=== block 1 ===
block_1/wires.png
Only two layers are drawn.
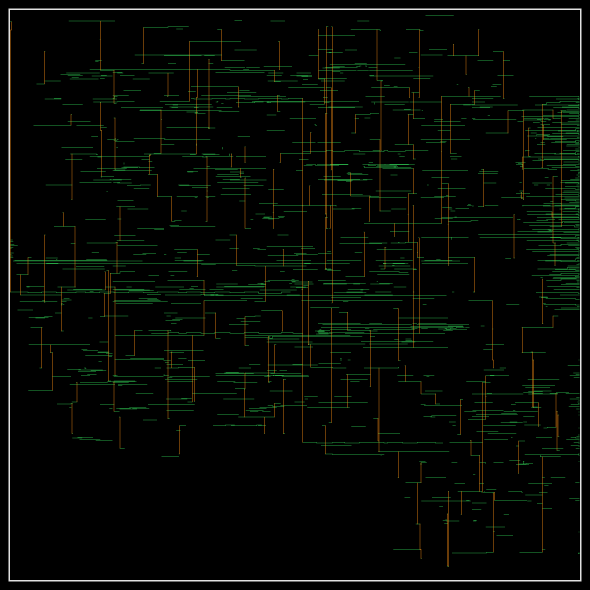

`src/rtl/cache_pkg.sv`:
```
// Shared types and geometry for the direct-mapped write-back data cache.
package cache_pkg;
   localparam int LINES    = 16;
   localparam int WORDS    = 4;
   localparam int ADDR_W   = 32;
   localparam int WSEL_W   = $clog2(WORDS);
   localparam int OFFSET_W = WSEL_W + 2;
   localparam int INDEX_W  = $clog2(LINES);
   localparam int TAG_W    = ADDR_W - INDEX_W - OFFSET_W;

   typedef enum logic [1:0] {IDLE, WRITEBACK, REFILL} state_e;

   typedef struct packed {
      logic             valid;
      logic             dirty;
      logic [TAG_W-1:0] tag;
   } meta_t;
endpackage

```
`src/rtl/dcache_array.sv`:
```
// Line storage: valid/dirty/tag per line plus data words; async read, byte-enable write.
module dcache_array
   import cache_pkg::*;
#(
   parameter int LINES = cache_pkg::LINES,
   parameter int WORDS = cache_pkg::WORDS
) (
   input  logic               clock,
   input  logic               reset,
   input  logic [INDEX_W-1:0] idx_i,
   input  logic [WSEL_W-1:0]  wsel_i,
   output meta_t              meta_o,
   output logic [31:0]        rdata_o,
   input  logic               wr_en_i,
   input  logic [3:0]         be_i,
   input  logic [31:0]        wdata_i,
   input  logic               meta_we_i,
   input  meta_t              meta_i
);
   logic [LINES-1:0] valid_q, dirty_q;
   logic [TAG_W-1:0] tag_q  [LINES];
   logic [31:0]      data_q [LINES][WORDS];

   assign meta_o  = '{valid: valid_q[idx_i], dirty: dirty_q[idx_i], tag: tag_q[idx_i]};
   assign rdata_o = data_q[idx_i][wsel_i];

   always_ff @(posedge clock or negedge reset) begin
      if (!reset) begin
         valid_q <= '0;
         dirty_q <= '0;
      end else if (meta_we_i) begin
         valid_q[idx_i] <= meta_i.valid;
         dirty_q[idx_i] <= meta_i.dirty;
      end
   end

   // Tags and data carry no reset; valid bits gate their use.
   always_ff @(posedge clock) begin
      if (meta_we_i) tag_q[idx_i] <= meta_i.tag;
      if (wr_en_i)
         for (int b = 0; b < 4; b++)
            if (be_i[b]) data_q[idx_i][wsel_i][8*b +: 8] <= wdata_i[8*b +: 8];
   end
endmodule

```
`src/rtl/dcache_wb.sv`:
```
// Direct-mapped write-back/write-allocate data cache with miss FSM and hit/miss counters.
module dcache_wb
   import cache_pkg::*;
#(
   parameter int LINES  = cache_pkg::LINES,
   parameter int WORDS  = cache_pkg::WORDS,
   parameter int ADDR_W = cache_pkg::ADDR_W
) (
   input  logic              clock,
   input  logic              reset,
   input  logic              cpu_read,
   input  logic              cpu_write,
   input  logic              cpu_sb,
   input  logic [ADDR_W-1:0] cpu_addr,
   input  logic [31:0]       cpu_wdata,
   output logic [31:0]       cpu_rdata,
   output logic              stall,
   output logic              mem_req,
   output logic              mem_we,
   output logic [ADDR_W-1:0] mem_addr,
   output logic [31:0]       mem_wdata,
   input  logic [31:0]       mem_rdata,
   input  logic              mem_ack,
   output logic [31:0]       hit_count,
   output logic [31:0]       miss_count
);
   localparam logic [WSEL_W-1:0] LAST = WSEL_W'(WORDS - 1);

   state_e              state_q, state_d;
   logic [WSEL_W-1:0]   cnt_q, cnt_d;
   logic                replay_q, replay_d;
   logic [31:0]         hit_q, miss_q;

   logic [INDEX_W-1:0]  idx;
   logic [WSEL_W-1:0]   wsel, arr_wsel;
   logic [TAG_W-1:0]    tag;
   meta_t               meta, meta_wr;
   logic [31:0]         arr_rdata, arr_wdata, rdata_c, mwdata_c;
   logic [ADDR_W-1:0]   maddr_c;
   logic [3:0]          be;
   logic                access, tag_hit, arr_we, meta_we;
   logic                stall_c, req_c, we_c, hit_ev, miss_ev;

   assign idx    = cpu_addr[OFFSET_W+INDEX_W-1:OFFSET_W];
   assign wsel   = cpu_addr[OFFSET_W-1:2];
   assign tag    = cpu_addr[ADDR_W-1:OFFSET_W+INDEX_W];
   assign access = cpu_read | cpu_write;

   dcache_array #(.LINES(LINES), .WORDS(WORDS)) u_array (
      .clock    (clock),
      .reset    (reset),
      .idx_i    (idx),
      .wsel_i   (arr_wsel),
      .meta_o   (meta),
      .rdata_o  (arr_rdata),
      .wr_en_i  (arr_we),
      .be_i     (be),
      .wdata_i  (arr_wdata),
      .meta_we_i(meta_we),
      .meta_i   (meta_wr)
   );

   assign tag_hit = meta.valid && (meta.tag == tag);

   always_comb begin
      state_d   = state_q;
      cnt_d     = cnt_q;
      replay_d  = 1'b0;
      arr_wsel  = wsel;
      arr_we    = 1'b0;
      be        = 4'h0;
      arr_wdata = cpu_wdata;
      meta_we   = 1'b0;
      meta_wr   = '{valid: 1'b1, dirty: 1'b1, tag: tag};
      stall_c   = 1'b0;
      req_c     = 1'b0;
      we_c      = 1'b0;
      maddr_c   = '0;
      mwdata_c  = '0;
      rdata_c   = '0;
      hit_ev    = 1'b0;
      miss_ev   = 1'b0;
      case (state_q)
         IDLE: begin
            if (access) begin
               if (tag_hit) begin
                  // The replayed access after a refill was already counted as a miss.
                  hit_ev  = !replay_q;
                  rdata_c = arr_rdata;
                  if (cpu_write) begin
                     arr_we    = 1'b1;
                     meta_we   = 1'b1;
                     be        = cpu_sb ? (4'b0001 << cpu_addr[1:0]) : 4'hF;
                     arr_wdata = cpu_sb ? {4{cpu_wdata[7:0]}} : cpu_wdata;
                  end
               end else begin
                  stall_c = 1'b1;
                  miss_ev = 1'b1;
                  state_d = (meta.valid && meta.dirty) ? WRITEBACK : REFILL;
               end
            end
         end
         WRITEBACK: begin
            stall_c  = 1'b1;
            arr_wsel = cnt_q;
            req_c    = 1'b1;
            we_c     = 1'b1;
            maddr_c  = {meta.tag, idx, cnt_q, 2'b00};
            mwdata_c = arr_rdata;
            if (mem_ack) begin
               cnt_d = cnt_q + 1'b1;
               if (cnt_q == LAST) begin
                  cnt_d   = '0;
                  state_d = REFILL;
               end
            end
         end
         REFILL: begin
            stall_c  = 1'b1;
            arr_wsel = cnt_q;
            req_c    = 1'b1;
            maddr_c  = {tag, idx, cnt_q, 2'b00};
            if (mem_ack) begin
               arr_we    = 1'b1;
               be        = 4'hF;
               arr_wdata = mem_rdata;
               cnt_d     = cnt_q + 1'b1;
               if (cnt_q == LAST) begin
                  cnt_d    = '0;
                  meta_we  = 1'b1;
                  meta_wr  = '{valid: 1'b1, dirty: 1'b0, tag: tag};
                  state_d  = IDLE;
                  replay_d = 1'b1;
               end
            end
         end
         default: state_d = IDLE;
      endcase
   end

   always_ff @(posedge clock or negedge reset) begin
      if (!reset) begin
         state_q  <= IDLE;
         cnt_q    <= '0;
         replay_q <= 1'b0;
         hit_q    <= '0;
         miss_q   <= '0;
      end else begin
         state_q  <= state_d;
         cnt_q    <= cnt_d;
         replay_q <= replay_d;
         if (hit_ev && hit_q != '1)   hit_q  <= hit_q + 1'b1;
         if (miss_ev && miss_q != '1) miss_q <= miss_q + 1'b1;
      end
   end

   // Reset forces the handshake and stall low even while a request is still presented.
   assign stall      = stall_c & reset;
   assign mem_req    = req_c & reset;
   assign mem_we     = we_c & reset;
   assign mem_addr   = maddr_c;
   assign mem_wdata  = mwdata_c;
   assign cpu_rdata  = reset ? rdata_c : 32'h0;
   assign hit_count  = hit_q;
   assign miss_count = miss_q;
endmodule

```
`config.mk`:
```
export PLATFORM = sky130hd
export DESIGN_NAME = dcache_wb
export DESIGN_NICKNAME = d
export VERILOG_FILES = /design/src/rtl/cache_pkg.sv /design/src/rtl/dcache_array.sv /design/src/rtl/dcache_wb.sv
export SDC_FILE = /design/constraint.sdc
export NUM_CORES = 2
export LEC_CHECK = 0
export ABC_AREA = 1
export CORE_MARGIN = 1
export CORE_UTILIZATION = 35
export DETAILED_ROUTE_END_ITERATION = 10
export DONT_BUFFER_PORTS = 1
export HOLD_SLACK_MARGIN = 0.08
export PLACE_DENSITY = 0.46
export SLEW_MARGIN = 20
export SYNTH_ARGS = -nofsm -noshare
export SYNTH_HDL_FRONTEND = slang
export SYNTH_SLANG_ARGS = --single-unit
```
`constraint.sdc`:
```
create_clock -name clock -period 5 [get_ports clock]
set_input_delay 0.75 -clock clock [delete_from_list [all_inputs] [get_ports clock]]
set_output_delay 0.75 -clock clock [all_outputs]
set_load 0.02 [all_outputs]
```
=== block 2 ===
### src/rtl/acq_sequencer.sv
// acq_sequencer: decodes a capture command, drives the ADC/PSRAM write/read strobes and drains the driver FIFO into UART frames.
// Ports:
//   clk_i, rst_n_i                   clock and synchronous active-low reset
//   cmd_frame_i/cmd_valid_i/cmd_error_i  command frame from the UART command path
//   cfg_*_o                          latched fields of the last accepted command
//   mem_ready_i, mem_size_add_o, mem_write_strobe_o, mem_read_strobe_o  memory driver handshake
//   fifo_data_i, fifo_empty_i, fifo_read_enable_o  driver FIFO drain port
//   tx_frame_o, tx_send_o, tx_ready_i  UART transmit handshake
//   busy_o, done_o, cmd_reject_o, timeout_err_o, led_n_o  status
module acq_sequencer #(
   parameter logic [23:0] TIMEOUT_CYCLES = 24'd12_000_000,
   parameter int          GUARD_CYCLES   = 2
) (
   input  logic        clk_i,
   input  logic        rst_n_i,
   input  logic [63:0] cmd_frame_i,
   input  logic        cmd_valid_i,
   input  logic        cmd_error_i,
   output logic [15:0] cfg_presamples_o,
   output logic [11:0] cfg_trigger_o,
   output logic [3:0]  cfg_trig_type_o,
   output logic [4:0]  cfg_frame_points_o,
   output logic [3:0]  cfg_processing_o,
   input  logic        mem_ready_i,
   output logic [22:0] mem_size_add_o,
   output logic        mem_write_strobe_o,
   output logic        mem_read_strobe_o,
   input  logic [23:0] fifo_data_i,
   input  logic        fifo_empty_i,
   output logic        fifo_read_enable_o,
   output logic [23:0] tx_frame_o,
   output logic        tx_send_o,
   input  logic        tx_ready_i,
   output logic        busy_o,
   output logic        done_o,
   output logic        cmd_reject_o,
   output logic        timeout_err_o,
   output logic        led_n_o
);
   localparam logic [3:0] S_IDLE      = 4'd0;
   localparam logic [3:0] S_WR_REQ    = 4'd1;
   localparam logic [3:0] S_WR_WAIT   = 4'd2;
   localparam logic [3:0] S_RD_REQ    = 4'd3;
   localparam logic [3:0] S_RD_WAIT   = 4'd4;
   localparam logic [3:0] S_POP       = 4'd5;
   localparam logic [3:0] S_SEND      = 4'd6;
   localparam logic [3:0] S_SEND_WAIT = 4'd7;
   localparam logic [3:0] S_FINISH    = 4'd8;
   localparam logic [7:0] GUARD       = GUARD_CYCLES[7:0];

   logic [3:0]  state_q, state_d;
   logic [22:0] size_q, size_d, words_q, words_d, mem_size_q, mem_size_d;
   logic [23:0] wd_q, wd_d, tx_frame_q, tx_frame_d;
   logic [7:0]  guard_q, guard_d;
   logic [40:0] cfg_q, cfg_d;
   logic        wr_q, wr_d, rd_q, rd_d, pop_q, pop_d, send_q, send_d;
   logic        done_q, done_d, rej_q, rej_d, to_q, to_d, busy_q, busy_d;
   logic        guard_ok, wd_run, to;
   logic [22:0] cmd_size;

   assign cmd_size = cmd_frame_i[63:41];
   assign guard_ok = guard_q == 8'd0;
   assign wd_run   = state_q inside {S_WR_REQ, S_WR_WAIT, S_RD_REQ, S_RD_WAIT, S_POP, S_SEND_WAIT};
   assign to       = wd_run && (wd_q == TIMEOUT_CYCLES - 24'd1);

   always_comb begin
      state_d    = state_q;
      size_d     = size_q;
      words_d    = words_q;
      mem_size_d = mem_size_q;
      cfg_d      = cfg_q;
      tx_frame_d = tx_frame_q;
      guard_d    = guard_ok ? 8'd0 : guard_q - 8'd1;
      wr_d       = 1'b0;
      rd_d       = 1'b0;
      pop_d      = 1'b0;
      send_d     = 1'b0;
      rej_d      = cmd_valid_i && (state_q != S_IDLE);
      case (state_q)
         S_IDLE: if (cmd_valid_i && !cmd_error_i) begin
            if (cmd_size == 23'd0) rej_d = 1'b1;
            else begin
               size_d  = cmd_size;
               cfg_d   = cmd_frame_i[40:0];
               // widened by one bit so size=0x7FFFFF rounds up without wrapping
               words_d = 23'(({1'b0, cmd_size} + 24'd1) >> 1);
               state_d = S_WR_REQ;
            end
         end
         S_WR_REQ: if (mem_ready_i) begin
            wr_d       = 1'b1;
            mem_size_d = size_q;
            guard_d    = GUARD;
            state_d    = S_WR_WAIT;
         end
         S_WR_WAIT: if (guard_ok && mem_ready_i) state_d = S_RD_REQ;
         S_RD_REQ: if (mem_ready_i) begin
            rd_d       = 1'b1;
            mem_size_d = size_q;
            guard_d    = GUARD;
            state_d    = S_RD_WAIT;
         end
         S_RD_WAIT: if (guard_ok) state_d = !fifo_empty_i ? S_POP : mem_ready_i ? S_RD_REQ : S_RD_WAIT;
         S_POP:
            if (words_q == 23'd0) state_d = S_FINISH;
            else if (tx_ready_i && !fifo_empty_i) begin
               pop_d   = 1'b1;
               state_d = S_SEND;
            end
            else if (fifo_empty_i && mem_ready_i) state_d = S_RD_REQ;
         // the pop issued on entry makes fifo_data_i valid during this state
         S_SEND: begin
            tx_frame_d = fifo_data_i;
            send_d     = 1'b1;
            words_d    = words_q - 23'd1;
            guard_d    = GUARD;
            state_d    = S_SEND_WAIT;
         end
         S_SEND_WAIT: if (guard_ok && tx_ready_i) state_d = S_POP;
         S_FINISH: state_d = S_IDLE;
         default: state_d = S_IDLE;
      endcase
      if (to) begin
         state_d = S_IDLE;
         wr_d    = 1'b0;
         rd_d    = 1'b0;
         pop_d   = 1'b0;
      end
      to_d   = to;
      done_d = state_d == S_FINISH;
      busy_d = state_d != S_IDLE;
      wd_d   = (state_d != state_q || !wd_run) ? 24'd0 : wd_q + 24'd1;
   end

   always_ff @(posedge clk_i) begin
      if (!rst_n_i) begin
         state_q    <= S_IDLE;
         size_q     <= '0;
         words_q    <= '0;
         mem_size_q <= '0;
         cfg_q      <= '0;
         tx_frame_q <= '0;
         guard_q    <= '0;
         wd_q       <= '0;
         wr_q       <= 1'b0;
         rd_q       <= 1'b0;
         pop_q      <= 1'b0;
         send_q     <= 1'b0;
         done_q     <= 1'b0;
         rej_q      <= 1'b0;
         to_q       <= 1'b0;
         busy_q     <= 1'b0;
      end else begin
         state_q    <= state_d;
         size_q     <= size_d;
         words_q    <= words_d;
         mem_size_q <= mem_size_d;
         cfg_q      <= cfg_d;
         tx_frame_q <= tx_frame_d;
         guard_q    <= guard_d;
         wd_q       <= wd_d;
         wr_q       <= wr_d;
         rd_q       <= rd_d;
         pop_q      <= pop_d;
         send_q     <= send_d;
         done_q     <= done_d;
         rej_q      <= rej_d;
         to_q       <= to_d;
         busy_q     <= busy_d;
      end
   end

   assign {cfg_presamples_o, cfg_trigger_o, cfg_trig_type_o, cfg_frame_points_o, cfg_processing_o} = cfg_q;
   assign mem_size_add_o     = mem_size_q;
   assign mem_write_strobe_o = wr_q;
   assign mem_read_strobe_o  = rd_q;
   assign fifo_read_enable_o = pop_q;
   assign tx_frame_o         = tx_frame_q;
   assign tx_send_o          = send_q;
   assign busy_o             = busy_q;
   assign done_o             = done_q;
   assign cmd_reject_o       = rej_q;
   assign timeout_err_o      = to_q;
   assign led_n_o            = !busy_q;
endmodule

### config.mk
export PLATFORM = sky130hd
export DESIGN_NAME = acq_sequencer
export DESIGN_NICKNAME = d
export VERILOG_FILES = /design/src/rtl/acq_sequencer.sv
export SDC_FILE = /design/constraint.sdc
export NUM_CORES = 1
export LEC_CHECK = 0
export ABC_CLOCK_PERIOD_IN_PS = 2150
export CORE_ASPECT_RATIO = 1.4
export CORE_UTILIZATION = 45
export CTS_CLUSTER_DIAMETER = 60
export DETAILED_ROUTE_END_ITERATION = 6
export GPL_ROUTABILITY_DRIVEN = 0
export PLACE_DENSITY = 0.77
export SYNTH_ARGS = -nofsm -noshare
export SYNTH_HDL_FRONTEND = slang
export SYNTH_SLANG_ARGS = --single-unit
### constraint.sdc
create_clock -name clk_i -period 2.15 [get_ports clk_i]
set_input_delay 0.43 -clock clk_i [delete_from_list [all_inputs] [get_ports clk_i]]
set_output_delay 0.43 -clock clk_i [all_outputs]
set_load 0.02 [all_outputs]
block_1/io_placement.png
Pins as bars across the die edge, other pins in gray.
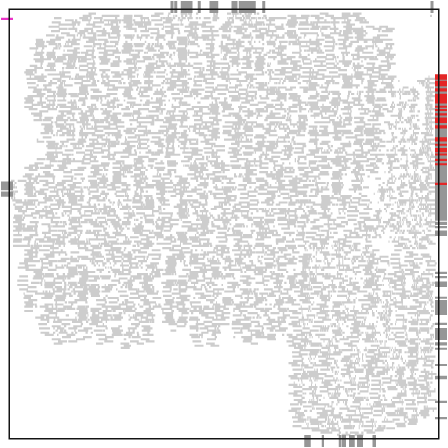
cpu_wdata: marked red, pins 32, direction input, edge right. clock: marked magenta, pins 1, direction input, edge left.
number of port buffers: 0
width of the die: 536 µm
Die Y: 536 µm

About block_1/wires.png:
metal 4: marked orange, wire length 6860 µm. metal 3: marked green, wire length 20.2 mm.
average wire per standard cell: 27.1 µm
vias post-DR: 64100
GR Util All Layers: 0.218
DRT Wirelength: 321000 µm

==> job_summary.md, block 1 <==
### Yosys + OpenROAD results

| Metric | Value |
|---|---|
| Setup crit start kind | `primary input` |
| Worst setup margin | `-0.00130 ns` |
| Synth Flop Type | `edfxtp_1` |
| Top cell area share | `0.731` |
| Yosys reg bits | `approximately 2500` |
| Failing checks | `negative setup slack` |
| Biggest register | `u_array.data_q` |
| Most frequent cells in the layout | `edfxtp_1, nand2_1, a22oi_1, buf_4, a21oi_1` |
| Fin. Hold Viols | `0` |
| Worst Tran Pin Value | `1.13 ns` |
| Clk pwr share | `0.372` |
| NetSw | `between 15000 and 20000 µW` |
| DRT antenna net count | `0` |
| Met1 WL | `roughly 140000 µm` |
| Clk root buf | `clkbuf_16` |
| Register share of the cell area | `0.634` |
| Distinct lib cells | `46` |
| Floorplan row count | `~200` |
| CP max FO | `between 150 and 200` |
| Pwr Total | `around 55000 µW` |
| VDD IR max | `approximately 0.49 mV` |
| Comb group | `roughly 8500 µW` |
| Final setup vio count | `1` |
| Max incr delay on CP | `roughly 0.73 ns` |
| Reported sequential group power | `25800 µW` |
| Fillers | `between 20000 and 30000` |
| Late-Pin Clk Latency | `0.91 ns` |
| Status | `complete, but fails checks` |
block 1: cells by family (layout without fill, tap and decap cells):
family	count (synthesis)	in the layout	share of synthesized area
AND/OR/NAND/NOR	2178	2178	0.0897
flip-flops	2533	2533	0.756
adder cells (fa/ha/maj)	7	7	0.000876
XOR/XNOR	47	47	0.00412
buffers and inverters	693	1497	0.0280
AND-OR/OR-AND	1842	1842	0.121
other	1	7	0.0000375
block 1: metrics by stage:
stage | cell area [µm²] | std cells | setup TNS (ns)
after global placement | 110000 | 11300 | 0
after floorplan | 100000 | 7302 | 0
after CTS | 119000 | 11800 | 0
after detailed placement | 110000 | 11300 | 0
after global routing | 119000 | 11900 | 0
final | 119000 | 11900 | -0.00130
block 1: worst paths after layout:
| check | from | endpoint | cells past startpoint |
|---|---|---|---|
| worst min register to register | u_array.valid_q[9] | u_array.valid_q[9] | 2 |
| worst min-delay path | mem_ack | state_q[1] | 5 |
| max in group asynchronous | reset | u_array.dirty_q[15] | 2 |
| worst max register to register | u_array.tag_q[9][8] | u_array.data_q[10][116] | 20 |
| worst max-delay path | cpu_addr[4] | mem_wdata[4] | 12 |
| min in group asynchronous | reset | state_q[1] | 2 |
block_2/io_placement.png
Pins as bars across the die edge, other pins in gray.
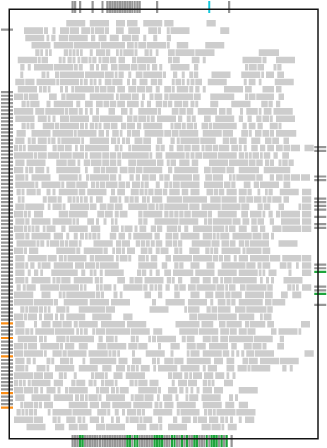
cmd_error_i: marked cyan, pins 1, direction input, edge top. cfg_frame_points_o: marked orange, pins 5, direction output, edge left. fifo_data_i: marked green, pins 24, direction input, edge 22 bottom, 2 right.
All pins by edge: 88 left, 64 bottom, 22 top, 18 right.

==> job_summary.md, block 2 <==
### Yosys + OpenROAD results

| Metric | Value |
|---|---|
| Yosys reg bits | `~180` |
| Cell Chain, Critical Path | `or4b_4 > nor4_4 > a31o_2 > buf_6 > nor3_4 > o22ai_4 > clkbuf_16 > nor3_2` |
| Worst Skew | `a little over 0.01 ns` |
| Max Slew Vio Count | `0` |
| Distinct lib cells | `about 64` |
| Status | `complete, but fails checks` |
| Synth Area per Inst | `7.91 µm²` |
| Top-count cell post-synth | `nand2_1` |
| Final setup vio count | `24` |
| Pint | `around 8700 µW` |
| Failing checks | `negative setup slack` |
| Post-synth seq share | `0.452` |
| Floorplan row count | `between 50 and 60` |
| Area occupied by multi-input gates | `roughly 4300 µm²` |
| Critical path required time | `roughly 2.5 ns` |
| Worst setup margin | `-0.156 ns` |
| NetSw | `5300 µW` |
==> block 2: cells by family (layout without fill, tap and decap cells) <==
| group | Yosys count | count (layout) | share of synthesized area |
|---|---|---|---|
| simple gates | 458 | 458 | 0.276 |
| compound gates | 230 | 230 | 0.164 |
| flops | 178 | 178 | 0.452 |
| buf+inv | 76 | 383 | 0.0435 |
| xor+xnor | 48 | 48 | 0.0533 |
| fa+ha+maj | 7 | 7 | 0.0111 |
==> block 2: per-layer routing <==
| metal | share of wire | vias to the layer above | track usage |
|---|---|---|---|
| li1 | - | 4001 | - |
| met1 | 0.39 | 3802 | 0.286 |
| met2 | 0.52 | 281 | 0.470 |
| met3 | 0.063 | 60 | 0.0738 |
| met4 | 0.032 | 0 | 0.114 |
| met5 | 0 | - | 0 |
==> block 2: state kept, by name (all words and copies together) (netlist names), 4 cells and up <==
| register | count |
|---|---|
| guard_q | 8 |
| tx_frame_o | 24 |
| wd_q | 24 |
| cfg_q | 41 |
| size_q | 23 |
| state_q | 4 |
| words_q | 23 |
| mem_size_add_o | 23 |
==> block 2: tightest hold or removal path: stages <==
cell	delay, ns
clkbuf_2	0.13
nand2_1	0.08
a21oi_1	0.05

=== block 3 ===
block_3/placement_by_type.png
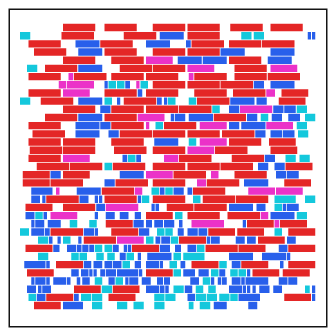

==> config.mk <==
export PLATFORM = sky130hd
export DESIGN_NAME = vc_fifo_bank_flat
export DESIGN_NICKNAME = d
export VERILOG_FILES = /design/src/rtl/vc_fifo_bank_if.sv /design/src/rtl/vc_fifo_bank.sv /design/src/flat_wrapper.sv
export SDC_FILE = /design/constraint.sdc
export NUM_CORES = 1
export LEC_CHECK = 0
export CAP_MARGIN = 10
export CORE_MARGIN = 3
export CORE_UTILIZATION = 59
export CTS_CLUSTER_SIZE = 30
export DETAILED_ROUTE_END_ITERATION = 10
export PLACE_DENSITY_LB_ADDON = 0.12
export SYNTH_ARGS = -nofsm -noshare
export SYNTH_HDL_FRONTEND = slang
export SYNTH_SLANG_ARGS = --single-unit
==> constraint.sdc <==
create_clock -name clk -period 2.7 [get_ports clk]
set_clock_uncertainty 0.15 [all_clocks]
set_input_delay 0.54 -clock clk [delete_from_list [all_inputs] [get_ports clk]]
set_output_delay 0.54 -clock clk [all_outputs]
set_load 0.02 [all_outputs]
==> src/rtl/vc_fifo_bank_if.sv <==
`default_nettype none
// ============================================================================
//  Module : vc_fifo_bank_if
//  Brief  : Write/pop/status bundle between a VC FIFO bank and its neighbours.
//  Rev    : 1.0  initial release
// ============================================================================
interface vc_fifo_bank_if #(
  parameter int DATA_WIDTH = 6
);
  logic                  push;
  logic [1:0]            push_id;
  logic [DATA_WIDTH-1:0] data_in;
  logic                  pop;
  logic [1:0]            pop_id;
  logic [DATA_WIDTH-1:0] data_out;
  logic                  valid_out;
  logic [3:0]            empty;
  logic [3:0]            full;
  logic [3:0]            almost_full;
  logic [3:0]            error;

  // Source/arbiter side.
  modport master (
    output push, push_id, data_in, pop, pop_id,
    input  data_out, valid_out, empty, full, almost_full, error
  );

  // FIFO bank side.
  modport slave (
    input  push, push_id, data_in, pop, pop_id,
    output data_out, valid_out, empty, full, almost_full, error
  );
endinterface
`default_nettype wire

==> src/rtl/vc_fifo_bank.sv <==
`default_nettype none
// ============================================================================
//  Module : vc_fifo_bank
//  Brief  : Four independent per-virtual-channel FIFOs with registered pop
//           output and sticky overflow/underflow flags.
//           Optional macro VC_FIFO_ALMOST_EN builds the almost_full outputs.
//  Rev    : 1.0  initial release
// ============================================================================
module vc_fifo_bank #(
  parameter int DATA_WIDTH = 6,
  parameter int DEPTH      = 4,
  parameter int AF_THRESH  = 3
) (
  input  wire logic      clk,
  input  wire logic      reset_L,
  vc_fifo_bank_if.slave  bus
);

  localparam int c_NQ    = 4;
  localparam int c_PTR_W = $clog2(DEPTH);
  localparam int c_CNT_W = c_PTR_W + 1;

  logic [c_PTR_W-1:0]    r_wr_ptr [c_NQ];
  logic [c_PTR_W-1:0]    r_rd_ptr [c_NQ];
  logic [c_CNT_W-1:0]    r_cnt    [c_NQ];
  logic [DATA_WIDTH-1:0] r_mem    [c_NQ][DEPTH];
  logic [DATA_WIDTH-1:0] r_data_out;
  logic                  r_valid_out;
  logic [c_NQ-1:0]       r_err;

  logic [c_NQ-1:0]       w_push_hit;
  logic [c_NQ-1:0]       w_pop_hit;
  logic [c_NQ-1:0]       w_push_acc;
  logic [c_NQ-1:0]       w_pop_acc;
  logic [c_NQ-1:0]       w_empty;
  logic [c_NQ-1:0]       w_full;
  logic [c_NQ-1:0]       w_af;
  logic [c_NQ-1:0]       w_err_set;

  generate
    if (DEPTH < 2 || (DEPTH & (DEPTH - 1)) != 0 || AF_THRESH < 1 || AF_THRESH > DEPTH) begin : g_bad_params
      $error("vc_fifo_bank: DEPTH must be a power of 2 >= 2 and AF_THRESH in 1..DEPTH");
    end
  endgenerate

  generate
    for (genvar gi = 0; gi < c_NQ; gi++) begin : g_queue
      assign w_push_hit[gi] = bus.push && (bus.push_id == 2'(gi));
      assign w_pop_hit[gi]  = bus.pop  && (bus.pop_id  == 2'(gi));
      assign w_empty[gi]    = (r_cnt[gi] == '0);
      assign w_full[gi]     = (r_cnt[gi] == c_CNT_W'(DEPTH));
      // A pop on the same edge frees the slot, so a full queue still takes the push.
      assign w_push_acc[gi] = w_push_hit[gi] && (!w_full[gi] || w_pop_hit[gi]);
      assign w_pop_acc[gi]  = w_pop_hit[gi] && !w_empty[gi];
      assign w_err_set[gi]  = (w_push_hit[gi] && !w_push_acc[gi]) ||
                              (w_pop_hit[gi]  && w_empty[gi]);
`ifdef VC_FIFO_ALMOST_EN
      assign w_af[gi]       = (r_cnt[gi] >= c_CNT_W'(AF_THRESH));
`else
      assign w_af[gi]       = 1'b0;
`endif
    end
  endgenerate

  // Pointers, occupancy, sticky errors and the registered pop result.
  always_ff @(posedge clk or negedge reset_L) begin
    if (!reset_L) begin
      for (int i = 0; i < c_NQ; i++) begin
        r_wr_ptr[i] <= '0;
        r_rd_ptr[i] <= '0;
        r_cnt[i]    <= '0;
      end
      r_err       <= '0;
      r_data_out  <= '0;
      r_valid_out <= 1'b0;
    end else begin
      for (int i = 0; i < c_NQ; i++) begin
        if (w_push_acc[i]) r_wr_ptr[i] <= r_wr_ptr[i] + c_PTR_W'(1);
        if (w_pop_acc[i])  r_rd_ptr[i] <= r_rd_ptr[i] + c_PTR_W'(1);
        case ({w_push_acc[i], w_pop_acc[i]})
          2'b10:   r_cnt[i] <= r_cnt[i] + c_CNT_W'(1);
          2'b01:   r_cnt[i] <= r_cnt[i] - c_CNT_W'(1);
          default: r_cnt[i] <= r_cnt[i];
        endcase
        if (w_err_set[i]) r_err[i] <= 1'b1;
      end
      if (|w_pop_acc) begin
        r_data_out  <= r_mem[bus.pop_id][r_rd_ptr[bus.pop_id]];
        r_valid_out <= 1'b1;
      end else begin
        r_valid_out <= 1'b0;
      end
    end
  end

  // Storage is deliberately left out of reset.
  always_ff @(posedge clk) begin
    if (|w_push_acc) begin
      r_mem[bus.push_id][r_wr_ptr[bus.push_id]] <= bus.data_in;
    end
  end

  assign bus.data_out    = r_data_out;
  assign bus.valid_out   = r_valid_out;
  assign bus.empty       = w_empty;
  assign bus.full        = w_full;
  assign bus.almost_full = w_af;
  assign bus.error       = r_err;

endmodule
`default_nettype wire

==> src/flat_wrapper.sv <==
// flat-port wrapper written by rule: the top's interface ports become plain ports
module vc_fifo_bank_flat 
#(
  parameter int DATA_WIDTH = 6,
  parameter int DEPTH      = 4,
  parameter int AF_THRESH  = 3
)
  (clk, reset_L, bus_push, bus_push_id, bus_data_in, bus_pop, bus_pop_id, bus_data_out, bus_valid_out, bus_empty, bus_full, bus_almost_full, bus_error);
  vc_fifo_bank_if #(.DATA_WIDTH(DATA_WIDTH)) bus_i ();
  input  wire logic clk;
  input  wire logic reset_L;
  input wire logic [$bits(bus_i.push)-1:0] bus_push;
  input wire logic [$bits(bus_i.push_id)-1:0] bus_push_id;
  input wire logic [$bits(bus_i.data_in)-1:0] bus_data_in;
  input wire logic [$bits(bus_i.pop)-1:0] bus_pop;
  input wire logic [$bits(bus_i.pop_id)-1:0] bus_pop_id;
  output wire logic [$bits(bus_i.data_out)-1:0] bus_data_out;
  output wire logic [$bits(bus_i.valid_out)-1:0] bus_valid_out;
  output wire logic [$bits(bus_i.empty)-1:0] bus_empty;
  output wire logic [$bits(bus_i.full)-1:0] bus_full;
  output wire logic [$bits(bus_i.almost_full)-1:0] bus_almost_full;
  output wire logic [$bits(bus_i.error)-1:0] bus_error;
  assign bus_i.push = bus_push;
  assign bus_i.push_id = bus_push_id;
  assign bus_i.data_in = bus_data_in;
  assign bus_i.pop = bus_pop;
  assign bus_i.pop_id = bus_pop_id;
  assign bus_data_out = bus_i.data_out;
  assign bus_valid_out = bus_i.valid_out;
  assign bus_empty = bus_i.empty;
  assign bus_full = bus_i.full;
  assign bus_almost_full = bus_i.almost_full;
  assign bus_error = bus_i.error;
  vc_fifo_bank #(.DATA_WIDTH(DATA_WIDTH), .DEPTH(DEPTH), .AF_THRESH(AF_THRESH)) u_core (.clk(clk), .reset_L(reset_L), .bus(bus_i));
endmodule
=== block 4 ===
**src/rtl/pfpu_cvt_arb_if.sv**
```systemverilog
// Bus bundle between four conversion requesters, the arbiter and the
// shared int-to-float converter. The arbiter takes the slave view.
interface pfpu_cvt_arb_if;
  logic [3:0]   req_valid;
  logic [127:0] req_a;
  logic [3:0]   req_ack;
  logic [31:0]  cvt_a;
  logic         cvt_valid;
  logic [31:0]  cvt_r;
  logic         cvt_valid_i;
  logic [31:0]  res;
  logic [3:0]   res_valid;
  logic         drain;
  logic         idle;
  logic         err;

  modport slave (
    input  req_valid, req_a, cvt_r, cvt_valid_i, drain,
    output req_ack, cvt_a, cvt_valid, res, res_valid, idle, err
  );

  modport master (
    output req_valid, req_a, cvt_r, cvt_valid_i, drain,
    input  req_ack, cvt_a, cvt_valid, res, res_valid, idle, err
  );
endinterface

```
**src/rtl/pfpu_cvt_arb.sv**
```systemverilog
// Round-robin arbiter sharing one pipelined int-to-float converter among
// four requesters. A tag pipeline matching the converter latency records
// which requester owns each result so it can be steered back on return.
module pfpu_cvt_arb #(
  parameter int LATENCY = 2
) (
  input  logic           sys_clk,
  input  logic           sys_rst,
  pfpu_cvt_arb_if.slave  bus
);

  logic [1:0]               ptr_q, ptr_d;
  logic [3:0]               ack;
  logic [1:0]               win;
  logic [1:0]               idx;
  logic                     xfer;
  logic signed [31:0]       op;

  logic                     cvt_valid_q, cvt_valid_d;
  logic signed [31:0]       cvt_a_q, cvt_a_d;
  logic [1:0]               cvt_id_q, cvt_id_d;

  logic [LATENCY-1:0]       tag_vld_q, tag_vld_d;
  logic [LATENCY-1:0][1:0]  tag_id_q, tag_id_d;
  logic                     tail_vld;
  logic [1:0]               tail_id;

  logic                     err_q, err_d;
  logic [3:0]               res_valid;

  // Round-robin search starting one past the last winner; drain blocks all grants
  always_comb begin
    ack  = '0;
    win  = ptr_q;
    xfer = 1'b0;
    idx  = '0;
    if (!bus.drain) begin
      for (int i = 1; i <= 4; i++) begin
        idx = ptr_q + 2'(i);
        if (!xfer && bus.req_valid[idx]) begin
          xfer     = 1'b1;
          win      = idx;
          ack[idx] = 1'b1;
        end
      end
    end
    ptr_d = xfer ? win : ptr_q;
  end

  // Issue stage: capture the winner's operand; operand holds when nothing issues
  always_comb begin
    op          = bus.req_a[{win, 5'd0} +: 32];
    cvt_valid_d = xfer;
    cvt_a_d     = xfer ? op : cvt_a_q;
    cvt_id_d    = win;
  end

  // Tag pipeline fed from the issue stage, shifting every cycle
  always_comb begin
    tag_vld_d    = tag_vld_q;
    tag_id_d     = tag_id_q;
    tag_vld_d[0] = cvt_valid_q;
    tag_id_d[0]  = cvt_id_q;
    for (int i = 1; i < LATENCY; i++) begin
      tag_vld_d[i] = tag_vld_q[i-1];
      tag_id_d[i]  = tag_id_q[i-1];
    end
  end

  // Result steering and sticky error when converter strobe disagrees with tail tag
  always_comb begin
    tail_vld  = tag_vld_q[LATENCY-1];
    tail_id   = tag_id_q[LATENCY-1];
    res_valid = '0;
    if (bus.cvt_valid_i && tail_vld)
      res_valid = 4'b0001 << tail_id;
    err_d = err_q | (bus.cvt_valid_i ^ tail_vld);
  end

  // Control state, cleared asynchronously
  always_ff @(posedge sys_clk or posedge sys_rst) begin
    if (sys_rst) begin
      ptr_q       <= 2'd3;
      cvt_valid_q <= 1'b0;
      cvt_a_q     <= '0;
      tag_vld_q   <= '0;
      err_q       <= 1'b0;
    end else begin
      ptr_q       <= ptr_d;
      cvt_valid_q <= cvt_valid_d;
      cvt_a_q     <= cvt_a_d;
      tag_vld_q   <= tag_vld_d;
      err_q       <= err_d;
    end
  end

  // Port ids only matter alongside a set valid bit, so they carry no reset
  always_ff @(posedge sys_clk) begin
    cvt_id_q <= cvt_id_d;
    tag_id_q <= tag_id_d;
  end

  assign bus.req_ack   = ack;
  assign bus.cvt_valid = cvt_valid_q;
  assign bus.cvt_a     = cvt_a_q;
  assign bus.res       = bus.cvt_r;
  assign bus.res_valid = res_valid;
  assign bus.err       = err_q;
  assign bus.idle      = (ack == 4'b0000) && !cvt_valid_q && !(|tag_vld_q);

endmodule

```
**src/flat_wrapper.sv**
```systemverilog
// flat-port wrapper written by rule: the top's interface ports become plain ports
module pfpu_cvt_arb_flat 
#(
  parameter int LATENCY = 2
)
  (sys_clk, sys_rst, bus_req_valid, bus_req_a, bus_cvt_r, bus_cvt_valid_i, bus_drain, bus_req_ack, bus_cvt_a, bus_cvt_valid, bus_res, bus_res_valid, bus_idle, bus_err);
  pfpu_cvt_arb_if bus_i ();
  input  logic sys_clk;
  input  logic sys_rst;
  input wire logic [$bits(bus_i.req_valid)-1:0] bus_req_valid;
  input wire logic [$bits(bus_i.req_a)-1:0] bus_req_a;
  input wire logic [$bits(bus_i.cvt_r)-1:0] bus_cvt_r;
  input wire logic [$bits(bus_i.cvt_valid_i)-1:0] bus_cvt_valid_i;
  input wire logic [$bits(bus_i.drain)-1:0] bus_drain;
  output wire logic [$bits(bus_i.req_ack)-1:0] bus_req_ack;
  output wire logic [$bits(bus_i.cvt_a)-1:0] bus_cvt_a;
  output wire logic [$bits(bus_i.cvt_valid)-1:0] bus_cvt_valid;
  output wire logic [$bits(bus_i.res)-1:0] bus_res;
  output wire logic [$bits(bus_i.res_valid)-1:0] bus_res_valid;
  output wire logic [$bits(bus_i.idle)-1:0] bus_idle;
  output wire logic [$bits(bus_i.err)-1:0] bus_err;
  assign bus_i.req_valid = bus_req_valid;
  assign bus_i.req_a = bus_req_a;
  assign bus_i.cvt_r = bus_cvt_r;
  assign bus_i.cvt_valid_i = bus_cvt_valid_i;
  assign bus_i.drain = bus_drain;
  assign bus_req_ack = bus_i.req_ack;
  assign bus_cvt_a = bus_i.cvt_a;
  assign bus_cvt_valid = bus_i.cvt_valid;
  assign bus_res = bus_i.res;
  assign bus_res_valid = bus_i.res_valid;
  assign bus_idle = bus_i.idle;
  assign bus_err = bus_i.err;
  pfpu_cvt_arb #(.LATENCY(LATENCY)) u_core (.sys_clk(sys_clk), .sys_rst(sys_rst), .bus(bus_i));
endmodule
```
**config.mk**
```make
export PLATFORM = sky130hd
export DESIGN_NAME = pfpu_cvt_arb_flat
export DESIGN_NICKNAME = d
export VERILOG_FILES = /design/src/rtl/pfpu_cvt_arb_if.sv /design/src/rtl/pfpu_cvt_arb.sv /design/src/flat_wrapper.sv
export SDC_FILE = /design/constraint.sdc
export NUM_CORES = 1
export LEC_CHECK = 0
export CORE_MARGIN = 2
export CORE_UTILIZATION = 35
export CTS_CLUSTER_DIAMETER = 120
export DETAILED_ROUTE_END_ITERATION = 6
export GPL_TIMING_DRIVEN = 0
export PLACE_DENSITY_LB_ADDON = 0.08
export SLEW_MARGIN = 30
export SYNTH_ARGS = -nofsm -noshare
export SYNTH_HDL_FRONTEND = slang
export SYNTH_SLANG_ARGS = --single-unit
```
**constraint.sdc**
```tcl
create_clock -name sys_clk -period 4 [get_ports sys_clk]
set_clock_uncertainty 0.15 [all_clocks]
set_input_delay 0.8 -clock sys_clk [delete_from_list [all_inputs] [get_ports sys_clk]]
set_output_delay 0.8 -clock sys_clk [all_outputs]
set_load 0.01 [all_outputs]
```
=== block 5 ===
### src/rtl/dds_phase_gen_pkg.sv
// -----------------------------------------------------------------------------
// dds_pkg
// Shared defaults for the multi-channel DDS phase generator: channel count,
// accumulator and ROM address widths, marker address, reset values of the
// frequency/phase words and the encoding of the shadow-register select.
// -----------------------------------------------------------------------------
package dds_pkg;

    localparam int DDS_NUM_CH = 2;
    localparam int DDS_ACC_W  = 32;
    localparam int DDS_ADDR_W = 12;

    localparam logic [DDS_ADDR_W-1:0] DDS_MARK      = 12'hC00;
    localparam logic [DDS_ACC_W-1:0]  DDS_FWORD_RST = 32'h0000_0000;
    localparam logic [DDS_ADDR_W-1:0] DDS_PWORD_RST = 12'd2048;

    // wr_sel encodings
    localparam logic SEL_FWORD = 1'b0;
    localparam logic SEL_PWORD = 1'b1;

    // Width of a channel index; a single channel still gets one bit.
    function automatic int ch_idx_w(input int n);
        return (n > 1) ? $clog2(n) : 1;
    endfunction

endpackage

### src/rtl/dds_phase_ch.sv
// -----------------------------------------------------------------------------
// dds_phase_ch
// One DDS channel: phase accumulator, registered ROM address, carry-out flag
// and marker-crossing detector.
//
// Ports
//   clk         system clock
//   rst         synchronous active-high reset
//   en          advance the accumulator this cycle
//   sync_clear  zero the accumulator, reload the address with the phase word
//   fword       active frequency word (accumulator increment)
//   pword       active phase word (added to the address)
//   addr        registered ROM address
//   strobe      one-cycle pulse when the address crosses MARK
//   wrap        one-cycle pulse on accumulator carry-out
// -----------------------------------------------------------------------------
module dds_phase_ch
    import dds_pkg::*;
#(
    parameter int                ACC_W  = DDS_ACC_W,
    parameter int                ADDR_W = DDS_ADDR_W,
    parameter logic [ADDR_W-1:0] MARK   = ADDR_W'(DDS_MARK)
) (
    input  logic              clk,
    input  logic              rst,
    input  logic              en,
    input  logic              sync_clear,
    input  logic [ACC_W-1:0]  fword,
    input  logic [ADDR_W-1:0] pword,
    output logic [ADDR_W-1:0] addr,
    output logic              strobe,
    output logic              wrap
);

    logic [ACC_W-1:0]  acc;
    logic [ACC_W:0]    acc_sum;
    logic [ADDR_W-1:0] addr_nxt;
    logic [ADDR_W-1:0] rel_prev;
    logic [ADDR_W-1:0] rel_new;
    logic              crossed;

    // One extra bit keeps the carry-out of the modular add.
    assign acc_sum  = {1'b0, acc} + {1'b0, fword};

    // Address uses the accumulator value before this cycle's update.
    assign addr_nxt = acc[ACC_W-1 -: ADDR_W] + pword;

    // Distance past MARK, modulo the address space. When the address moves
    // forward through MARK this distance drops, even if MARK itself is
    // stepped over. The history is simply the current address register, so
    // it is reloaded whenever the address is (reset, sync_clear, advance).
    assign rel_prev = addr     - MARK;
    assign rel_new  = addr_nxt - MARK;
    assign crossed  = (rel_new < rel_prev);

    always_ff @(posedge clk) begin
        if (rst) begin
            acc    <= '0;
            addr   <= '0;
            strobe <= 1'b0;
            wrap   <= 1'b0;
        end else if (sync_clear) begin
            // Coherent restart: all channels begin again from phase zero.
            acc    <= '0;
            addr   <= pword;
            strobe <= 1'b0;
            wrap   <= 1'b0;
        end else if (en) begin
            acc    <= acc_sum[ACC_W-1:0];
            addr   <= addr_nxt;
            strobe <= crossed;
            wrap   <= acc_sum[ACC_W];
        end else begin
            strobe <= 1'b0;
            wrap   <= 1'b0;
        end
    end

endmodule

### src/rtl/dds_phase_gen.sv
// -----------------------------------------------------------------------------
// dds_phase_gen
// Multi-channel DDS phase accumulator / sine ROM address generator.
// Holds the double-buffered frequency and phase words (shadow bank written
// by the host, active bank loaded on commit) and instantiates one
// dds_phase_ch per channel.
//
// Ports
//   clk         system clock
//   rst         synchronous active-high reset
//   en          advance all accumulators
//   sync_clear  zero all accumulators (coherent phase restart)
//   wr_en       write the shadow word selected by wr_ch / wr_sel
//   wr_ch       channel index of the write (out-of-range indices ignored)
//   wr_sel      SEL_FWORD or SEL_PWORD
//   wr_data     write data; phase words use the low ADDR_W bits
//   commit      copy every shadow word to its active word
//   addr_out    packed ROM addresses, channel c at [c*ADDR_W +: ADDR_W]
//   strobe      per-channel marker-crossing pulse
//   wrap        per-channel accumulator carry-out pulse
//   valid       addr_out reflects an advanced accumulator
// -----------------------------------------------------------------------------
module dds_phase_gen
    import dds_pkg::*;
#(
    parameter int                NUM_CH    = DDS_NUM_CH,
    parameter int                ACC_W     = DDS_ACC_W,
    parameter int                ADDR_W    = DDS_ADDR_W,
    parameter logic [ADDR_W-1:0] MARK      = ADDR_W'(DDS_MARK),
    parameter logic [ACC_W-1:0]  FWORD_RST = ACC_W'(DDS_FWORD_RST),
    parameter logic [ADDR_W-1:0] PWORD_RST = ADDR_W'(DDS_PWORD_RST),
    localparam int               CH_W      = ch_idx_w(NUM_CH)
) (
    input  logic                     clk,
    input  logic                     rst,
    input  logic                     en,
    input  logic                     sync_clear,
    input  logic                     wr_en,
    input  logic [CH_W-1:0]          wr_ch,
    input  logic                     wr_sel,
    input  logic [ACC_W-1:0]         wr_data,
    input  logic                     commit,
    output logic [NUM_CH*ADDR_W-1:0] addr_out,
    output logic [NUM_CH-1:0]        strobe,
    output logic [NUM_CH-1:0]        wrap,
    output logic                     valid
);

    logic [ACC_W-1:0]  fword_shd     [NUM_CH];
    logic [ACC_W-1:0]  fword_act     [NUM_CH];
    logic [ADDR_W-1:0] pword_shd     [NUM_CH];
    logic [ADDR_W-1:0] pword_act     [NUM_CH];
    logic [ACC_W-1:0]  fword_shd_nxt [NUM_CH];
    logic [ADDR_W-1:0] pword_shd_nxt [NUM_CH];

    // Shadow write decode. Comparing against every legal channel index means
    // an index of NUM_CH or above matches nothing and the write is dropped.
    always_comb begin
        fword_shd_nxt = fword_shd;
        pword_shd_nxt = pword_shd;
        for (int c = 0; c < NUM_CH; c++) begin
            if (wr_en && (wr_ch == CH_W'(c))) begin
                if (wr_sel == SEL_FWORD) begin
                    fword_shd_nxt[c] = wr_data;
                end else begin
                    pword_shd_nxt[c] = wr_data[ADDR_W-1:0];
                end
            end
        end
    end

    // Commit copies the post-write shadow value, so a write in the same
    // cycle as commit goes straight through to the active bank.
    always_ff @(posedge clk) begin
        if (rst) begin
            for (int c = 0; c < NUM_CH; c++) begin
                fword_shd[c] <= FWORD_RST;
                fword_act[c] <= FWORD_RST;
                pword_shd[c] <= PWORD_RST;
                pword_act[c] <= PWORD_RST;
            end
        end else begin
            fword_shd <= fword_shd_nxt;
            pword_shd <= pword_shd_nxt;
            if (commit) begin
                fword_act <= fword_shd_nxt;
                pword_act <= pword_shd_nxt;
            end
        end
    end

    // Sticky once the first advance has reached the address registers.
    always_ff @(posedge clk) begin
        if (rst) begin
            valid <= 1'b0;
        end else if (en) begin
            valid <= 1'b1;
        end
    end

    for (genvar c = 0; c < NUM_CH; c++) begin : g_ch
        dds_phase_ch #(
            .ACC_W  (ACC_W),
            .ADDR_W (ADDR_W),
            .MARK   (MARK)
        ) u_ch (
            .clk        (clk),
            .rst        (rst),
            .en         (en),
            .sync_clear (sync_clear),
            .fword      (fword_act[c]),
            .pword      (pword_act[c]),
            .addr       (addr_out[c*ADDR_W +: ADDR_W]),
            .strobe     (strobe[c]),
            .wrap       (wrap[c])
        );
    end

endmodule

### config.mk
export PLATFORM = sky130hd
export DESIGN_NAME = dds_phase_gen
export DESIGN_NICKNAME = d
export VERILOG_FILES = /design/src/rtl/dds_phase_gen_pkg.sv /design/src/rtl/dds_phase_ch.sv /design/src/rtl/dds_phase_gen.sv
export SDC_FILE = /design/constraint.sdc
export NUM_CORES = 1
export LEC_CHECK = 0
export CAP_MARGIN = 20
export CORE_MARGIN = 4
export CORE_UTILIZATION = 38
export CTS_CLUSTER_SIZE = 16
export DETAILED_ROUTE_END_ITERATION = 16
export HOLD_SLACK_MARGIN = 0.1
export PLACE_DENSITY = 0.6
export SLEW_MARGIN = 15
export SYNTH_ARGS = -nofsm -noshare
export SYNTH_HDL_FRONTEND = slang
export SYNTH_SLANG_ARGS = --single-unit
### constraint.sdc
create_clock -name clk -period 3.55 [get_ports clk]
set_input_delay 0.71 -clock clk [delete_from_list [all_inputs] [get_ports clk]]
set_output_delay 0.71 -clock clk [all_outputs]
set_load 0.02 [all_outputs]
=== block 6 ===
===== src/rtl/trap_controller.sv =====
// Trap/HALT responder: freezes and flushes the pipe, latches exception state,
// raises an IRQ, waits on the host, then redirects fetch.
module trap_controller #(
  parameter int               XLEN        = 32,
  parameter logic [XLEN-1:0]  TRAP_VECTOR = 32'h0000_0100,
  parameter int               CNT_W       = 16
) (
  input  logic             clk,
  input  logic             rst,
  input  logic             valid_in,
  input  logic             trap_in,
  input  logic             halt_in,
  input  logic [XLEN-1:0]  pc_in,
  input  logic [31:0]      instr_in,
  input  logic             host_ack,
  input  logic             host_resume,
  output logic             stall,
  output logic             flush,
  output logic             irq,
  output logic             redirect_valid,
  output logic [XLEN-1:0]  redirect_pc,
  output logic [3:0]       cause,
  output logic [XLEN-1:0]  epc,
  output logic [31:0]      tval,
  output logic             halted,
  output logic [CNT_W-1:0] trap_count
);

  localparam logic [3:0] CAUSE_ILL  = 4'd2;
  localparam logic [3:0] CAUSE_HALT = 4'd3;

  // SETTLE is the cycle after a trap ack: irq is already low, fetch not yet moved.
  typedef enum logic [2:0] {RUN, FLUSH, NOTIFY, SETTLE, HALTED, REDIRECT} state_t;
  state_t state;

  always_ff @(posedge clk or posedge rst) begin
    if (rst) begin
      state          <= RUN;
      stall          <= 1'b0;
      flush          <= 1'b0;
      irq            <= 1'b0;
      redirect_valid <= 1'b0;
      redirect_pc    <= '0;
      cause          <= '0;
      epc            <= '0;
      tval           <= '0;
      halted         <= 1'b0;
      trap_count     <= '0;
    end else begin
      flush          <= 1'b0;
      redirect_valid <= 1'b0;
      case (state)
        RUN: begin
          stall <= 1'b0;
          if (valid_in && (trap_in || halt_in)) begin
            epc   <= pc_in;
            tval  <= instr_in;
            cause <= trap_in ? CAUSE_ILL : CAUSE_HALT;
            if (trap_in && trap_count != '1) trap_count <= trap_count + 1'b1;
            flush <= 1'b1;
            stall <= 1'b1;
            state <= FLUSH;
          end
        end
        FLUSH: begin
          irq   <= 1'b1;
          state <= NOTIFY;
        end
        NOTIFY: begin
          if (host_ack) begin
            irq <= 1'b0;
            if (cause == CAUSE_ILL) begin
              state <= SETTLE;
            end else begin
              halted <= 1'b1;
              state  <= HALTED;
            end
          end
        end
        SETTLE: begin
          redirect_valid <= 1'b1;
          redirect_pc    <= TRAP_VECTOR;
          state          <= REDIRECT;
        end
        HALTED: begin
          if (host_resume) begin
            halted         <= 1'b0;
            redirect_valid <= 1'b1;
            redirect_pc    <= epc + XLEN'(4);
            state          <= REDIRECT;
          end
        end
        REDIRECT: begin
          stall <= 1'b0;
          state <= RUN;
        end
        default: state <= RUN;
      endcase
    end
  end

endmodule


===== config.mk =====
export PLATFORM = sky130hd
export DESIGN_NAME = trap_controller
export DESIGN_NICKNAME = d
export VERILOG_FILES = /design/src/rtl/trap_controller.sv
export SDC_FILE = /design/constraint.sdc
export NUM_CORES = 1
export LEC_CHECK = 0
export CORE_MARGIN = 1
export CORE_UTILIZATION = 50
export DETAILED_ROUTE_END_ITERATION = 12
export DONT_BUFFER_PORTS = 1
export PLACE_DENSITY = 0.61
export SETUP_SLACK_MARGIN = 0.02
export SYNTH_ARGS = -nofsm -noshare
export SYNTH_HDL_FRONTEND = slang
export SYNTH_SLANG_ARGS = --single-unit

===== constraint.sdc =====
create_clock -name clk -period 7 [get_ports clk]
set_input_delay 1.4 -clock clk [delete_from_list [all_inputs] [get_ports clk]]
set_output_delay 1.4 -clock clk [all_outputs]
set_load 0.1 [all_outputs]


==> layout pictures side by side <==
Signal wires by layer.
Only two layers are drawn.
picture 1
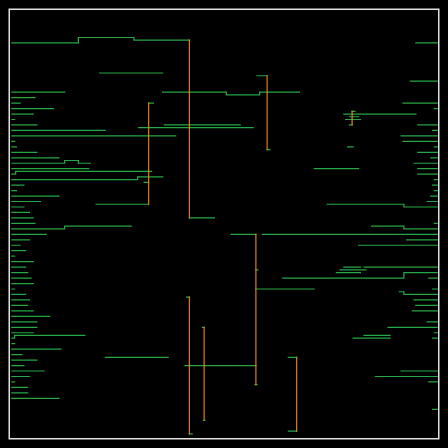
picture 2
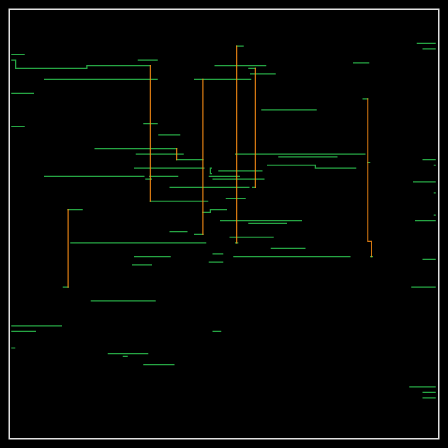
picture 3
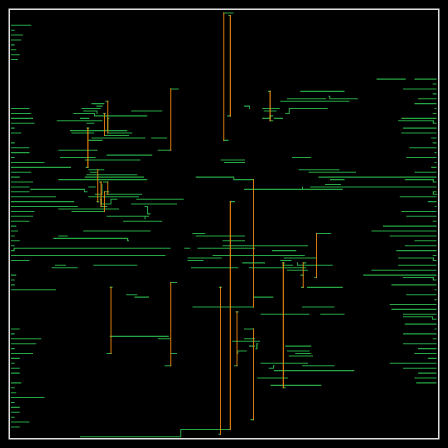
picture 4
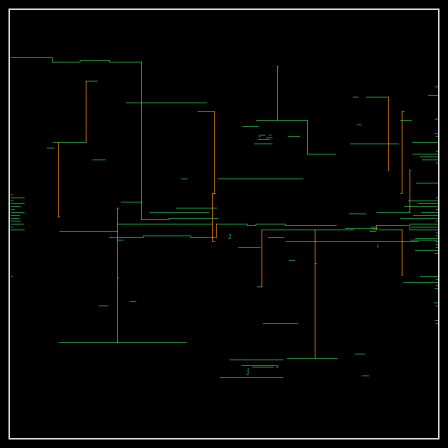
Of these, most wire: picture 4
Picture 1 is block 6.
Picture 2 is block 3.
Picture 4 is block 5.
Picture 3 is block 4.

block_5/placement_by_type.png
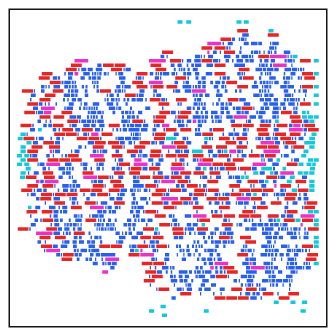
other buffers and delay cells: marked cyan, cells 89, share of their area 5.7%. combinational and other logic: marked blue, cells 1203, share of their area 53%. clock drivers and dummy loads: marked magenta, cells 53, share of their area 6.7%. flops: marked red, cells 269, share of their area 35%.

==> job_summary.md, block 5 <==
### Yosys + OpenROAD results

| Metric | Value |
|---|---|
| Adder-cell area share of the yosys netlist | `0.101` |
| Critical path required time | `~4 ns` |
| DP Wirelength | `25300 µm` |
| Top cells by area | `dfxtp_1, mux2i_1, ha_1, nor2_1, a211oi_1` |
| Status | `completed` |
| Critical Path Source | `g_ch[1].u_ch.acc[20]` |
| Initial antenna violation count | `0` |
| Synth Flop Type | `dfxtp_1` |
| Fin. Hold Viols | `0` |
| Largest net degree at the start of global routing | `about 190` |
| Hold path depth | `2` |
| # resized after CTS | `0` |
| Worst hold path class | `in2reg` |
| Max_cap viols | `0` |
| Registers | `269` |
==> block 5: kinds of logic after synthesis <==
group | count (synthesis)
flip-flops | 269
AND-OR/OR-AND | 366
buffers and inverters | 134
multiplexers | 144
adder cells (fa/ha/maj) | 110
XOR/XNOR | 74
AND/OR/NAND/NOR | 465
==> block 5: state kept, by name, summed over array words and instances (netlist names) <==
register / count
valid: 1
pword_act: 24
fword_act: 64
g_ch.u_ch.addr: 24
fword_shd: 64
g_ch.u_ch.wrap: 2
g_ch.u_ch.acc: 64
pword_shd: 24
g_ch.u_ch.strobe: 2
==> block 5: metal layers <==
metal  track usage  routed length (µm)  part of all wire  vias to the layer above
li1              -                   -                 -                     5635
met5             0                   0                 0                        -
met1         0.257               18300              0.51                     5268
met3        0.0256                1270             0.035                       37
met2         0.288               15900              0.44                      177
met4        0.0299                 508             0.014                        0
==> block 5: stage by stage <==
stage	util	setup slack [ns]
detailed placement	0.419	0.217
CTS	0.448	0.195
global route	0.449	0.0344
finish	0.449	0.308
global placement	0.419	0.308
floorplan	-	0.527
block_4/io_placement.png
Pins as bars across the die edge, other pins in gray.
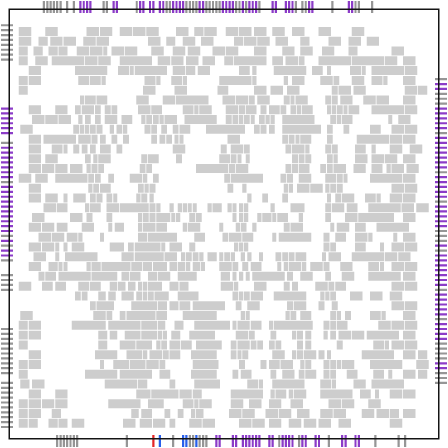
bus_req_ack: marked blue, pins 4, direction output, edge bottom. bus_req_a: marked purple, pins 128, direction input, edge 43 right, 35 top, 26 left, 24 bottom. bus_err: marked red, pins 1, direction output, edge bottom.
All pins by edge: 68 top, 63 left, 63 right, 49 bottom.

==> job_summary.md, block 4 <==
### Yosys + OpenROAD results

| Metric | Value |
|---|---|
| Post-synth seq share | `0.233` |
| Core area | `~13000 µm²` |
| Die Y | `~120 µm` |
| Tcrit/Tclk final | `1.06` |
| FF-to-FF path depth | `13` |
| Vias/cell | `between 6 and 7` |
| Critical Path Source | `u_core.ptr_q[0]` |
| Final setup vio count | `1` |
| Yosys Warn Count | `0` |
| Status | `complete, but fails checks` |
| Failing checks | `negative setup slack` |
| Average wire per standard cell | `between 15 and 20 µm` |
| Final Cell Area | `7390 µm²` |
| Number of global-route vias before repair | `just over 6000` |
| Drt pass-1 iters | `7` |
| Core Util at FP | `0.363` |
| Drt initial violations | `around 440` |
| Worst setup margin | `-0.227 ns` |
| Synth Flop Type | `dfrtp_1` |
| CTS Sinks | `around 44` |
[block 4: synthesized netlist by cell type, types with 3 or more instances]
library cell  instances  share of area
a21oi_1             101           0.11
a221o_1              35          0.076
and2_1                3         0.0041
buf_2                11          0.012
buf_4                35          0.057
buf_6                 4         0.0098
clkbuf_1             43          0.035
dfrtp_1              36           0.20
dfxtp_1               6          0.026
ha_1                  9          0.024
inv_1                 4         0.0033
mux2i_1              38          0.082
nand2_1             102          0.083
nand3_1              65          0.070
nor2_1                5         0.0041
o21ai_0               5         0.0054
o311ai_1             64           0.12
[block 4: final cells by class]
class / count / area share
plain buffers: 91 / 0.0718
clock buffers: 5 / 0.0169
clock inverters: 3 / 0.0122
inverters: 5 / 0.00288
multi-input cells: 460 / 0.418
flip-flops and latches: 44 / 0.145
well taps: 172 / 0.0291
repair buffers: 226 / 0.304
[block 4: what timing repair did]
item,4_1_cts,5_1_grt
pin swaps,7,8
hold endpoints to repair,0,0
setup endpoints to repair,21,4
resized,39,4
buffers inserted,13,3
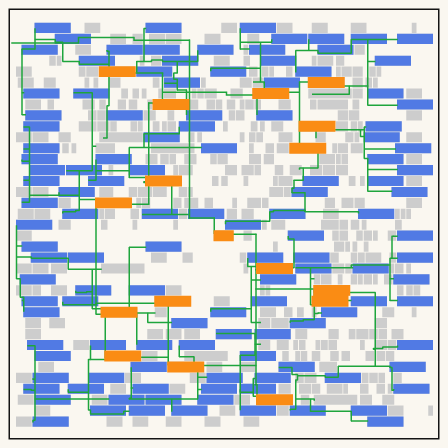
block_6/clk_routes.png
flip-flops: marked blue, count 122. clock drivers: marked orange, count 17. clock wires: marked green, length 1520 µm.
There are 18 routed clock nets.

block_6/congestion.png
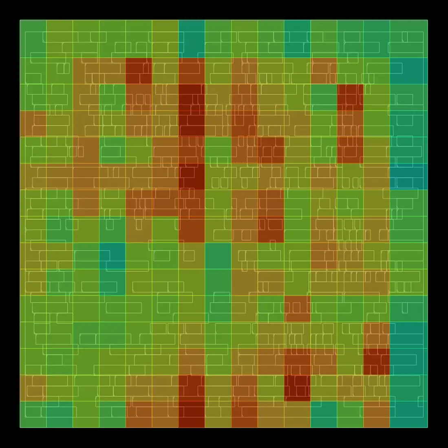
GR Util All Layers: 0.231
GR Util met1: 0.286
average wire per standard cell: 20.3 µm
met2 usage: 0.359

==> job_summary.md, block 6 <==
### Yosys + OpenROAD results

| Metric | Value |
|---|---|
| Status | `completed` |
| Post-Layout Cell Count | `613` |
| # resized after CTS | `0` |
| Xor/xnor share | `0.0353` |
| CTS tree | `yes` |
| Late-Pin Clk Latency | `between 0.5 and 0.6 ns` |
| CTS Sinks | `122` |
| DRT Wirelength | `12500 µm` |
| Worst hold path class | `reg2reg` |
| Area occupied by multi-input gates | `~2300 µm²` |
| Core Util at FP | `0.521` |
| Max_cap viols | `0` |
| Largest net degree at the start of global routing | `roughly 75` |
| Reg-to-reg critical path endpoint | `redirect_pc[30]` |
| Worst hold slack | `0.667 ns` |
| Worst slack, placed | `3.67 ns` |
## block 6: state kept, by name, indices dropped and copies added (netlist names)
signal          flops
cause               2
epc                32
flush               1
halted              1
irq                 1
redirect_pc        32
redirect_valid      1
stall               1
state               3
trap_count         16
tval               32
## block 6: how the worst min path moves through the flow
stage / from / end / cells after the start
after floorplan: state[2] / state[1] / 2
after global placement: state[2] / state[1] / 1
after detailed placement: state[2] / state[1] / 1
after CTS: state[2] / state[1] / 1
after global routing: state[2] / state[1] / 1
final: state[2] / state[1] / 1
## block 6: critical path, stage by stage, from the launching register on
cell and delay (ns):
dfrtp_1 1.02, nand2_1 0.34, nor4_1 1.04, a31oi_1 0.19, a221o_1 0.30
## block 6: layer usage
layer,GRT usage,part of all wire,vias to the layer above
met4,0.0969,0.016,0
met1,0.286,0.42,1805
li1,-,-,1702
met3,0.0907,0.088,20
met5,0,0,-
met2,0.359,0.48,154
## block 6: layout make-up
cell class	count	area share
Timing Repair Buffer	5	0.00603
Multi-Input combinational cell	313	0.365
Clock inverter	14	0.0390
Sequential cell	122	0.490
Inverter	5	0.00342
Clock buffer	18	0.0687
Tap cell	136	0.0273
block_3/io_placement.png
Pins as bars across the die edge, other pins in gray.
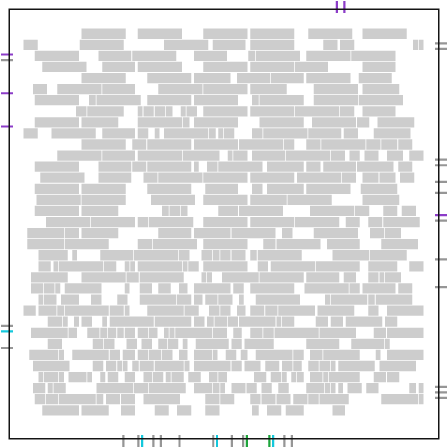
bus_pop_id: marked green, pins 2, direction input, edge bottom. bus_data_in: marked purple, pins 6, direction input, edge 3 left, 2 top, 1 right. bus_full: marked cyan, pins 4, direction output, edge 3 bottom, 1 left.
All pins by edge: 15 bottom, 13 right, 7 left, 2 top.

## Picture notes: block_3/placement_by_type.png
clock drivers and dummy loads: marked magenta, cells 32, share of their area 8.2%. other buffers and delay cells: marked cyan, cells 84, share of their area 10%. combinational and other logic: marked blue, cells 194, share of their area 27%. flops: marked red, cells 135, share of their area 55%.

==> job_summary.md, block 3 <==
### Yosys + OpenROAD results

| Metric | Value |
|---|---|
| Status | `complete, but fails checks` |
| Failing checks | `negative hold slack` |
| Post-synth seq share | `0.666` |
| Total CTS buffers | `17` |
| Core Util at FP | `0.618` |
| Top cell area share | `0.497` |
| Top cells by area | `edfxtp_1, dfrtp_1, mux4_2, mux2i_1, xor2_1` |
| Clk root buf | `clkbuf_8` |
| Number of H-tree levels | `4` |
| Post-synthesis cell count | `342` |
| CP max FO | `9` |
| Core area | `~9400 µm²` |
| Worst Setup End Kind | `flip-flop` |
| First-pass GRT wire length | `around 19000 µm` |
| Fin. Hold Viols | `16` |
| Worst hold slack | `-0.0109 ns` |
| Post-CTS setup buffer count | `0` |
| Area occupied by multi-input gates | `1810 µm²` |
| Setup crit start kind | `primary input` |
| Synth Area in Simple Gates | `0.0607` |
block 3: worst reg2reg max path: cells and delay by family (launching register included):
| kind | cells | cell delay, ns |
|---|---|---|
| buf+inv | 1 | 0.22 |
| mux | 1 | 0.61 |
| simple gates | 3 | 0.71 |
| flops | 1 | 0.40 |
block 3: area by class of cell:
type / count / area share
Sequential cell: 135 / 0.537
Multi-Input combinational cell: 178 / 0.251
Timing Repair Buffer: 84 / 0.101
Clock buffer: 19 / 0.0586
Tap cell: 129 / 0.0224
Clock inverter: 13 / 0.0218
Inverter: 16 / 0.00835
block 3: per-layer routing:
metal,share of wire,wire length (µm),vias to the layer above,global-route usage
met2,0.50,5950,117,0.379
met1,0.43,5100,1665,0.318
li1,-,-,1472,-
met3,0.052,611,17,0.0451
met4,0.018,210,0,0.0825
met5,0,0,-,0
block 3: sequential cells by signal (all words and copies together), names as in the netlist:
register / cells
u_core.r_wr_ptr: 8
u_core.bus.error: 4
u_core.bus.data_out: 6
u_core.r_mem: 96
u_core.r_cnt: 12
u_core.bus.valid_out: 1
u_core.r_rd_ptr: 8

=== block 7 ===
block_7/wires.png
Only two layers are drawn.
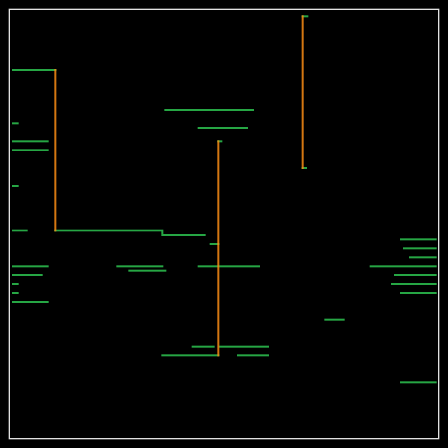

### src/rtl/cache_cfg_pkg.sv
// Shared configuration for the cache associativity mode controller:
// mode encodings, way enable masks and the controller state set.
package cache_cfg_pkg;

    localparam int DEF_WAYS    = 8;
    localparam int DEF_INDEX_W = 12;
    localparam int WAY_W       = 3;

    localparam logic [1:0] MODE_DM = 2'b00;
    localparam logic [1:0] MODE_2W = 2'b01;
    localparam logic [1:0] MODE_4W = 2'b10;
    localparam logic [1:0] MODE_8W = 2'b11;

    typedef enum logic [2:0] {
        ST_IDLE,
        ST_DRAIN,
        ST_READ,
        ST_CHECK,
        ST_WB,
        ST_INV,
        ST_COMMIT
    } state_t;

    // Ways enabled by a mode; way n sits at bit (WAYS-1-n), so enabled
    // ways fill the mask from the MSB down (DM -> 1000_0000).
    function automatic logic [DEF_WAYS-1:0] way_mask(input logic [1:0] mode);
        logic [DEF_WAYS-1:0] m;
        int                  n_en;
        m    = '0;
        n_en = 1 << mode;
        for (int i = 0; i < DEF_WAYS; i++) begin
            if (i < n_en) m[DEF_WAYS-1-i] = 1'b1;
        end
        return m;
    endfunction

endpackage

### src/rtl/cache_way_pick.sv
// Finds the lowest-numbered way set in a dirty vector. Way n lives at
// bit (WAYS-1-n), so the lowest-numbered way is the highest set bit.
module cache_way_pick
    import cache_cfg_pkg::*;
#(
    parameter int WAYS = DEF_WAYS
) (
    input  logic [WAYS-1:0]  vec,
    output logic [WAY_W-1:0] way,
    output logic             found
);

    // Scan from the highest way number down so the lowest one wins.
    always_comb begin
        way   = '0;
        found = 1'b0;
        for (int n = WAYS - 1; n >= 0; n--) begin
            if (vec[WAYS-1-n]) begin
                way   = WAY_W'(n);
                found = 1'b1;
            end
        end
    end

endmodule

### src/rtl/cache_mode_ctrl.sv
// Sequences a cache associativity mode change: stall the CPU, drain the
// in-flight access, then sweep every index writing back dirty lines of the
// ways enabled under the old mode and invalidating all ways, and finally
// commit the new mode.
module cache_mode_ctrl
    import cache_cfg_pkg::*;
#(
    parameter int INDEX_W = DEF_INDEX_W,
    parameter int WAYS    = DEF_WAYS
) (
    input  logic               clk,
    input  logic               reset,
    input  logic               mode_req,
    input  logic [1:0]         mode_new,
    output logic               mode_ack,
    input  logic               cpu_busy,
    output logic               stall,
    output logic [1:0]         sel,
    output logic [INDEX_W-1:0] sweep_index,
    input  logic [WAYS-1:0]    dirty_vec,
    output logic               wb_req,
    output logic [WAY_W-1:0]   wb_way,
    input  logic               wb_ack,
    output logic               inv_en
);

    localparam logic [INDEX_W-1:0] LAST_IDX = '1;

    state_t             state, state_d;
    logic [1:0]         pend;
    logic [INDEX_W-1:0] idx;
    logic [WAYS-1:0]    pending;
    logic               gap;       // one idle cycle after each wb_ack

    logic [WAYS-1:0]    mask;
    logic [WAY_W-1:0]   pick_way;
    logic               pick_found;
    logic [WAYS-1:0]    pick_bit;

    // Old-mode mask: sel only changes on the commit edge, so during the
    // sweep it still describes which ways may hold valid dirty data.
    assign mask        = way_mask(sel);
    assign sweep_index = idx;
    assign pick_bit    = {{(WAYS-1){1'b0}}, 1'b1} << (WAYS - 1 - int'(pick_way));

    cache_way_pick #(.WAYS(WAYS)) u_pick (
        .vec   (pending),
        .way   (pick_way),
        .found (pick_found)
    );

    // State register.
    always_ff @(posedge clk or negedge reset) begin
        if (!reset) state <= ST_IDLE;
        else        state <= state_d;
    end

    // Next-state and strobe outputs.
    always_comb begin
        state_d  = state;
        stall    = 1'b1;
        mode_ack = 1'b0;
        wb_req   = 1'b0;
        wb_way   = '0;
        inv_en   = 1'b0;
        case (state)
            ST_IDLE: begin
                stall = 1'b0;
                if (mode_req) state_d = (mode_new == sel) ? ST_COMMIT : ST_DRAIN;
            end
            ST_DRAIN: begin
                if (!cpu_busy) state_d = ST_READ;
            end
            ST_READ: begin
                state_d = ST_CHECK;
            end
            ST_CHECK: begin
                state_d = ((dirty_vec & mask) != '0) ? ST_WB : ST_INV;
            end
            ST_WB: begin
                wb_way = pick_way;
                wb_req = !gap && pick_found;
                if (!pick_found)
                    state_d = ST_INV;
                else if (!gap && wb_ack && ((pending & ~pick_bit) == '0))
                    state_d = ST_INV;
            end
            ST_INV: begin
                inv_en  = 1'b1;
                state_d = (idx == LAST_IDX) ? ST_COMMIT : ST_READ;
            end
            ST_COMMIT: begin
                mode_ack = 1'b1;
                state_d  = ST_IDLE;
            end
            default: state_d = ST_IDLE;
        endcase
    end

    // Sweep datapath: pending mode, index, per-index write-back set, and
    // the committed mode (updated on the edge that enters COMMIT).
    always_ff @(posedge clk or negedge reset) begin
        if (!reset) begin
            sel     <= MODE_DM;
            pend    <= MODE_DM;
            idx     <= '0;
            pending <= '0;
            gap     <= 1'b0;
        end else begin
            case (state)
                ST_IDLE: begin
                    if (mode_req) pend <= mode_new;
                end
                ST_DRAIN: begin
                    if (!cpu_busy) idx <= '0;
                end
                ST_CHECK: begin
                    pending <= dirty_vec & mask;
                    gap     <= 1'b0;
                end
                ST_WB: begin
                    if (gap) begin
                        gap <= 1'b0;
                    end else if (wb_ack && pick_found) begin
                        pending <= pending & ~pick_bit;
                        gap     <= 1'b1;
                    end
                end
                ST_INV: begin
                    if (idx != LAST_IDX) idx <= idx + INDEX_W'(1);
                    else                 sel <= pend;
                end
                ST_COMMIT: begin
                    idx <= '0;
                end
                default: ;
            endcase
        end
    end

endmodule
### config.mk
export PLATFORM = sky130hd
export DESIGN_NAME = cache_mode_ctrl
export DESIGN_NICKNAME = d
export VERILOG_FILES = /design/src/rtl/cache_cfg_pkg.sv /design/src/rtl/cache_way_pick.sv /design/src/rtl/cache_mode_ctrl.sv
export SDC_FILE = /design/constraint.sdc
export NUM_CORES = 1
export LEC_CHECK = 0
export CAP_MARGIN = 30
export CORE_MARGIN = 2
export CORE_UTILIZATION = 45
export DETAILED_ROUTE_END_ITERATION = 10
export PLACE_DENSITY = 0.72
export SYNTH_ARGS = -nofsm -noshare
export SYNTH_HDL_FRONTEND = slang
export SYNTH_SLANG_ARGS = --single-unit
### constraint.sdc
create_clock -name clk -period 2.2 [get_ports clk]
set_input_delay 0.22 -clock clk [delete_from_list [all_inputs] [get_ports clk]]
set_output_delay 0.22 -clock clk [all_outputs]
set_load 0.05 [all_outputs]
=== block 8 ===
## src/rtl/parity_pkg.sv

```systemverilog
// Shared definitions for the parity generator / serial frame transmitter pair.
// Holds the frame FSM state encoding and the fixed line levels.
package parity_pkg;

    localparam int PARITY_DATA_W = 16;

    localparam logic START_BIT  = 1'b0;
    localparam logic STOP_BIT   = 1'b1;
    localparam logic IDLE_LEVEL = 1'b1;

    typedef enum logic [2:0] {
        IDLE,
        START,
        DATA,
        PARITY,
        STOP
    } tx_state_e;

endpackage

```

## src/rtl/bit_timer.sv

```systemverilog
// Bit-period timer: counts 0..CLKS_PER_BIT-1 while enabled and pulses tick on
// the last cycle of each bit period. Held at zero while disabled.
module bit_timer #(
    parameter int CLKS_PER_BIT = 4
) (
    input  logic clk,
    input  logic rst_n,
    input  logic enable,
    output logic tick
);

    localparam int CNT_W = (CLKS_PER_BIT > 1) ? $clog2(CLKS_PER_BIT) : 1;

    logic [CNT_W-1:0] cnt_reg;

    // With CLKS_PER_BIT=1 the counter never leaves zero, so every enabled cycle ticks.
    assign tick = enable && (cnt_reg == CNT_W'(CLKS_PER_BIT - 1));

    always_ff @(posedge clk or negedge rst_n) begin
        if (!rst_n) begin
            cnt_reg <= '0;
        end else if (!enable || tick) begin
            cnt_reg <= '0;
        end else begin
            cnt_reg <= cnt_reg + CNT_W'(1);
        end
    end

endmodule

```

## src/rtl/parity_frame_tx.sv

```systemverilog
// Serial frame transmitter: start bit, DATA_W data bits LSB first, the supplied
// parity bit and a stop bit, each held for CLKS_PER_BIT clocks.
module parity_frame_tx
    import parity_pkg::*;
#(
    parameter int DATA_W       = PARITY_DATA_W,
    parameter int CLKS_PER_BIT = 4
) (
    input  logic              clk,
    input  logic              rst_n,
    input  logic              in_valid,
    output logic              in_ready,
    input  logic [DATA_W-1:0] in_data,
    input  logic              in_parity,
    output logic              tx_out,
    output logic              busy,
    output logic              done
);

    localparam int IDX_W = (DATA_W > 1) ? $clog2(DATA_W) : 1;

    tx_state_e         state_reg, state_next;
    logic [DATA_W-1:0] shift_reg, shift_next;
    logic [IDX_W-1:0]  idx_reg, idx_next;
    logic              parity_reg, parity_next;
    logic              tx_reg, tx_next;
    logic              done_reg, done_next;
    logic              tick;

    bit_timer #(
        .CLKS_PER_BIT(CLKS_PER_BIT)
    ) u_bit_timer (
        .clk   (clk),
        .rst_n (rst_n),
        .enable(state_reg != IDLE),
        .tick  (tick)
    );

    always_ff @(posedge clk or negedge rst_n) begin
        if (!rst_n) begin
            state_reg  <= IDLE;
            shift_reg  <= '0;
            idx_reg    <= '0;
            parity_reg <= 1'b0;
            tx_reg     <= IDLE_LEVEL;
            done_reg   <= 1'b0;
        end else begin
            state_reg  <= state_next;
            shift_reg  <= shift_next;
            idx_reg    <= idx_next;
            parity_reg <= parity_next;
            tx_reg     <= tx_next;
            done_reg   <= done_next;
        end
    end

    always_comb begin
        state_next  = state_reg;
        shift_next  = shift_reg;
        idx_next    = idx_reg;
        parity_next = parity_reg;
        done_next   = 1'b0;
        tx_next     = IDLE_LEVEL;

        case (state_reg)
            IDLE: begin
                if (in_valid) begin
                    shift_next  = in_data;
                    parity_next = in_parity;
                    state_next  = START;
                end
            end
            START: begin
                if (tick) begin
                    idx_next   = '0;
                    state_next = DATA;
                end
            end
            DATA: begin
                if (tick) begin
                    shift_next = shift_reg >> 1;
                    idx_next   = idx_reg + IDX_W'(1);
                    if (idx_reg == IDX_W'(DATA_W - 1)) begin
                        state_next = PARITY;
                    end
                end
            end
            PARITY: begin
                if (tick) begin
                    state_next = STOP;
                end
            end
            STOP: begin
                if (tick) begin
                    state_next = IDLE;
                    done_next  = 1'b1;
                end
            end
            default: begin
                state_next = IDLE;
            end
        endcase

        // The line level is registered, so it is derived from where the FSM is heading.
        case (state_next)
            START:   tx_next = START_BIT;
            DATA:    tx_next = shift_next[0];
            PARITY:  tx_next = parity_next;
            STOP:    tx_next = STOP_BIT;
            default: tx_next = IDLE_LEVEL;
        endcase
    end

    assign busy     = (state_reg != IDLE);
    assign in_ready = ~busy;
    assign tx_out   = tx_reg;
    assign done     = done_reg;

endmodule

```

## config.mk

```make
export PLATFORM = sky130hd
export DESIGN_NAME = parity_frame_tx
export DESIGN_NICKNAME = d
export VERILOG_FILES = /design/src/rtl/parity_pkg.sv /design/src/rtl/bit_timer.sv /design/src/rtl/parity_frame_tx.sv
export SDC_FILE = /design/constraint.sdc
export NUM_CORES = 1
export LEC_CHECK = 0
export ABC_AREA = 1
export CELL_PAD_IN_SITES_DETAIL_PLACEMENT = 1
export CELL_PAD_IN_SITES_GLOBAL_PLACEMENT = 1
export CORE_AREA = 2 2 60 62
export CTS_BUF_LIST = sky130_fd_sc_hd__clkbuf_8 sky130_fd_sc_hd__clkbuf_16
export DETAILED_ROUTE_END_ITERATION = 8
export DIE_AREA = 0 0 62 64
export HOLD_SLACK_MARGIN = 0.15
export PLACE_DENSITY = 0.92
export SETUP_SLACK_MARGIN = 0.4
export SLEW_MARGIN = 20
export SYNTH_ARGS = -nofsm -noshare
export SYNTH_HDL_FRONTEND = slang
export SYNTH_SLANG_ARGS = --single-unit
```

## constraint.sdc

```tcl
create_clock -name clk -period 2.4 [get_ports clk]
set_input_delay 0.48 -clock clk [delete_from_list [all_inputs] [get_ports clk]]
set_output_delay 0.48 -clock clk [all_outputs]
set_load 0.01 [all_outputs]
```

=== block 9 ===
### src/rtl/hex_tx_pkg.sv
// Shared types and constants for the hex word transmitter.
// Latency: n/a (declarations only).
// Backpressure: n/a.
package hex_tx_pkg;

    typedef enum logic [1:0] {
        IDLE = 2'd0,
        HEX  = 2'd1,
        CR   = 2'd2,
        LF   = 2'd3
    } state_t;

    localparam logic [7:0] ASCII_CR = 8'h0D;
    localparam logic [7:0] ASCII_LF = 8'h0A;

endpackage

### src/rtl/dec2assic.sv
// Converts one 4-bit nibble to its uppercase ASCII hex character.
// Latency: combinational.
// Backpressure: none; pure function of the input.
module dec2assic (
    input  logic [3:0] nibble,
    output logic [7:0] ascii
);

    // 0-9 land on '0'..'9'; 10-15 land on 'A'..'F' ('A' - 10 = 0x37)
    always_comb begin
        if (nibble < 4'd10) begin
            ascii = 8'h30 + {4'h0, nibble};
        end else begin
            ascii = 8'h37 + {4'h0, nibble};
        end
    end

endmodule

### src/rtl/hex_word_tx.sv
// Prints a DATA_W-bit word as ASCII hex (MS nibble first), optionally followed by CR LF.
// Latency: first character valid 1 cycle after the input handshake; one character per tx handshake, no bubbles.
// Backpressure: tx_data/tx_valid held while tx_ready is low; in_ready is high only while idle.
module hex_word_tx
    import hex_tx_pkg::*;
#(
    parameter int DATA_W  = 16,
    parameter bit CRLF_EN = 1'b1
) (
    input  logic              clk,
    input  logic              rst_n,
    input  logic [DATA_W-1:0] in_data,
    input  logic              in_valid,
    output logic              in_ready,
    output logic [7:0]        tx_data,
    output logic              tx_valid,
    input  logic              tx_ready,
    output logic              busy
);

    localparam int NIBBLES = DATA_W / 4;
    localparam int CNT_W   = (NIBBLES > 1) ? $clog2(NIBBLES) : 1;

    state_t              state;
    logic [DATA_W-1:0]   word_reg;
    logic [CNT_W-1:0]    cnt;
    logic [CNT_W-1:0]    cnt_next;
    logic [3:0]          nibble;
    logic [7:0]          ascii;

    // Pick the nibble for the character being loaded next: the top nibble of
    // the incoming word when idle, otherwise the next lower latched nibble.
    always_comb begin
        cnt_next = cnt - CNT_W'(1);
        if (state == IDLE) begin
            nibble = in_data[DATA_W-1 -: 4];
        end else begin
            nibble = word_reg[{cnt_next, 2'b00} +: 4];
        end
    end

    dec2assic u_dec2assic (
        .nibble (nibble),
        .ascii  (ascii)
    );

    assign in_ready = (state == IDLE);
    assign busy     = (state != IDLE);

    // Main sequencer: latch word, then walk nibbles and optional CR LF, one per handshake
    always_ff @(posedge clk or negedge rst_n) begin
        if (!rst_n) begin
            state    <= IDLE;
            word_reg <= '0;
            cnt      <= '0;
            tx_data  <= 8'h00;
            tx_valid <= 1'b0;
        end else begin
            case (state)
                IDLE: begin
                    if (in_valid) begin
                        word_reg <= in_data;
                        cnt      <= CNT_W'(NIBBLES - 1);
                        tx_data  <= ascii;
                        tx_valid <= 1'b1;
                        state    <= HEX;
                    end
                end
                HEX: begin
                    if (tx_valid && tx_ready) begin
                        if (cnt != '0) begin
                            cnt     <= cnt_next;
                            tx_data <= ascii;
                        end else if (CRLF_EN) begin
                            tx_data <= ASCII_CR;
                            state   <= CR;
                        end else begin
                            tx_valid <= 1'b0;
                            state    <= IDLE;
                        end
                    end
                end
                CR: begin
                    if (tx_valid && tx_ready) begin
                        tx_data <= ASCII_LF;
                        state   <= LF;
                    end
                end
                LF: begin
                    if (tx_valid && tx_ready) begin
                        tx_valid <= 1'b0;
                        state    <= IDLE;
                    end
                end
                default: begin
                    tx_valid <= 1'b0;
                    state    <= IDLE;
                end
            endcase
        end
    end

endmodule

### config.mk
export PLATFORM = sky130hd
export DESIGN_NAME = hex_word_tx
export DESIGN_NICKNAME = d
export VERILOG_FILES = /design/src/rtl/hex_tx_pkg.sv /design/src/rtl/dec2assic.sv /design/src/rtl/hex_word_tx.sv
export SDC_FILE = /design/constraint.sdc
export NUM_CORES = 1
export LEC_CHECK = 0
export CAP_MARGIN = 20
export CORE_MARGIN = 3
export CORE_UTILIZATION = 44
export CTS_CLUSTER_DIAMETER = 200
export DETAILED_ROUTE_END_ITERATION = 8
export PLACE_DENSITY = 0.77
export SLEW_MARGIN = 25
export SYNTH_ARGS = -nofsm -noshare
export SYNTH_HDL_FRONTEND = slang
export SYNTH_SLANG_ARGS = --single-unit
### constraint.sdc
create_clock -name clk -period 2.6 [get_ports clk]
set_clock_uncertainty 0.15 [all_clocks]
set_input_delay 0.26 -clock clk [delete_from_list [all_inputs] [get_ports clk]]
set_output_delay 0.26 -clock clk [all_outputs]
set_load 0.01 [all_outputs]
=== block 10 ===
<file path="config.mk">
export PLATFORM = sky130hd
export DESIGN_NAME = alu_operand_sequencer
export DESIGN_NICKNAME = d
export VERILOG_FILES = /design/src/rtl/alu_operand_sequencer.sv
export SDC_FILE = /design/constraint.sdc
export NUM_CORES = 1
export LEC_CHECK = 0
export ABC_CLOCK_PERIOD_IN_PS = 4200
export CAP_MARGIN = 20
export CORE_MARGIN = 10
export CORE_UTILIZATION = 40
export DETAILED_ROUTE_END_ITERATION = 8
export GPL_TIMING_DRIVEN = 0
export MAX_ROUTING_LAYER = met4
export PLACE_DENSITY = 0.76
export SYNTH_ARGS = -nofsm -noshare
export SYNTH_HDL_FRONTEND = slang
export SYNTH_SLANG_ARGS = --single-unit
</file>
<file path="constraint.sdc">
create_clock -name clk -period 4.2 [get_ports clk]
set_input_delay 0.42 -clock clk [delete_from_list [all_inputs] [get_ports clk]]
set_output_delay 0.42 -clock clk [all_outputs]
set_load 0.05 [all_outputs]
</file>
<file path="src/rtl/alu_operand_sequencer.sv">
// Operand feeder and result capture stage for an external 8-bit combinational ALU.
// Collects A, B and mode bytes over valid/ready, waits SETTLE_CYCLES, then presents the result.
module alu_operand_sequencer #(
  parameter int SETTLE_CYCLES = 1
) (
  input  logic       clk,
  input  logic       reset,
  input  logic [7:0] in_data,
  input  logic       in_valid,
  output logic       in_ready,
  output logic [7:0] alu_a,
  output logic [7:0] alu_b,
  output logic       alu_m,
  input  logic [7:0] alu_out,
  output logic [7:0] res_data,
  output logic       res_valid,
  input  logic       res_ready,
  output logic       busy,
  output logic [7:0] ops_done
);

  typedef enum logic [2:0] {
    LOAD_A,
    LOAD_B,
    LOAD_M,
    EXEC,
    HOLD
  } state_t;

  localparam logic [3:0] SETTLE_LAST = 4'(SETTLE_CYCLES - 1);

  state_t     state;
  state_t     state_next;
  logic [3:0] settle_cnt;
  logic       load_a;
  logic       load_b;
  logic       load_m;
  logic       capture;
  logic       retire;

  always_ff @(posedge clk or posedge reset) begin
    if (reset) begin
      state <= LOAD_A;
    end else begin
      state <= state_next;
    end
  end

  // in_ready and busy depend on state alone, so in_valid never reaches in_ready combinationally.
  always_comb begin
    state_next = state;
    in_ready   = 1'b0;
    busy       = 1'b1;
    load_a     = 1'b0;
    load_b     = 1'b0;
    load_m     = 1'b0;
    capture    = 1'b0;
    retire     = 1'b0;
    case (state)
      LOAD_A: begin
        in_ready = 1'b1;
        busy     = 1'b0;
        if (in_valid) begin
          load_a     = 1'b1;
          state_next = LOAD_B;
        end
      end
      LOAD_B: begin
        in_ready = 1'b1;
        if (in_valid) begin
          load_b     = 1'b1;
          state_next = LOAD_M;
        end
      end
      LOAD_M: begin
        in_ready = 1'b1;
        if (in_valid) begin
          load_m     = 1'b1;
          state_next = EXEC;
        end
      end
      EXEC: begin
        if (settle_cnt == SETTLE_LAST) begin
          capture    = 1'b1;
          state_next = HOLD;
        end
      end
      HOLD: begin
        if (res_ready) begin
          retire     = 1'b1;
          state_next = LOAD_A;
        end
      end
      default: begin
        state_next = LOAD_A;
      end
    endcase
  end

  // Operands persist after an operation until their own byte is reloaded.
  always_ff @(posedge clk or posedge reset) begin
    if (reset) begin
      alu_a      <= 8'h00;
      alu_b      <= 8'h00;
      alu_m      <= 1'b0;
      settle_cnt <= 4'd0;
    end else begin
      if (load_a) begin
        alu_a <= in_data;
      end
      if (load_b) begin
        alu_b <= in_data;
      end
      if (load_m) begin
        alu_m      <= in_data[0];
        settle_cnt <= 4'd0;
      end else if (state == EXEC && !capture) begin
        settle_cnt <= settle_cnt + 4'd1;
      end
    end
  end

  always_ff @(posedge clk or posedge reset) begin
    if (reset) begin
      res_data  <= 8'h00;
      res_valid <= 1'b0;
      ops_done  <= 8'h00;
    end else begin
      if (capture) begin
        res_data  <= alu_out;
        res_valid <= 1'b1;
      end else if (retire) begin
        res_valid <= 1'b0;
        ops_done  <= ops_done + 8'd1;
      end
    end
  end

endmodule

</file>
=== block 11 ===
<file path="src/rtl/i2s_tx_pkg.sv">
// Shared definitions for the I2S transmitter: one-hot control states and
// default geometry (sample width, SCLK divider, bits per channel).
package i2s_tx_pkg;

    typedef enum logic [3:0] {
        IDLE  = 4'b0001,
        WAIT  = 4'b0010,
        LEFT  = 4'b0100,
        RIGHT = 4'b1000
    } state_e;

    localparam int DATA_W_DEF      = 24;
    localparam int SCLK_DIV_DEF    = 32;
    localparam int BITS_PER_CH_DEF = 32;

endpackage

</file>
<file path="src/rtl/i2s_sclk_gen.sv">
// Bit-clock generator: divides clk into SCLK while running and tracks the
// bit position inside the current channel half-frame.
module i2s_sclk_gen
    import i2s_tx_pkg::*;
#(
    parameter int SCLK_DIV    = SCLK_DIV_DEF,
    parameter int BITS_PER_CH = BITS_PER_CH_DEF,
    localparam int SC_W       = $clog2(SCLK_DIV),
    localparam int BC_W       = $clog2(BITS_PER_CH)
) (
    input  logic            clk,
    input  logic            rst,
    input  logic            run_i,
    output logic            sclk_o,
    output logic            fall_evt_o,
    output logic            ch_wrap_o,
    output logic [BC_W-1:0] bit_cnt_o
);

    logic [SC_W-1:0] sclk_cnt_q;
    logic [SC_W-1:0] sclk_cnt_d;
    logic [BC_W-1:0] bit_cnt_q;
    logic [BC_W-1:0] bit_cnt_d;
    logic            sclk_q;

    // Next-count logic; counters sit at zero whenever the transmitter is not shifting
    always_comb begin
        fall_evt_o = run_i && (sclk_cnt_q == SC_W'(SCLK_DIV - 1));
        ch_wrap_o  = fall_evt_o && (bit_cnt_q == BC_W'(BITS_PER_CH - 1));
        sclk_cnt_d = sclk_cnt_q;
        bit_cnt_d  = bit_cnt_q;
        if (!run_i) begin
            sclk_cnt_d = '0;
            bit_cnt_d  = '0;
        end else if (fall_evt_o) begin
            sclk_cnt_d = '0;
            bit_cnt_d  = ch_wrap_o ? '0 : bit_cnt_q + BC_W'(1);
        end else begin
            sclk_cnt_d = sclk_cnt_q + SC_W'(1);
        end
    end

    // Counter and SCLK registers; SCLK is decoded from the next count so it is glitch-free
    always_ff @(posedge clk) begin
        if (rst) begin
            sclk_cnt_q <= '0;
            bit_cnt_q  <= '0;
            sclk_q     <= 1'b0;
        end else begin
            sclk_cnt_q <= sclk_cnt_d;
            bit_cnt_q  <= bit_cnt_d;
            sclk_q     <= (sclk_cnt_d >= SC_W'(SCLK_DIV / 2));
        end
    end

    assign sclk_o    = sclk_q;
    assign bit_cnt_o = bit_cnt_q;

endmodule

</file>
<file path="src/rtl/i2s_tx.sv">
// I2S transmitter: one-deep sample holding buffer, one-hot control FSM and
// MSB-first serializer with the standard one-SCLK delay after each LRCLK edge.
module i2s_tx
    import i2s_tx_pkg::*;
#(
    parameter int DATA_W      = DATA_W_DEF,
    parameter int SCLK_DIV    = SCLK_DIV_DEF,
    parameter int BITS_PER_CH = BITS_PER_CH_DEF
) (
    input  logic              clk,
    input  logic              rst,
    input  logic              en,
    input  logic              ld,
    input  logic [DATA_W-1:0] lft_in,
    input  logic [DATA_W-1:0] rght_in,
    output logic              SCLK,
    output logic              LRCLK,
    output logic              SDout,
    output logic              frm_start,
    output logic              underrun,
    output logic [3:0]        state
);

    localparam int BC_W = $clog2(BITS_PER_CH);

    state_e            state_q;
    logic              lrclk_q;
    logic              sdout_q;
    logic              frm_q;
    logic              und_q;
    logic [DATA_W-1:0] hold_l_q;
    logic [DATA_W-1:0] hold_r_q;
    logic              hold_vld_q;
    logic [DATA_W-1:0] act_l_q;
    logic [DATA_W-1:0] act_r_q;
    logic [DATA_W-1:0] sh_q;

    logic              run_s;
    logic              fall_s;
    logic              wrap_s;
    logic [BC_W-1:0]   bit_cnt_s;
    logic              next_frame_s;
    logic              xfer_s;
    logic              data_bit_s;

    i2s_sclk_gen #(
        .SCLK_DIV    (SCLK_DIV),
        .BITS_PER_CH (BITS_PER_CH)
    ) u_sclk_gen (
        .clk        (clk),
        .rst        (rst),
        .run_i      (run_s),
        .sclk_o     (SCLK),
        .fall_evt_o (fall_s),
        .ch_wrap_o  (wrap_s),
        .bit_cnt_o  (bit_cnt_s)
    );

    // Frame-start decode; the new bit position k = bit_cnt+1 carries data while k <= DATA_W
    always_comb begin
        run_s        = (state_q == LEFT) || (state_q == RIGHT);
        next_frame_s = ((state_q == WAIT) && en && hold_vld_q) ||
                       ((state_q == RIGHT) && wrap_s && en);
        xfer_s       = next_frame_s && hold_vld_q;
        data_bit_s   = (bit_cnt_s < BC_W'(DATA_W));
    end

    // Holding buffer: a load always wins, even in the cycle the old contents are transferred
    always_ff @(posedge clk) begin
        if (rst) begin
            hold_l_q   <= '0;
            hold_r_q   <= '0;
            hold_vld_q <= 1'b0;
        end else if (ld) begin
            hold_l_q   <= lft_in;
            hold_r_q   <= rght_in;
            hold_vld_q <= 1'b1;
        end else if (xfer_s) begin
            hold_vld_q <= 1'b0;
        end
    end

    // Control FSM with registered LRCLK/SDout/pulses and the serializer
    always_ff @(posedge clk) begin
        if (rst) begin
            state_q <= IDLE;
            lrclk_q <= 1'b1;
            sdout_q <= 1'b0;
            frm_q   <= 1'b0;
            und_q   <= 1'b0;
            act_l_q <= '0;
            act_r_q <= '0;
            sh_q    <= '0;
        end else begin
            frm_q <= 1'b0;
            und_q <= 1'b0;
            if (next_frame_s) begin
                state_q <= LEFT;
                lrclk_q <= 1'b0;
                sdout_q <= 1'b0;
                if (hold_vld_q) begin
                    act_l_q <= hold_l_q;
                    act_r_q <= hold_r_q;
                    sh_q    <= hold_l_q;
                    frm_q   <= 1'b1;
                end else begin
                    // no fresh sample: replay the previous one
                    sh_q    <= act_l_q;
                    und_q   <= 1'b1;
                end
            end else begin
                case (state_q)
                    IDLE: begin
                        lrclk_q <= 1'b1;
                        sdout_q <= 1'b0;
                        if (en) begin
                            state_q <= WAIT;
                        end
                    end
                    WAIT: begin
                        if (!en) begin
                            state_q <= IDLE;
                        end
                    end
                    LEFT, RIGHT: begin
                        if (fall_s) begin
                            if (wrap_s) begin
                                sdout_q <= 1'b0;
                                lrclk_q <= 1'b1;
                                if (state_q == LEFT) begin
                                    state_q <= RIGHT;
                                    sh_q    <= act_r_q;
                                end else begin
                                    state_q <= IDLE;
                                end
                            end else if (data_bit_s) begin
                                sdout_q <= sh_q[DATA_W-1];
                                sh_q    <= {sh_q[DATA_W-2:0], 1'b0};
                            end else begin
                                sdout_q <= 1'b0;
                            end
                        end
                    end
                    default: begin
                        state_q <= IDLE;
                        lrclk_q <= 1'b1;
                        sdout_q <= 1'b0;
                    end
                endcase
            end
        end
    end

    assign LRCLK     = lrclk_q;
    assign SDout     = sdout_q;
    assign frm_start = frm_q;
    assign underrun  = und_q;
    assign state     = state_q;

endmodule
</file>
<file path="config.mk">
export PLATFORM = sky130hd
export DESIGN_NAME = i2s_tx
export DESIGN_NICKNAME = d
export VERILOG_FILES = /design/src/rtl/i2s_tx_pkg.sv /design/src/rtl/i2s_sclk_gen.sv /design/src/rtl/i2s_tx.sv
export SDC_FILE = /design/constraint.sdc
export NUM_CORES = 1
export LEC_CHECK = 0
export CORE_MARGIN = 5
export CORE_UTILIZATION = 50
export CTS_BUF_LIST = sky130_fd_sc_hd__clkbuf_8 sky130_fd_sc_hd__clkbuf_16
export DETAILED_ROUTE_END_ITERATION = 7
export PLACE_DENSITY_LB_ADDON = 0.08
export SYNTH_ARGS = -nofsm -noshare
export SYNTH_HDL_FRONTEND = slang
export SYNTH_HIERARCHICAL = 1
export SYNTH_SLANG_ARGS = --single-unit
</file>
<file path="constraint.sdc">
create_clock -name clk -period 3.6 [get_ports clk]
set_input_delay 0.36 -clock clk [delete_from_list [all_inputs] [get_ports clk]]
set_output_delay 0.36 -clock clk [all_outputs]
set_load 0.02 [all_outputs]
</file>
block_7/congestion.png
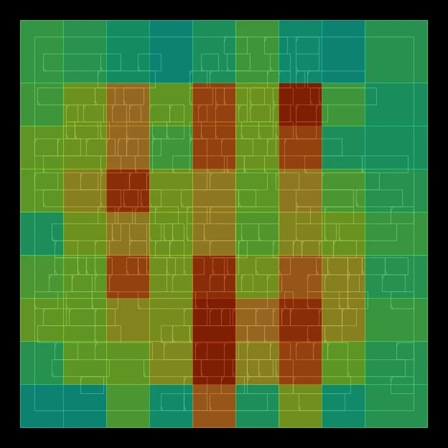
Core Util, Final: 0.626
GR Util met1: 0.301
M3 GR Usage: 0.0291

block_7/placement_by_type.png
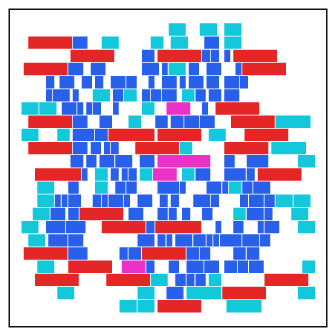
other buffers and delay cells: marked cyan, cells 48, share of their area 22%. flops: marked red, cells 28, share of their area 32%. combinational and other logic: marked blue, cells 138, share of their area 43%. clock drivers and dummy loads: marked magenta, cells 4, share of their area 3.2%.

Notes on block_7/wires.png above:
metal 4: marked orange, wire length 80.2 µm. metal 3: marked green, wire length 179 µm.

==> job_summary.md, block 7 <==
### Yosys + OpenROAD results

| Metric | Value |
|---|---|
| Gr ovfl total | `0` |
| Worst slack, placed | `~0.19 ns` |
| DRT antenna net count | `0` |
| Slack of the worst reg-to-reg path | `roughly 0.19 ns` |
| Fin. Hold Viols | `0` |
| Number of H-tree levels | `1` |
| Max layer used | `met4` |
| Post-Layout Cell Count | `around 270` |
| Min Tclk post-route | `2.17 ns` |
| Max reg flops | `12` |
| Status | `completed` |
| Late-Pin Clk Latency | `approximately 0.28 ns` |
| Max_cap viols | `0` |
| Worst hold slack | `0.308 ns` |
| Critical path depth | `4` |
| Cells in synth_stat.txt | `176` |
| Pwr/cell area | `828 nW/µm²` |
| Worst path slowest cell | `or3b_2` |
| First-pass GRT wire length | `7140 µm` |
| Yosys stat chip area | `around 1700 µm²` |
| Top cells by area | `dfrtp_1, a22o_1, mux2_2, nor2_1, a211oi_1` |
| Setup crit start kind | `flip-flop` |
| Post-synthesis cell count | `176` |
| Floorplan row count | `22` |
## block 7: Yosys cell counts (2+ instances only)
cell type	number
a211oi_1	5
a21oi_1	5
a22o_1	6
a31oi_1	3
a32o_1	3
and3_1	4
and4_1	2
buf_2	3
clkbuf_1	6
dfrtp_1	28
inv_1	6
mux2_2	4
nand2_1	7
nand2b_1	2
nand3_1	7
nand4_1	3
nor2_1	11
nor3_1	6
nor3b_1	3
nor4_1	3
o2111ai_1	2
o21ai_0	7
o21bai_1	2
o22ai_1	5
o311a_1	3
o311ai_0	2
o31ai_1	3
o41ai_1	4
or2_2	2
or3_1	2
or4_1	2
xnor2_1	4
xor2_1	2
## block 7: cell type report
| cell class | instances | area (µm²) | share of cell area |
|---|---|---|---|
| Sequential cell | 28 | 704 | 0.310 |
| Clock buffer | 3 | 41.3 | 0.0181 |
| Multi-Input combinational cell | 131 | 931 | 0.409 |
| Tap cell | 48 | 60.1 | 0.0264 |
| Clock inverter | 1 | 30.0 | 0.0132 |
| Timing Repair Buffer | 48 | 483 | 0.212 |
| Inverter | 7 | 26.3 | 0.0115 |
## block 7: power breakdown
group	switching [µW]	internal [µW]	total (µW)
Combinational	440	328	768
Clock	172	244	416
Sequential	108	592	700
Total	720	1160	1880
block_11/io_placement.png
Pins as bars across the die edge, other pins in gray.
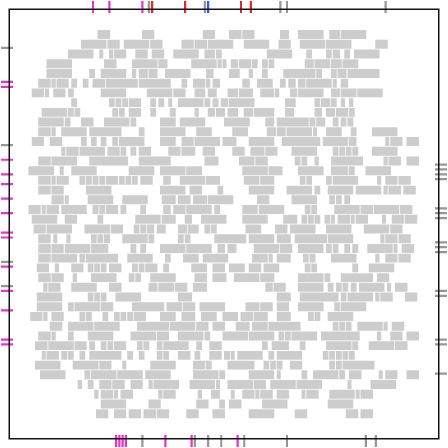
en: marked blue, pins 1, direction input, edge top. state: marked red, pins 4, direction output, edge top. lft_in: marked magenta, pins 24, direction input, edge 14 left, 7 bottom, 3 top.
Die Y: 120 µm
number of port buffers: 60

==> job_summary.md, block 11 <==
### Yosys + OpenROAD results

| Metric | Value |
|---|---|
| Status | `completed` |
| Net Sw Frac | `0.214` |
| Multiplexer share | `0.199` |
| Leading cell kind | `logic gates` |
| Area occupied by multi-input gates | `between 2000 and 3000 µm²` |
| RSZ-0062 raised after global routing | `no` |
| Well Taps | `approximately 150` |
| Adder-cell area share of the yosys netlist | `0.00831` |
| Max_cap viols | `0` |
| Synth Area per Inst | `9.79 µm²` |
| Post-synthesis cell count | `~600` |
| AND-OR/OR-AND Cells, Area Fraction | `0.155` |
| Width of the die | `about 120 µm` |
| Slew margin rel. | `0.460` |
| Inverter count | `3` |
| Floorplan row count | `~40` |
| Critical Path Source | `u_sclk_gen/sclk_cnt_q[0]` |
| Worst hold path class | `in2reg` |
| Combinational Power Share | `0.061` |
| Core Util, Final | `0.610` |
| Worst min-delay path endpoint | `hold_r_q[6]` |
| Top non-seq family | `multiplexers` |
| Critical path depth | `9` |
| DRC | `0` |
| Drt initial violations | `between 200 and 250` |
| Metal3 WL | `523 µm` |
| Drt pass-1 iters | `5` |
| Registers | `between 100 and 150` |
| Vias post-DR | `about 4500` |
==> block 11: power by group through the flow <==
stage,logic [µW],clock network [µW],registers [µW]
floorplan,145,0,1630
global placement,223,0,1640
detailed placement,227,0,1640
CTS,228,1880,1610
global route,248,1950,1610
finish,226,1850,1610
==> block 11: synth_stat cells, types with 5 or more instances <==
cell        n  share of area
dfxtp_1   139           0.46
mux2i_1    94           0.16
a21oi_1    57          0.047
nor2_1     55          0.034
nand3_1    53          0.044
o21ai_0    40          0.033
clkbuf_1   35          0.022
mux2_2     23          0.043
o22ai_2    21          0.044
buf_2      14          0.012
o21ai_1    12          0.010
nor3_1      7         0.0058
nand2b_1    5         0.0052
==> block 11: stage by stage <==
stage / hold slack [ns] / worst slack (ns) / cell area [µm²]
after floorplan: 0.433 / 0.965 / 6020
after global placement: 0.445 / 0.802 / 6630
after detailed placement: 0.461 / 0.682 / 6630
after CTS: 0.422 / 0.647 / 7270
after global routing: 0.463 / 0.421 / 7270
final: 0.429 / 0.671 / 7270
block_10/clk_routes.png
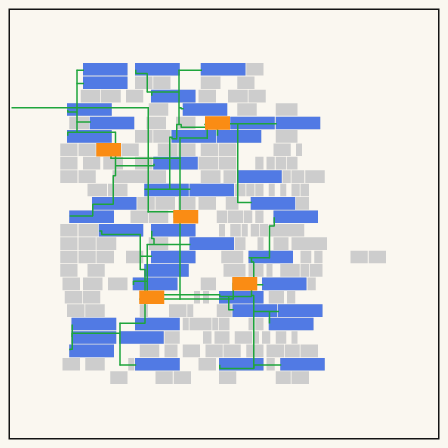
clock drivers: marked orange, count 5. clock wires: marked green, length 480 µm. flip-flops: marked blue, count 41.
There are 6 routed clock nets.

block_10/congestion.png
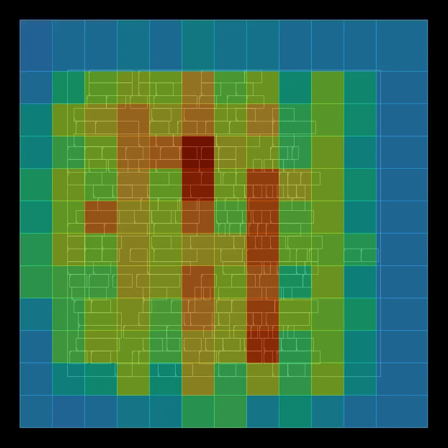
M3 GR Usage: 0.0432
gr busiest metal: met2
Core Util, Final: 0.576

==> job_summary.md, block 10 <==
### Yosys + OpenROAD results

| Metric | Value |
|---|---|
| Post-synth seq share | `0.574` |
| Worst Setup EP | `busy` |
| Combinational Power Share | `0.582` |
| Xor/xnor share | `0.0343` |
| Post-cts hold buffer count | `0` |
| Num ports | `~56` |
| Tcrit/Tclk final | `0.560` |
| Status | `completed` |
| Gr ovfl total | `0` |
| Most frequent cells in the layout | `clkdlybuf4s50_1, dfrtp_1, mux2_2, nand2_1, a21oi_1` |
| Top cells by area | `dfrtp_1, mux2_2, ha_1, xnor2_1, a21oi_1` |
| Yosys reg bits | `roughly 41` |
| Flop pwr share | `0.288` |
| RSZ-0062 raised after global routing | `no` |
| Total CTS buffers | `5` |
| Number of synthesized flops with an enable pin | `0` |
| Pint | `1240 µW` |
| Max Root-Sink Buffers | `2` |
| Distinct lib cells | `33` |
-- block 10: worst max-delay path: cells and delay by family (launching register included) --
family        cells  cell delay, ns
flops             1            0.38
buf+inv           2            0.88
simple gates      1            0.38
-- block 10: layout make-up --
| type | instances | area, µm² |
|---|---|---|
| clock inverter | 2 | 35.0 |
| buffer | 6 | 37.5 |
| timing repair buffer | 55 | 551 |
| inverter | 6 | 22.5 |
| fill | 346 | 1850 |
| sequential | 41 | 1030 |
| clock buffer | 5 | 68.8 |
| multi-input combinational | 83 | 701 |
| tap | 52 | 65.1 |
-- block 10: per-layer routing --
layer	wire, µm	vias up	global-route usage
li1	-	590	-
met1	1730	651	0.134
met5	0	-	-
met3	244	8	0.0432
met2	2180	44	0.199
met4	56	0	0.0353
-- block 10: synth_stat cells, drive strengths merged (3+ instances only) --
cell	count
o21ai	4
buf	6
ha	3
nand2	7
a21oi	6
nand3	4
inv	6
mux2	25
xnor2	4
dfrtp	41
nor2	4
xor2	3
-- block 10: power by group through the flow --
stage	registers (µW)	clock network [µW]	logic, µW
global placement	654	0	1330
floorplan	1140	0	446
CTS	668	311	1360
detailed placement	671	0	1360
finish	665	301	1340
global route	689	330	1410
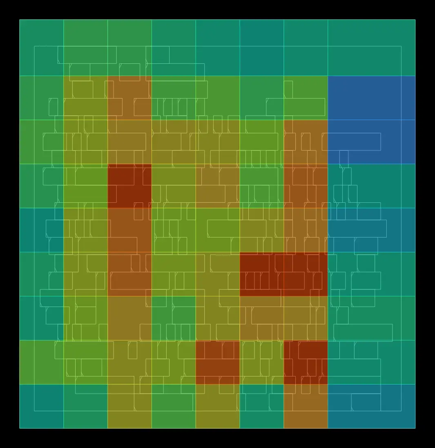
block_8/congestion.png
average wire per standard cell: 14.0 µm
Core Util, Final: 0.512

block_8/io_placement.png
Pins as bars across the die edge, other pins in gray.
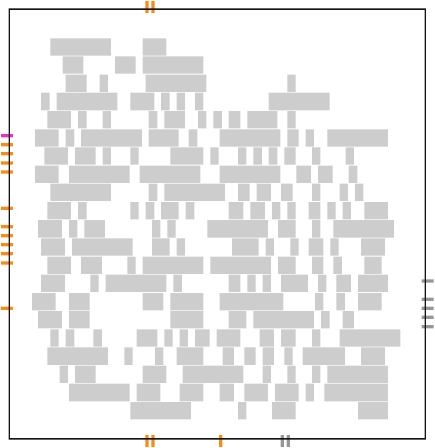
in_data: marked orange, pins 16, direction input, edge 11 left, 3 bottom, 2 top. clk: marked magenta, pins 1, direction input, edge left.
All pins by edge: 12 left, 5 right, 5 bottom, 2 top.
number of port buffers: 23
Die Y: 64 µm
width of the die: 62 µm

==> job_summary.md, block 8 <==
### Yosys + OpenROAD results

| Metric | Value |
|---|---|
| Status | `completed` |
| Ys async rst share | `1.00` |
| Worst path slowest cell | `clkdlybuf4s50_1` |
| Gr ovfl total | `0` |
| Tcrit/Tclk final | `0.777` |
| Gr busiest metal | `met2` |
| GR Util met1 | `0.193` |
| Fraction of layout cells with a size suffix above 1 | `0.156` |
| Synth Flop Type | `dfrtp_1` |
| Post-cts hold buffer count | `0` |
| Yosys reg bits | `28` |
| Worst Tran Pin Value | `0.359 ns` |
| DP Wirelength | `between 2000 and 2500 µm` |
| Nets | `between 150 and 200` |
| Hold path depth | `1` |
| Max Fclk | `~540 MHz` |
| WP data arrival | `approximately 1.4 ns` |
block 8: logic make-up after synthesis:
group           Yosys count  synth area share
simple gates             60             0.227
flops                    28             0.523
fa+ha+maj                 2            0.0186
compound gates           21             0.122
buf+inv                  34             0.109
block 8: worst max path at each step:
stage                            start       end  slack, ns
after floorplan           state_reg[0]  in_ready       1.03
after global placement    state_reg[0]  in_ready       0.58
after detailed placement  state_reg[2]  in_ready       0.52
after CTS                 state_reg[2]  in_ready       0.40
after global routing      state_reg[2]      busy       0.45
final                     state_reg[2]      busy       0.54
block 8: stage by stage:
step	cells	power (µW)
after floorplan	145	481
after global placement	212	523
after detailed placement	212	524
after CTS	219	779
after global routing	219	805
final	219	770
block 8: where the power goes:
part | switching, µW | leakage, µW | internal, µW
Combinational | 14.7 | 0.000427 | 28.0
Clock | 141 | 0.0000269 | 115
Sequential | 0 | 0.000335 | 471
Total | 156 | 0.000789 | 614
block 8: cell type report:
class / instances / area [µm²] / area share
multi-input combinational: 83 / 494 / 0.294
clock buffer: 3 / 41.3 / 0.0246
timing repair buffer: 27 / 263 / 0.156
sequential: 28 / 703 / 0.418
inverter: 31 / 119 / 0.0707
tap: 46 / 57.6 / 0.0342
clock inverter: 1 / 3.75 / 0.00223
block_9/wires.png
Only two layers are drawn.
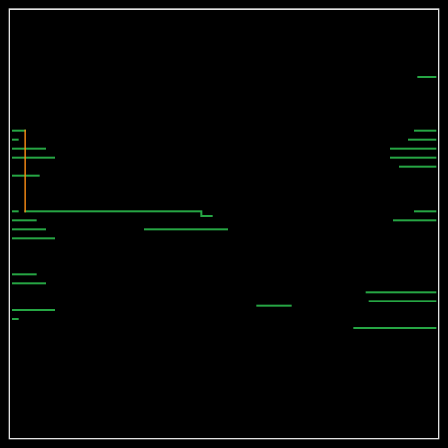
metal 4: marked orange, wire length 12.2 µm. metal 3: marked green, wire length 165 µm.
DRT Wirelength: 2820 µm
GR Util All Layers: 0.148
vias post-DR: 1135

==> job_summary.md, block 9 <==
### Yosys + OpenROAD results

| Metric | Value |
|---|---|
| Status | `completed` |
| Top cells by count | `dfrtp_1, mux2_2, nand2_1, inv_1, mux2i_1` |
| Worst slack, placed | `about 0.047 ns` |
| Metal3 WL | `around 160 µm` |
| Core area | `between 3000 and 4000 µm²` |
| Worst setup margin | `0.158 ns` |
| Vias/cell | `about 5.2` |
| Post-synth seq share | `0.459` |
| Max Slew Vio Count | `0` |
| Syn_nets | `167` |
| Worst hold path class | `in2async` |
| Reg-to-reg critical path endpoint | `tx_data[2]` |
| Gr ovfl total | `0` |
| Pint | `1600 µW` |
| Number of synthesized flops with an enable pin | `0` |
| Slew margin rel. | `0.588` |
| Post-CTS setup buffer count | `0` |
| Worst Setup End Kind | `flip-flop` |
| Critical path required time | `around 2.7 ns` |
| Number of port buffers | `29` |
| Core Util at FP | `0.480` |
| Nets | `around 200` |
| Max layer used | `met4` |
| Clk root buf | `clkbuf_4` |
==> block 9: worst max-delay path by stage <==
stage | startpoint | to | slack, ns | cells past startpoint
6_report | cnt[0] | tx_data[2] | 0.16 | 8
5_1_grt | cnt[0] | tx_data[2] | 0.007 | 8
4_1_cts | cnt[0] | tx_data[4] | 0.01 | 9
3_5_place_dp | cnt[0] | tx_data[4] | 0.05 | 9
3_3_place_gp | cnt[0] | tx_data[4] | 0.17 | 9
2_1_floorplan | cnt[0] | tx_data[4] | 0.22 | 10
==> block 9: final cells by class <==
type	instances	area (µm²)
clock buffer	3	22.5
clock inverter	1	30.0
fill	283	1250
inverter	9	33.8
multi-input combinational	99	766
sequential	28	702
tap	44	55.1
timing repair buffer	33	320
==> block 9: power groups by stage <==
stage / combinational (µW) / sequential [µW] / clock, µW
after floorplan: 1120 / 774 / 0
after global placement: 1490 / 776 / 0
after detailed placement: 1530 / 788 / 0
after CTS: 1540 / 775 / 299
after global routing: 1740 / 804 / 316
final: 1540 / 773 / 288


## Gallery

Pin map.
Pins as bars across the die edge, other pins in gray.
panel A
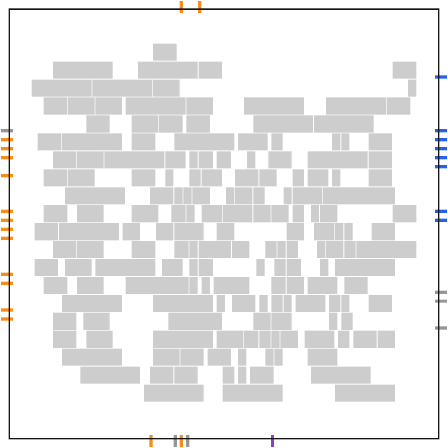
panel B
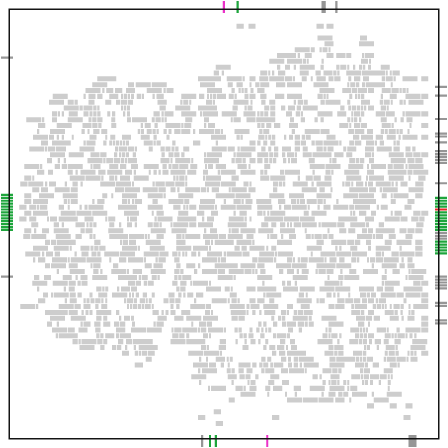
panel C
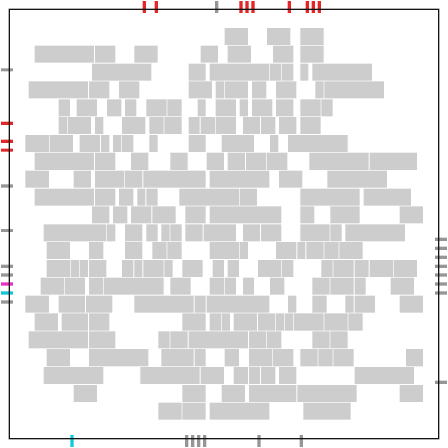
panel D
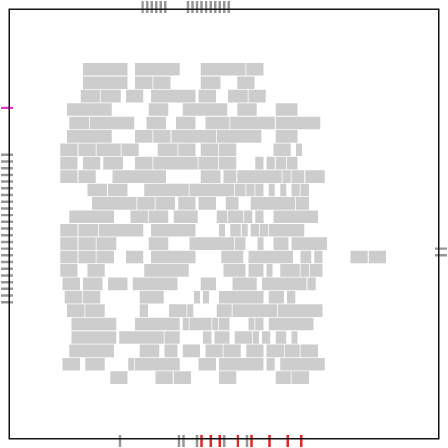
panel E
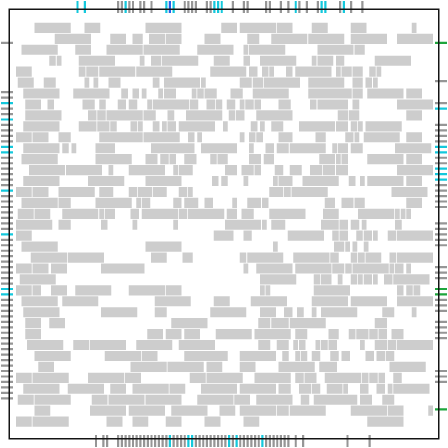
panel D: block 10
panel C: block 7
panel A: block 9
panel B: block 5
panel E: block 6
- most pins: panel E


## Gallery

Cells colored by class.
(a)
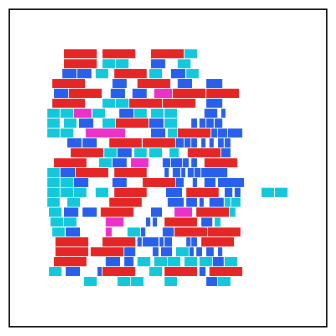
(b)
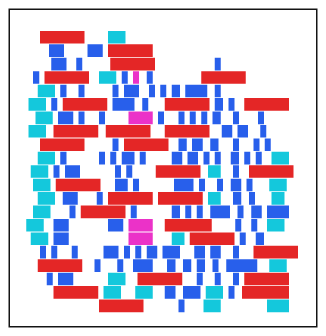
(c)
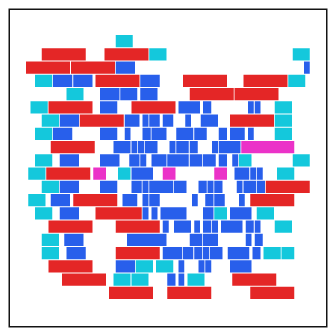
(d)
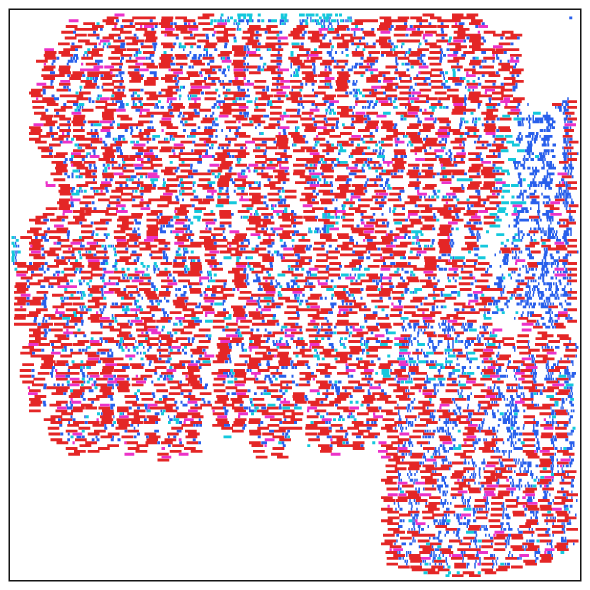
(e)
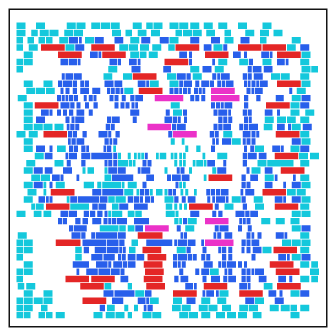
(f)
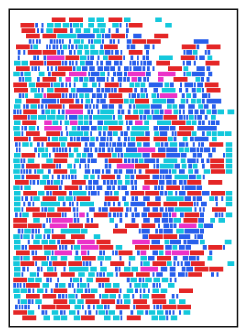
(b) comes from block 8.
(f) comes from block 2.
(d) comes from block 1.
(e) comes from block 4.
(a) comes from block 10.
(c) comes from block 9.

Key to (b):
other buffers and delay cells: marked cyan, cells 27, share of their area 16%. clock drivers and dummy loads: marked magenta, cells 4, share of their area 2.8%. combinational and other logic: marked blue, cells 114, share of their area 38%. flops: marked red, cells 28, share of their area 43%.

Power and IR drop assume default switching activity.
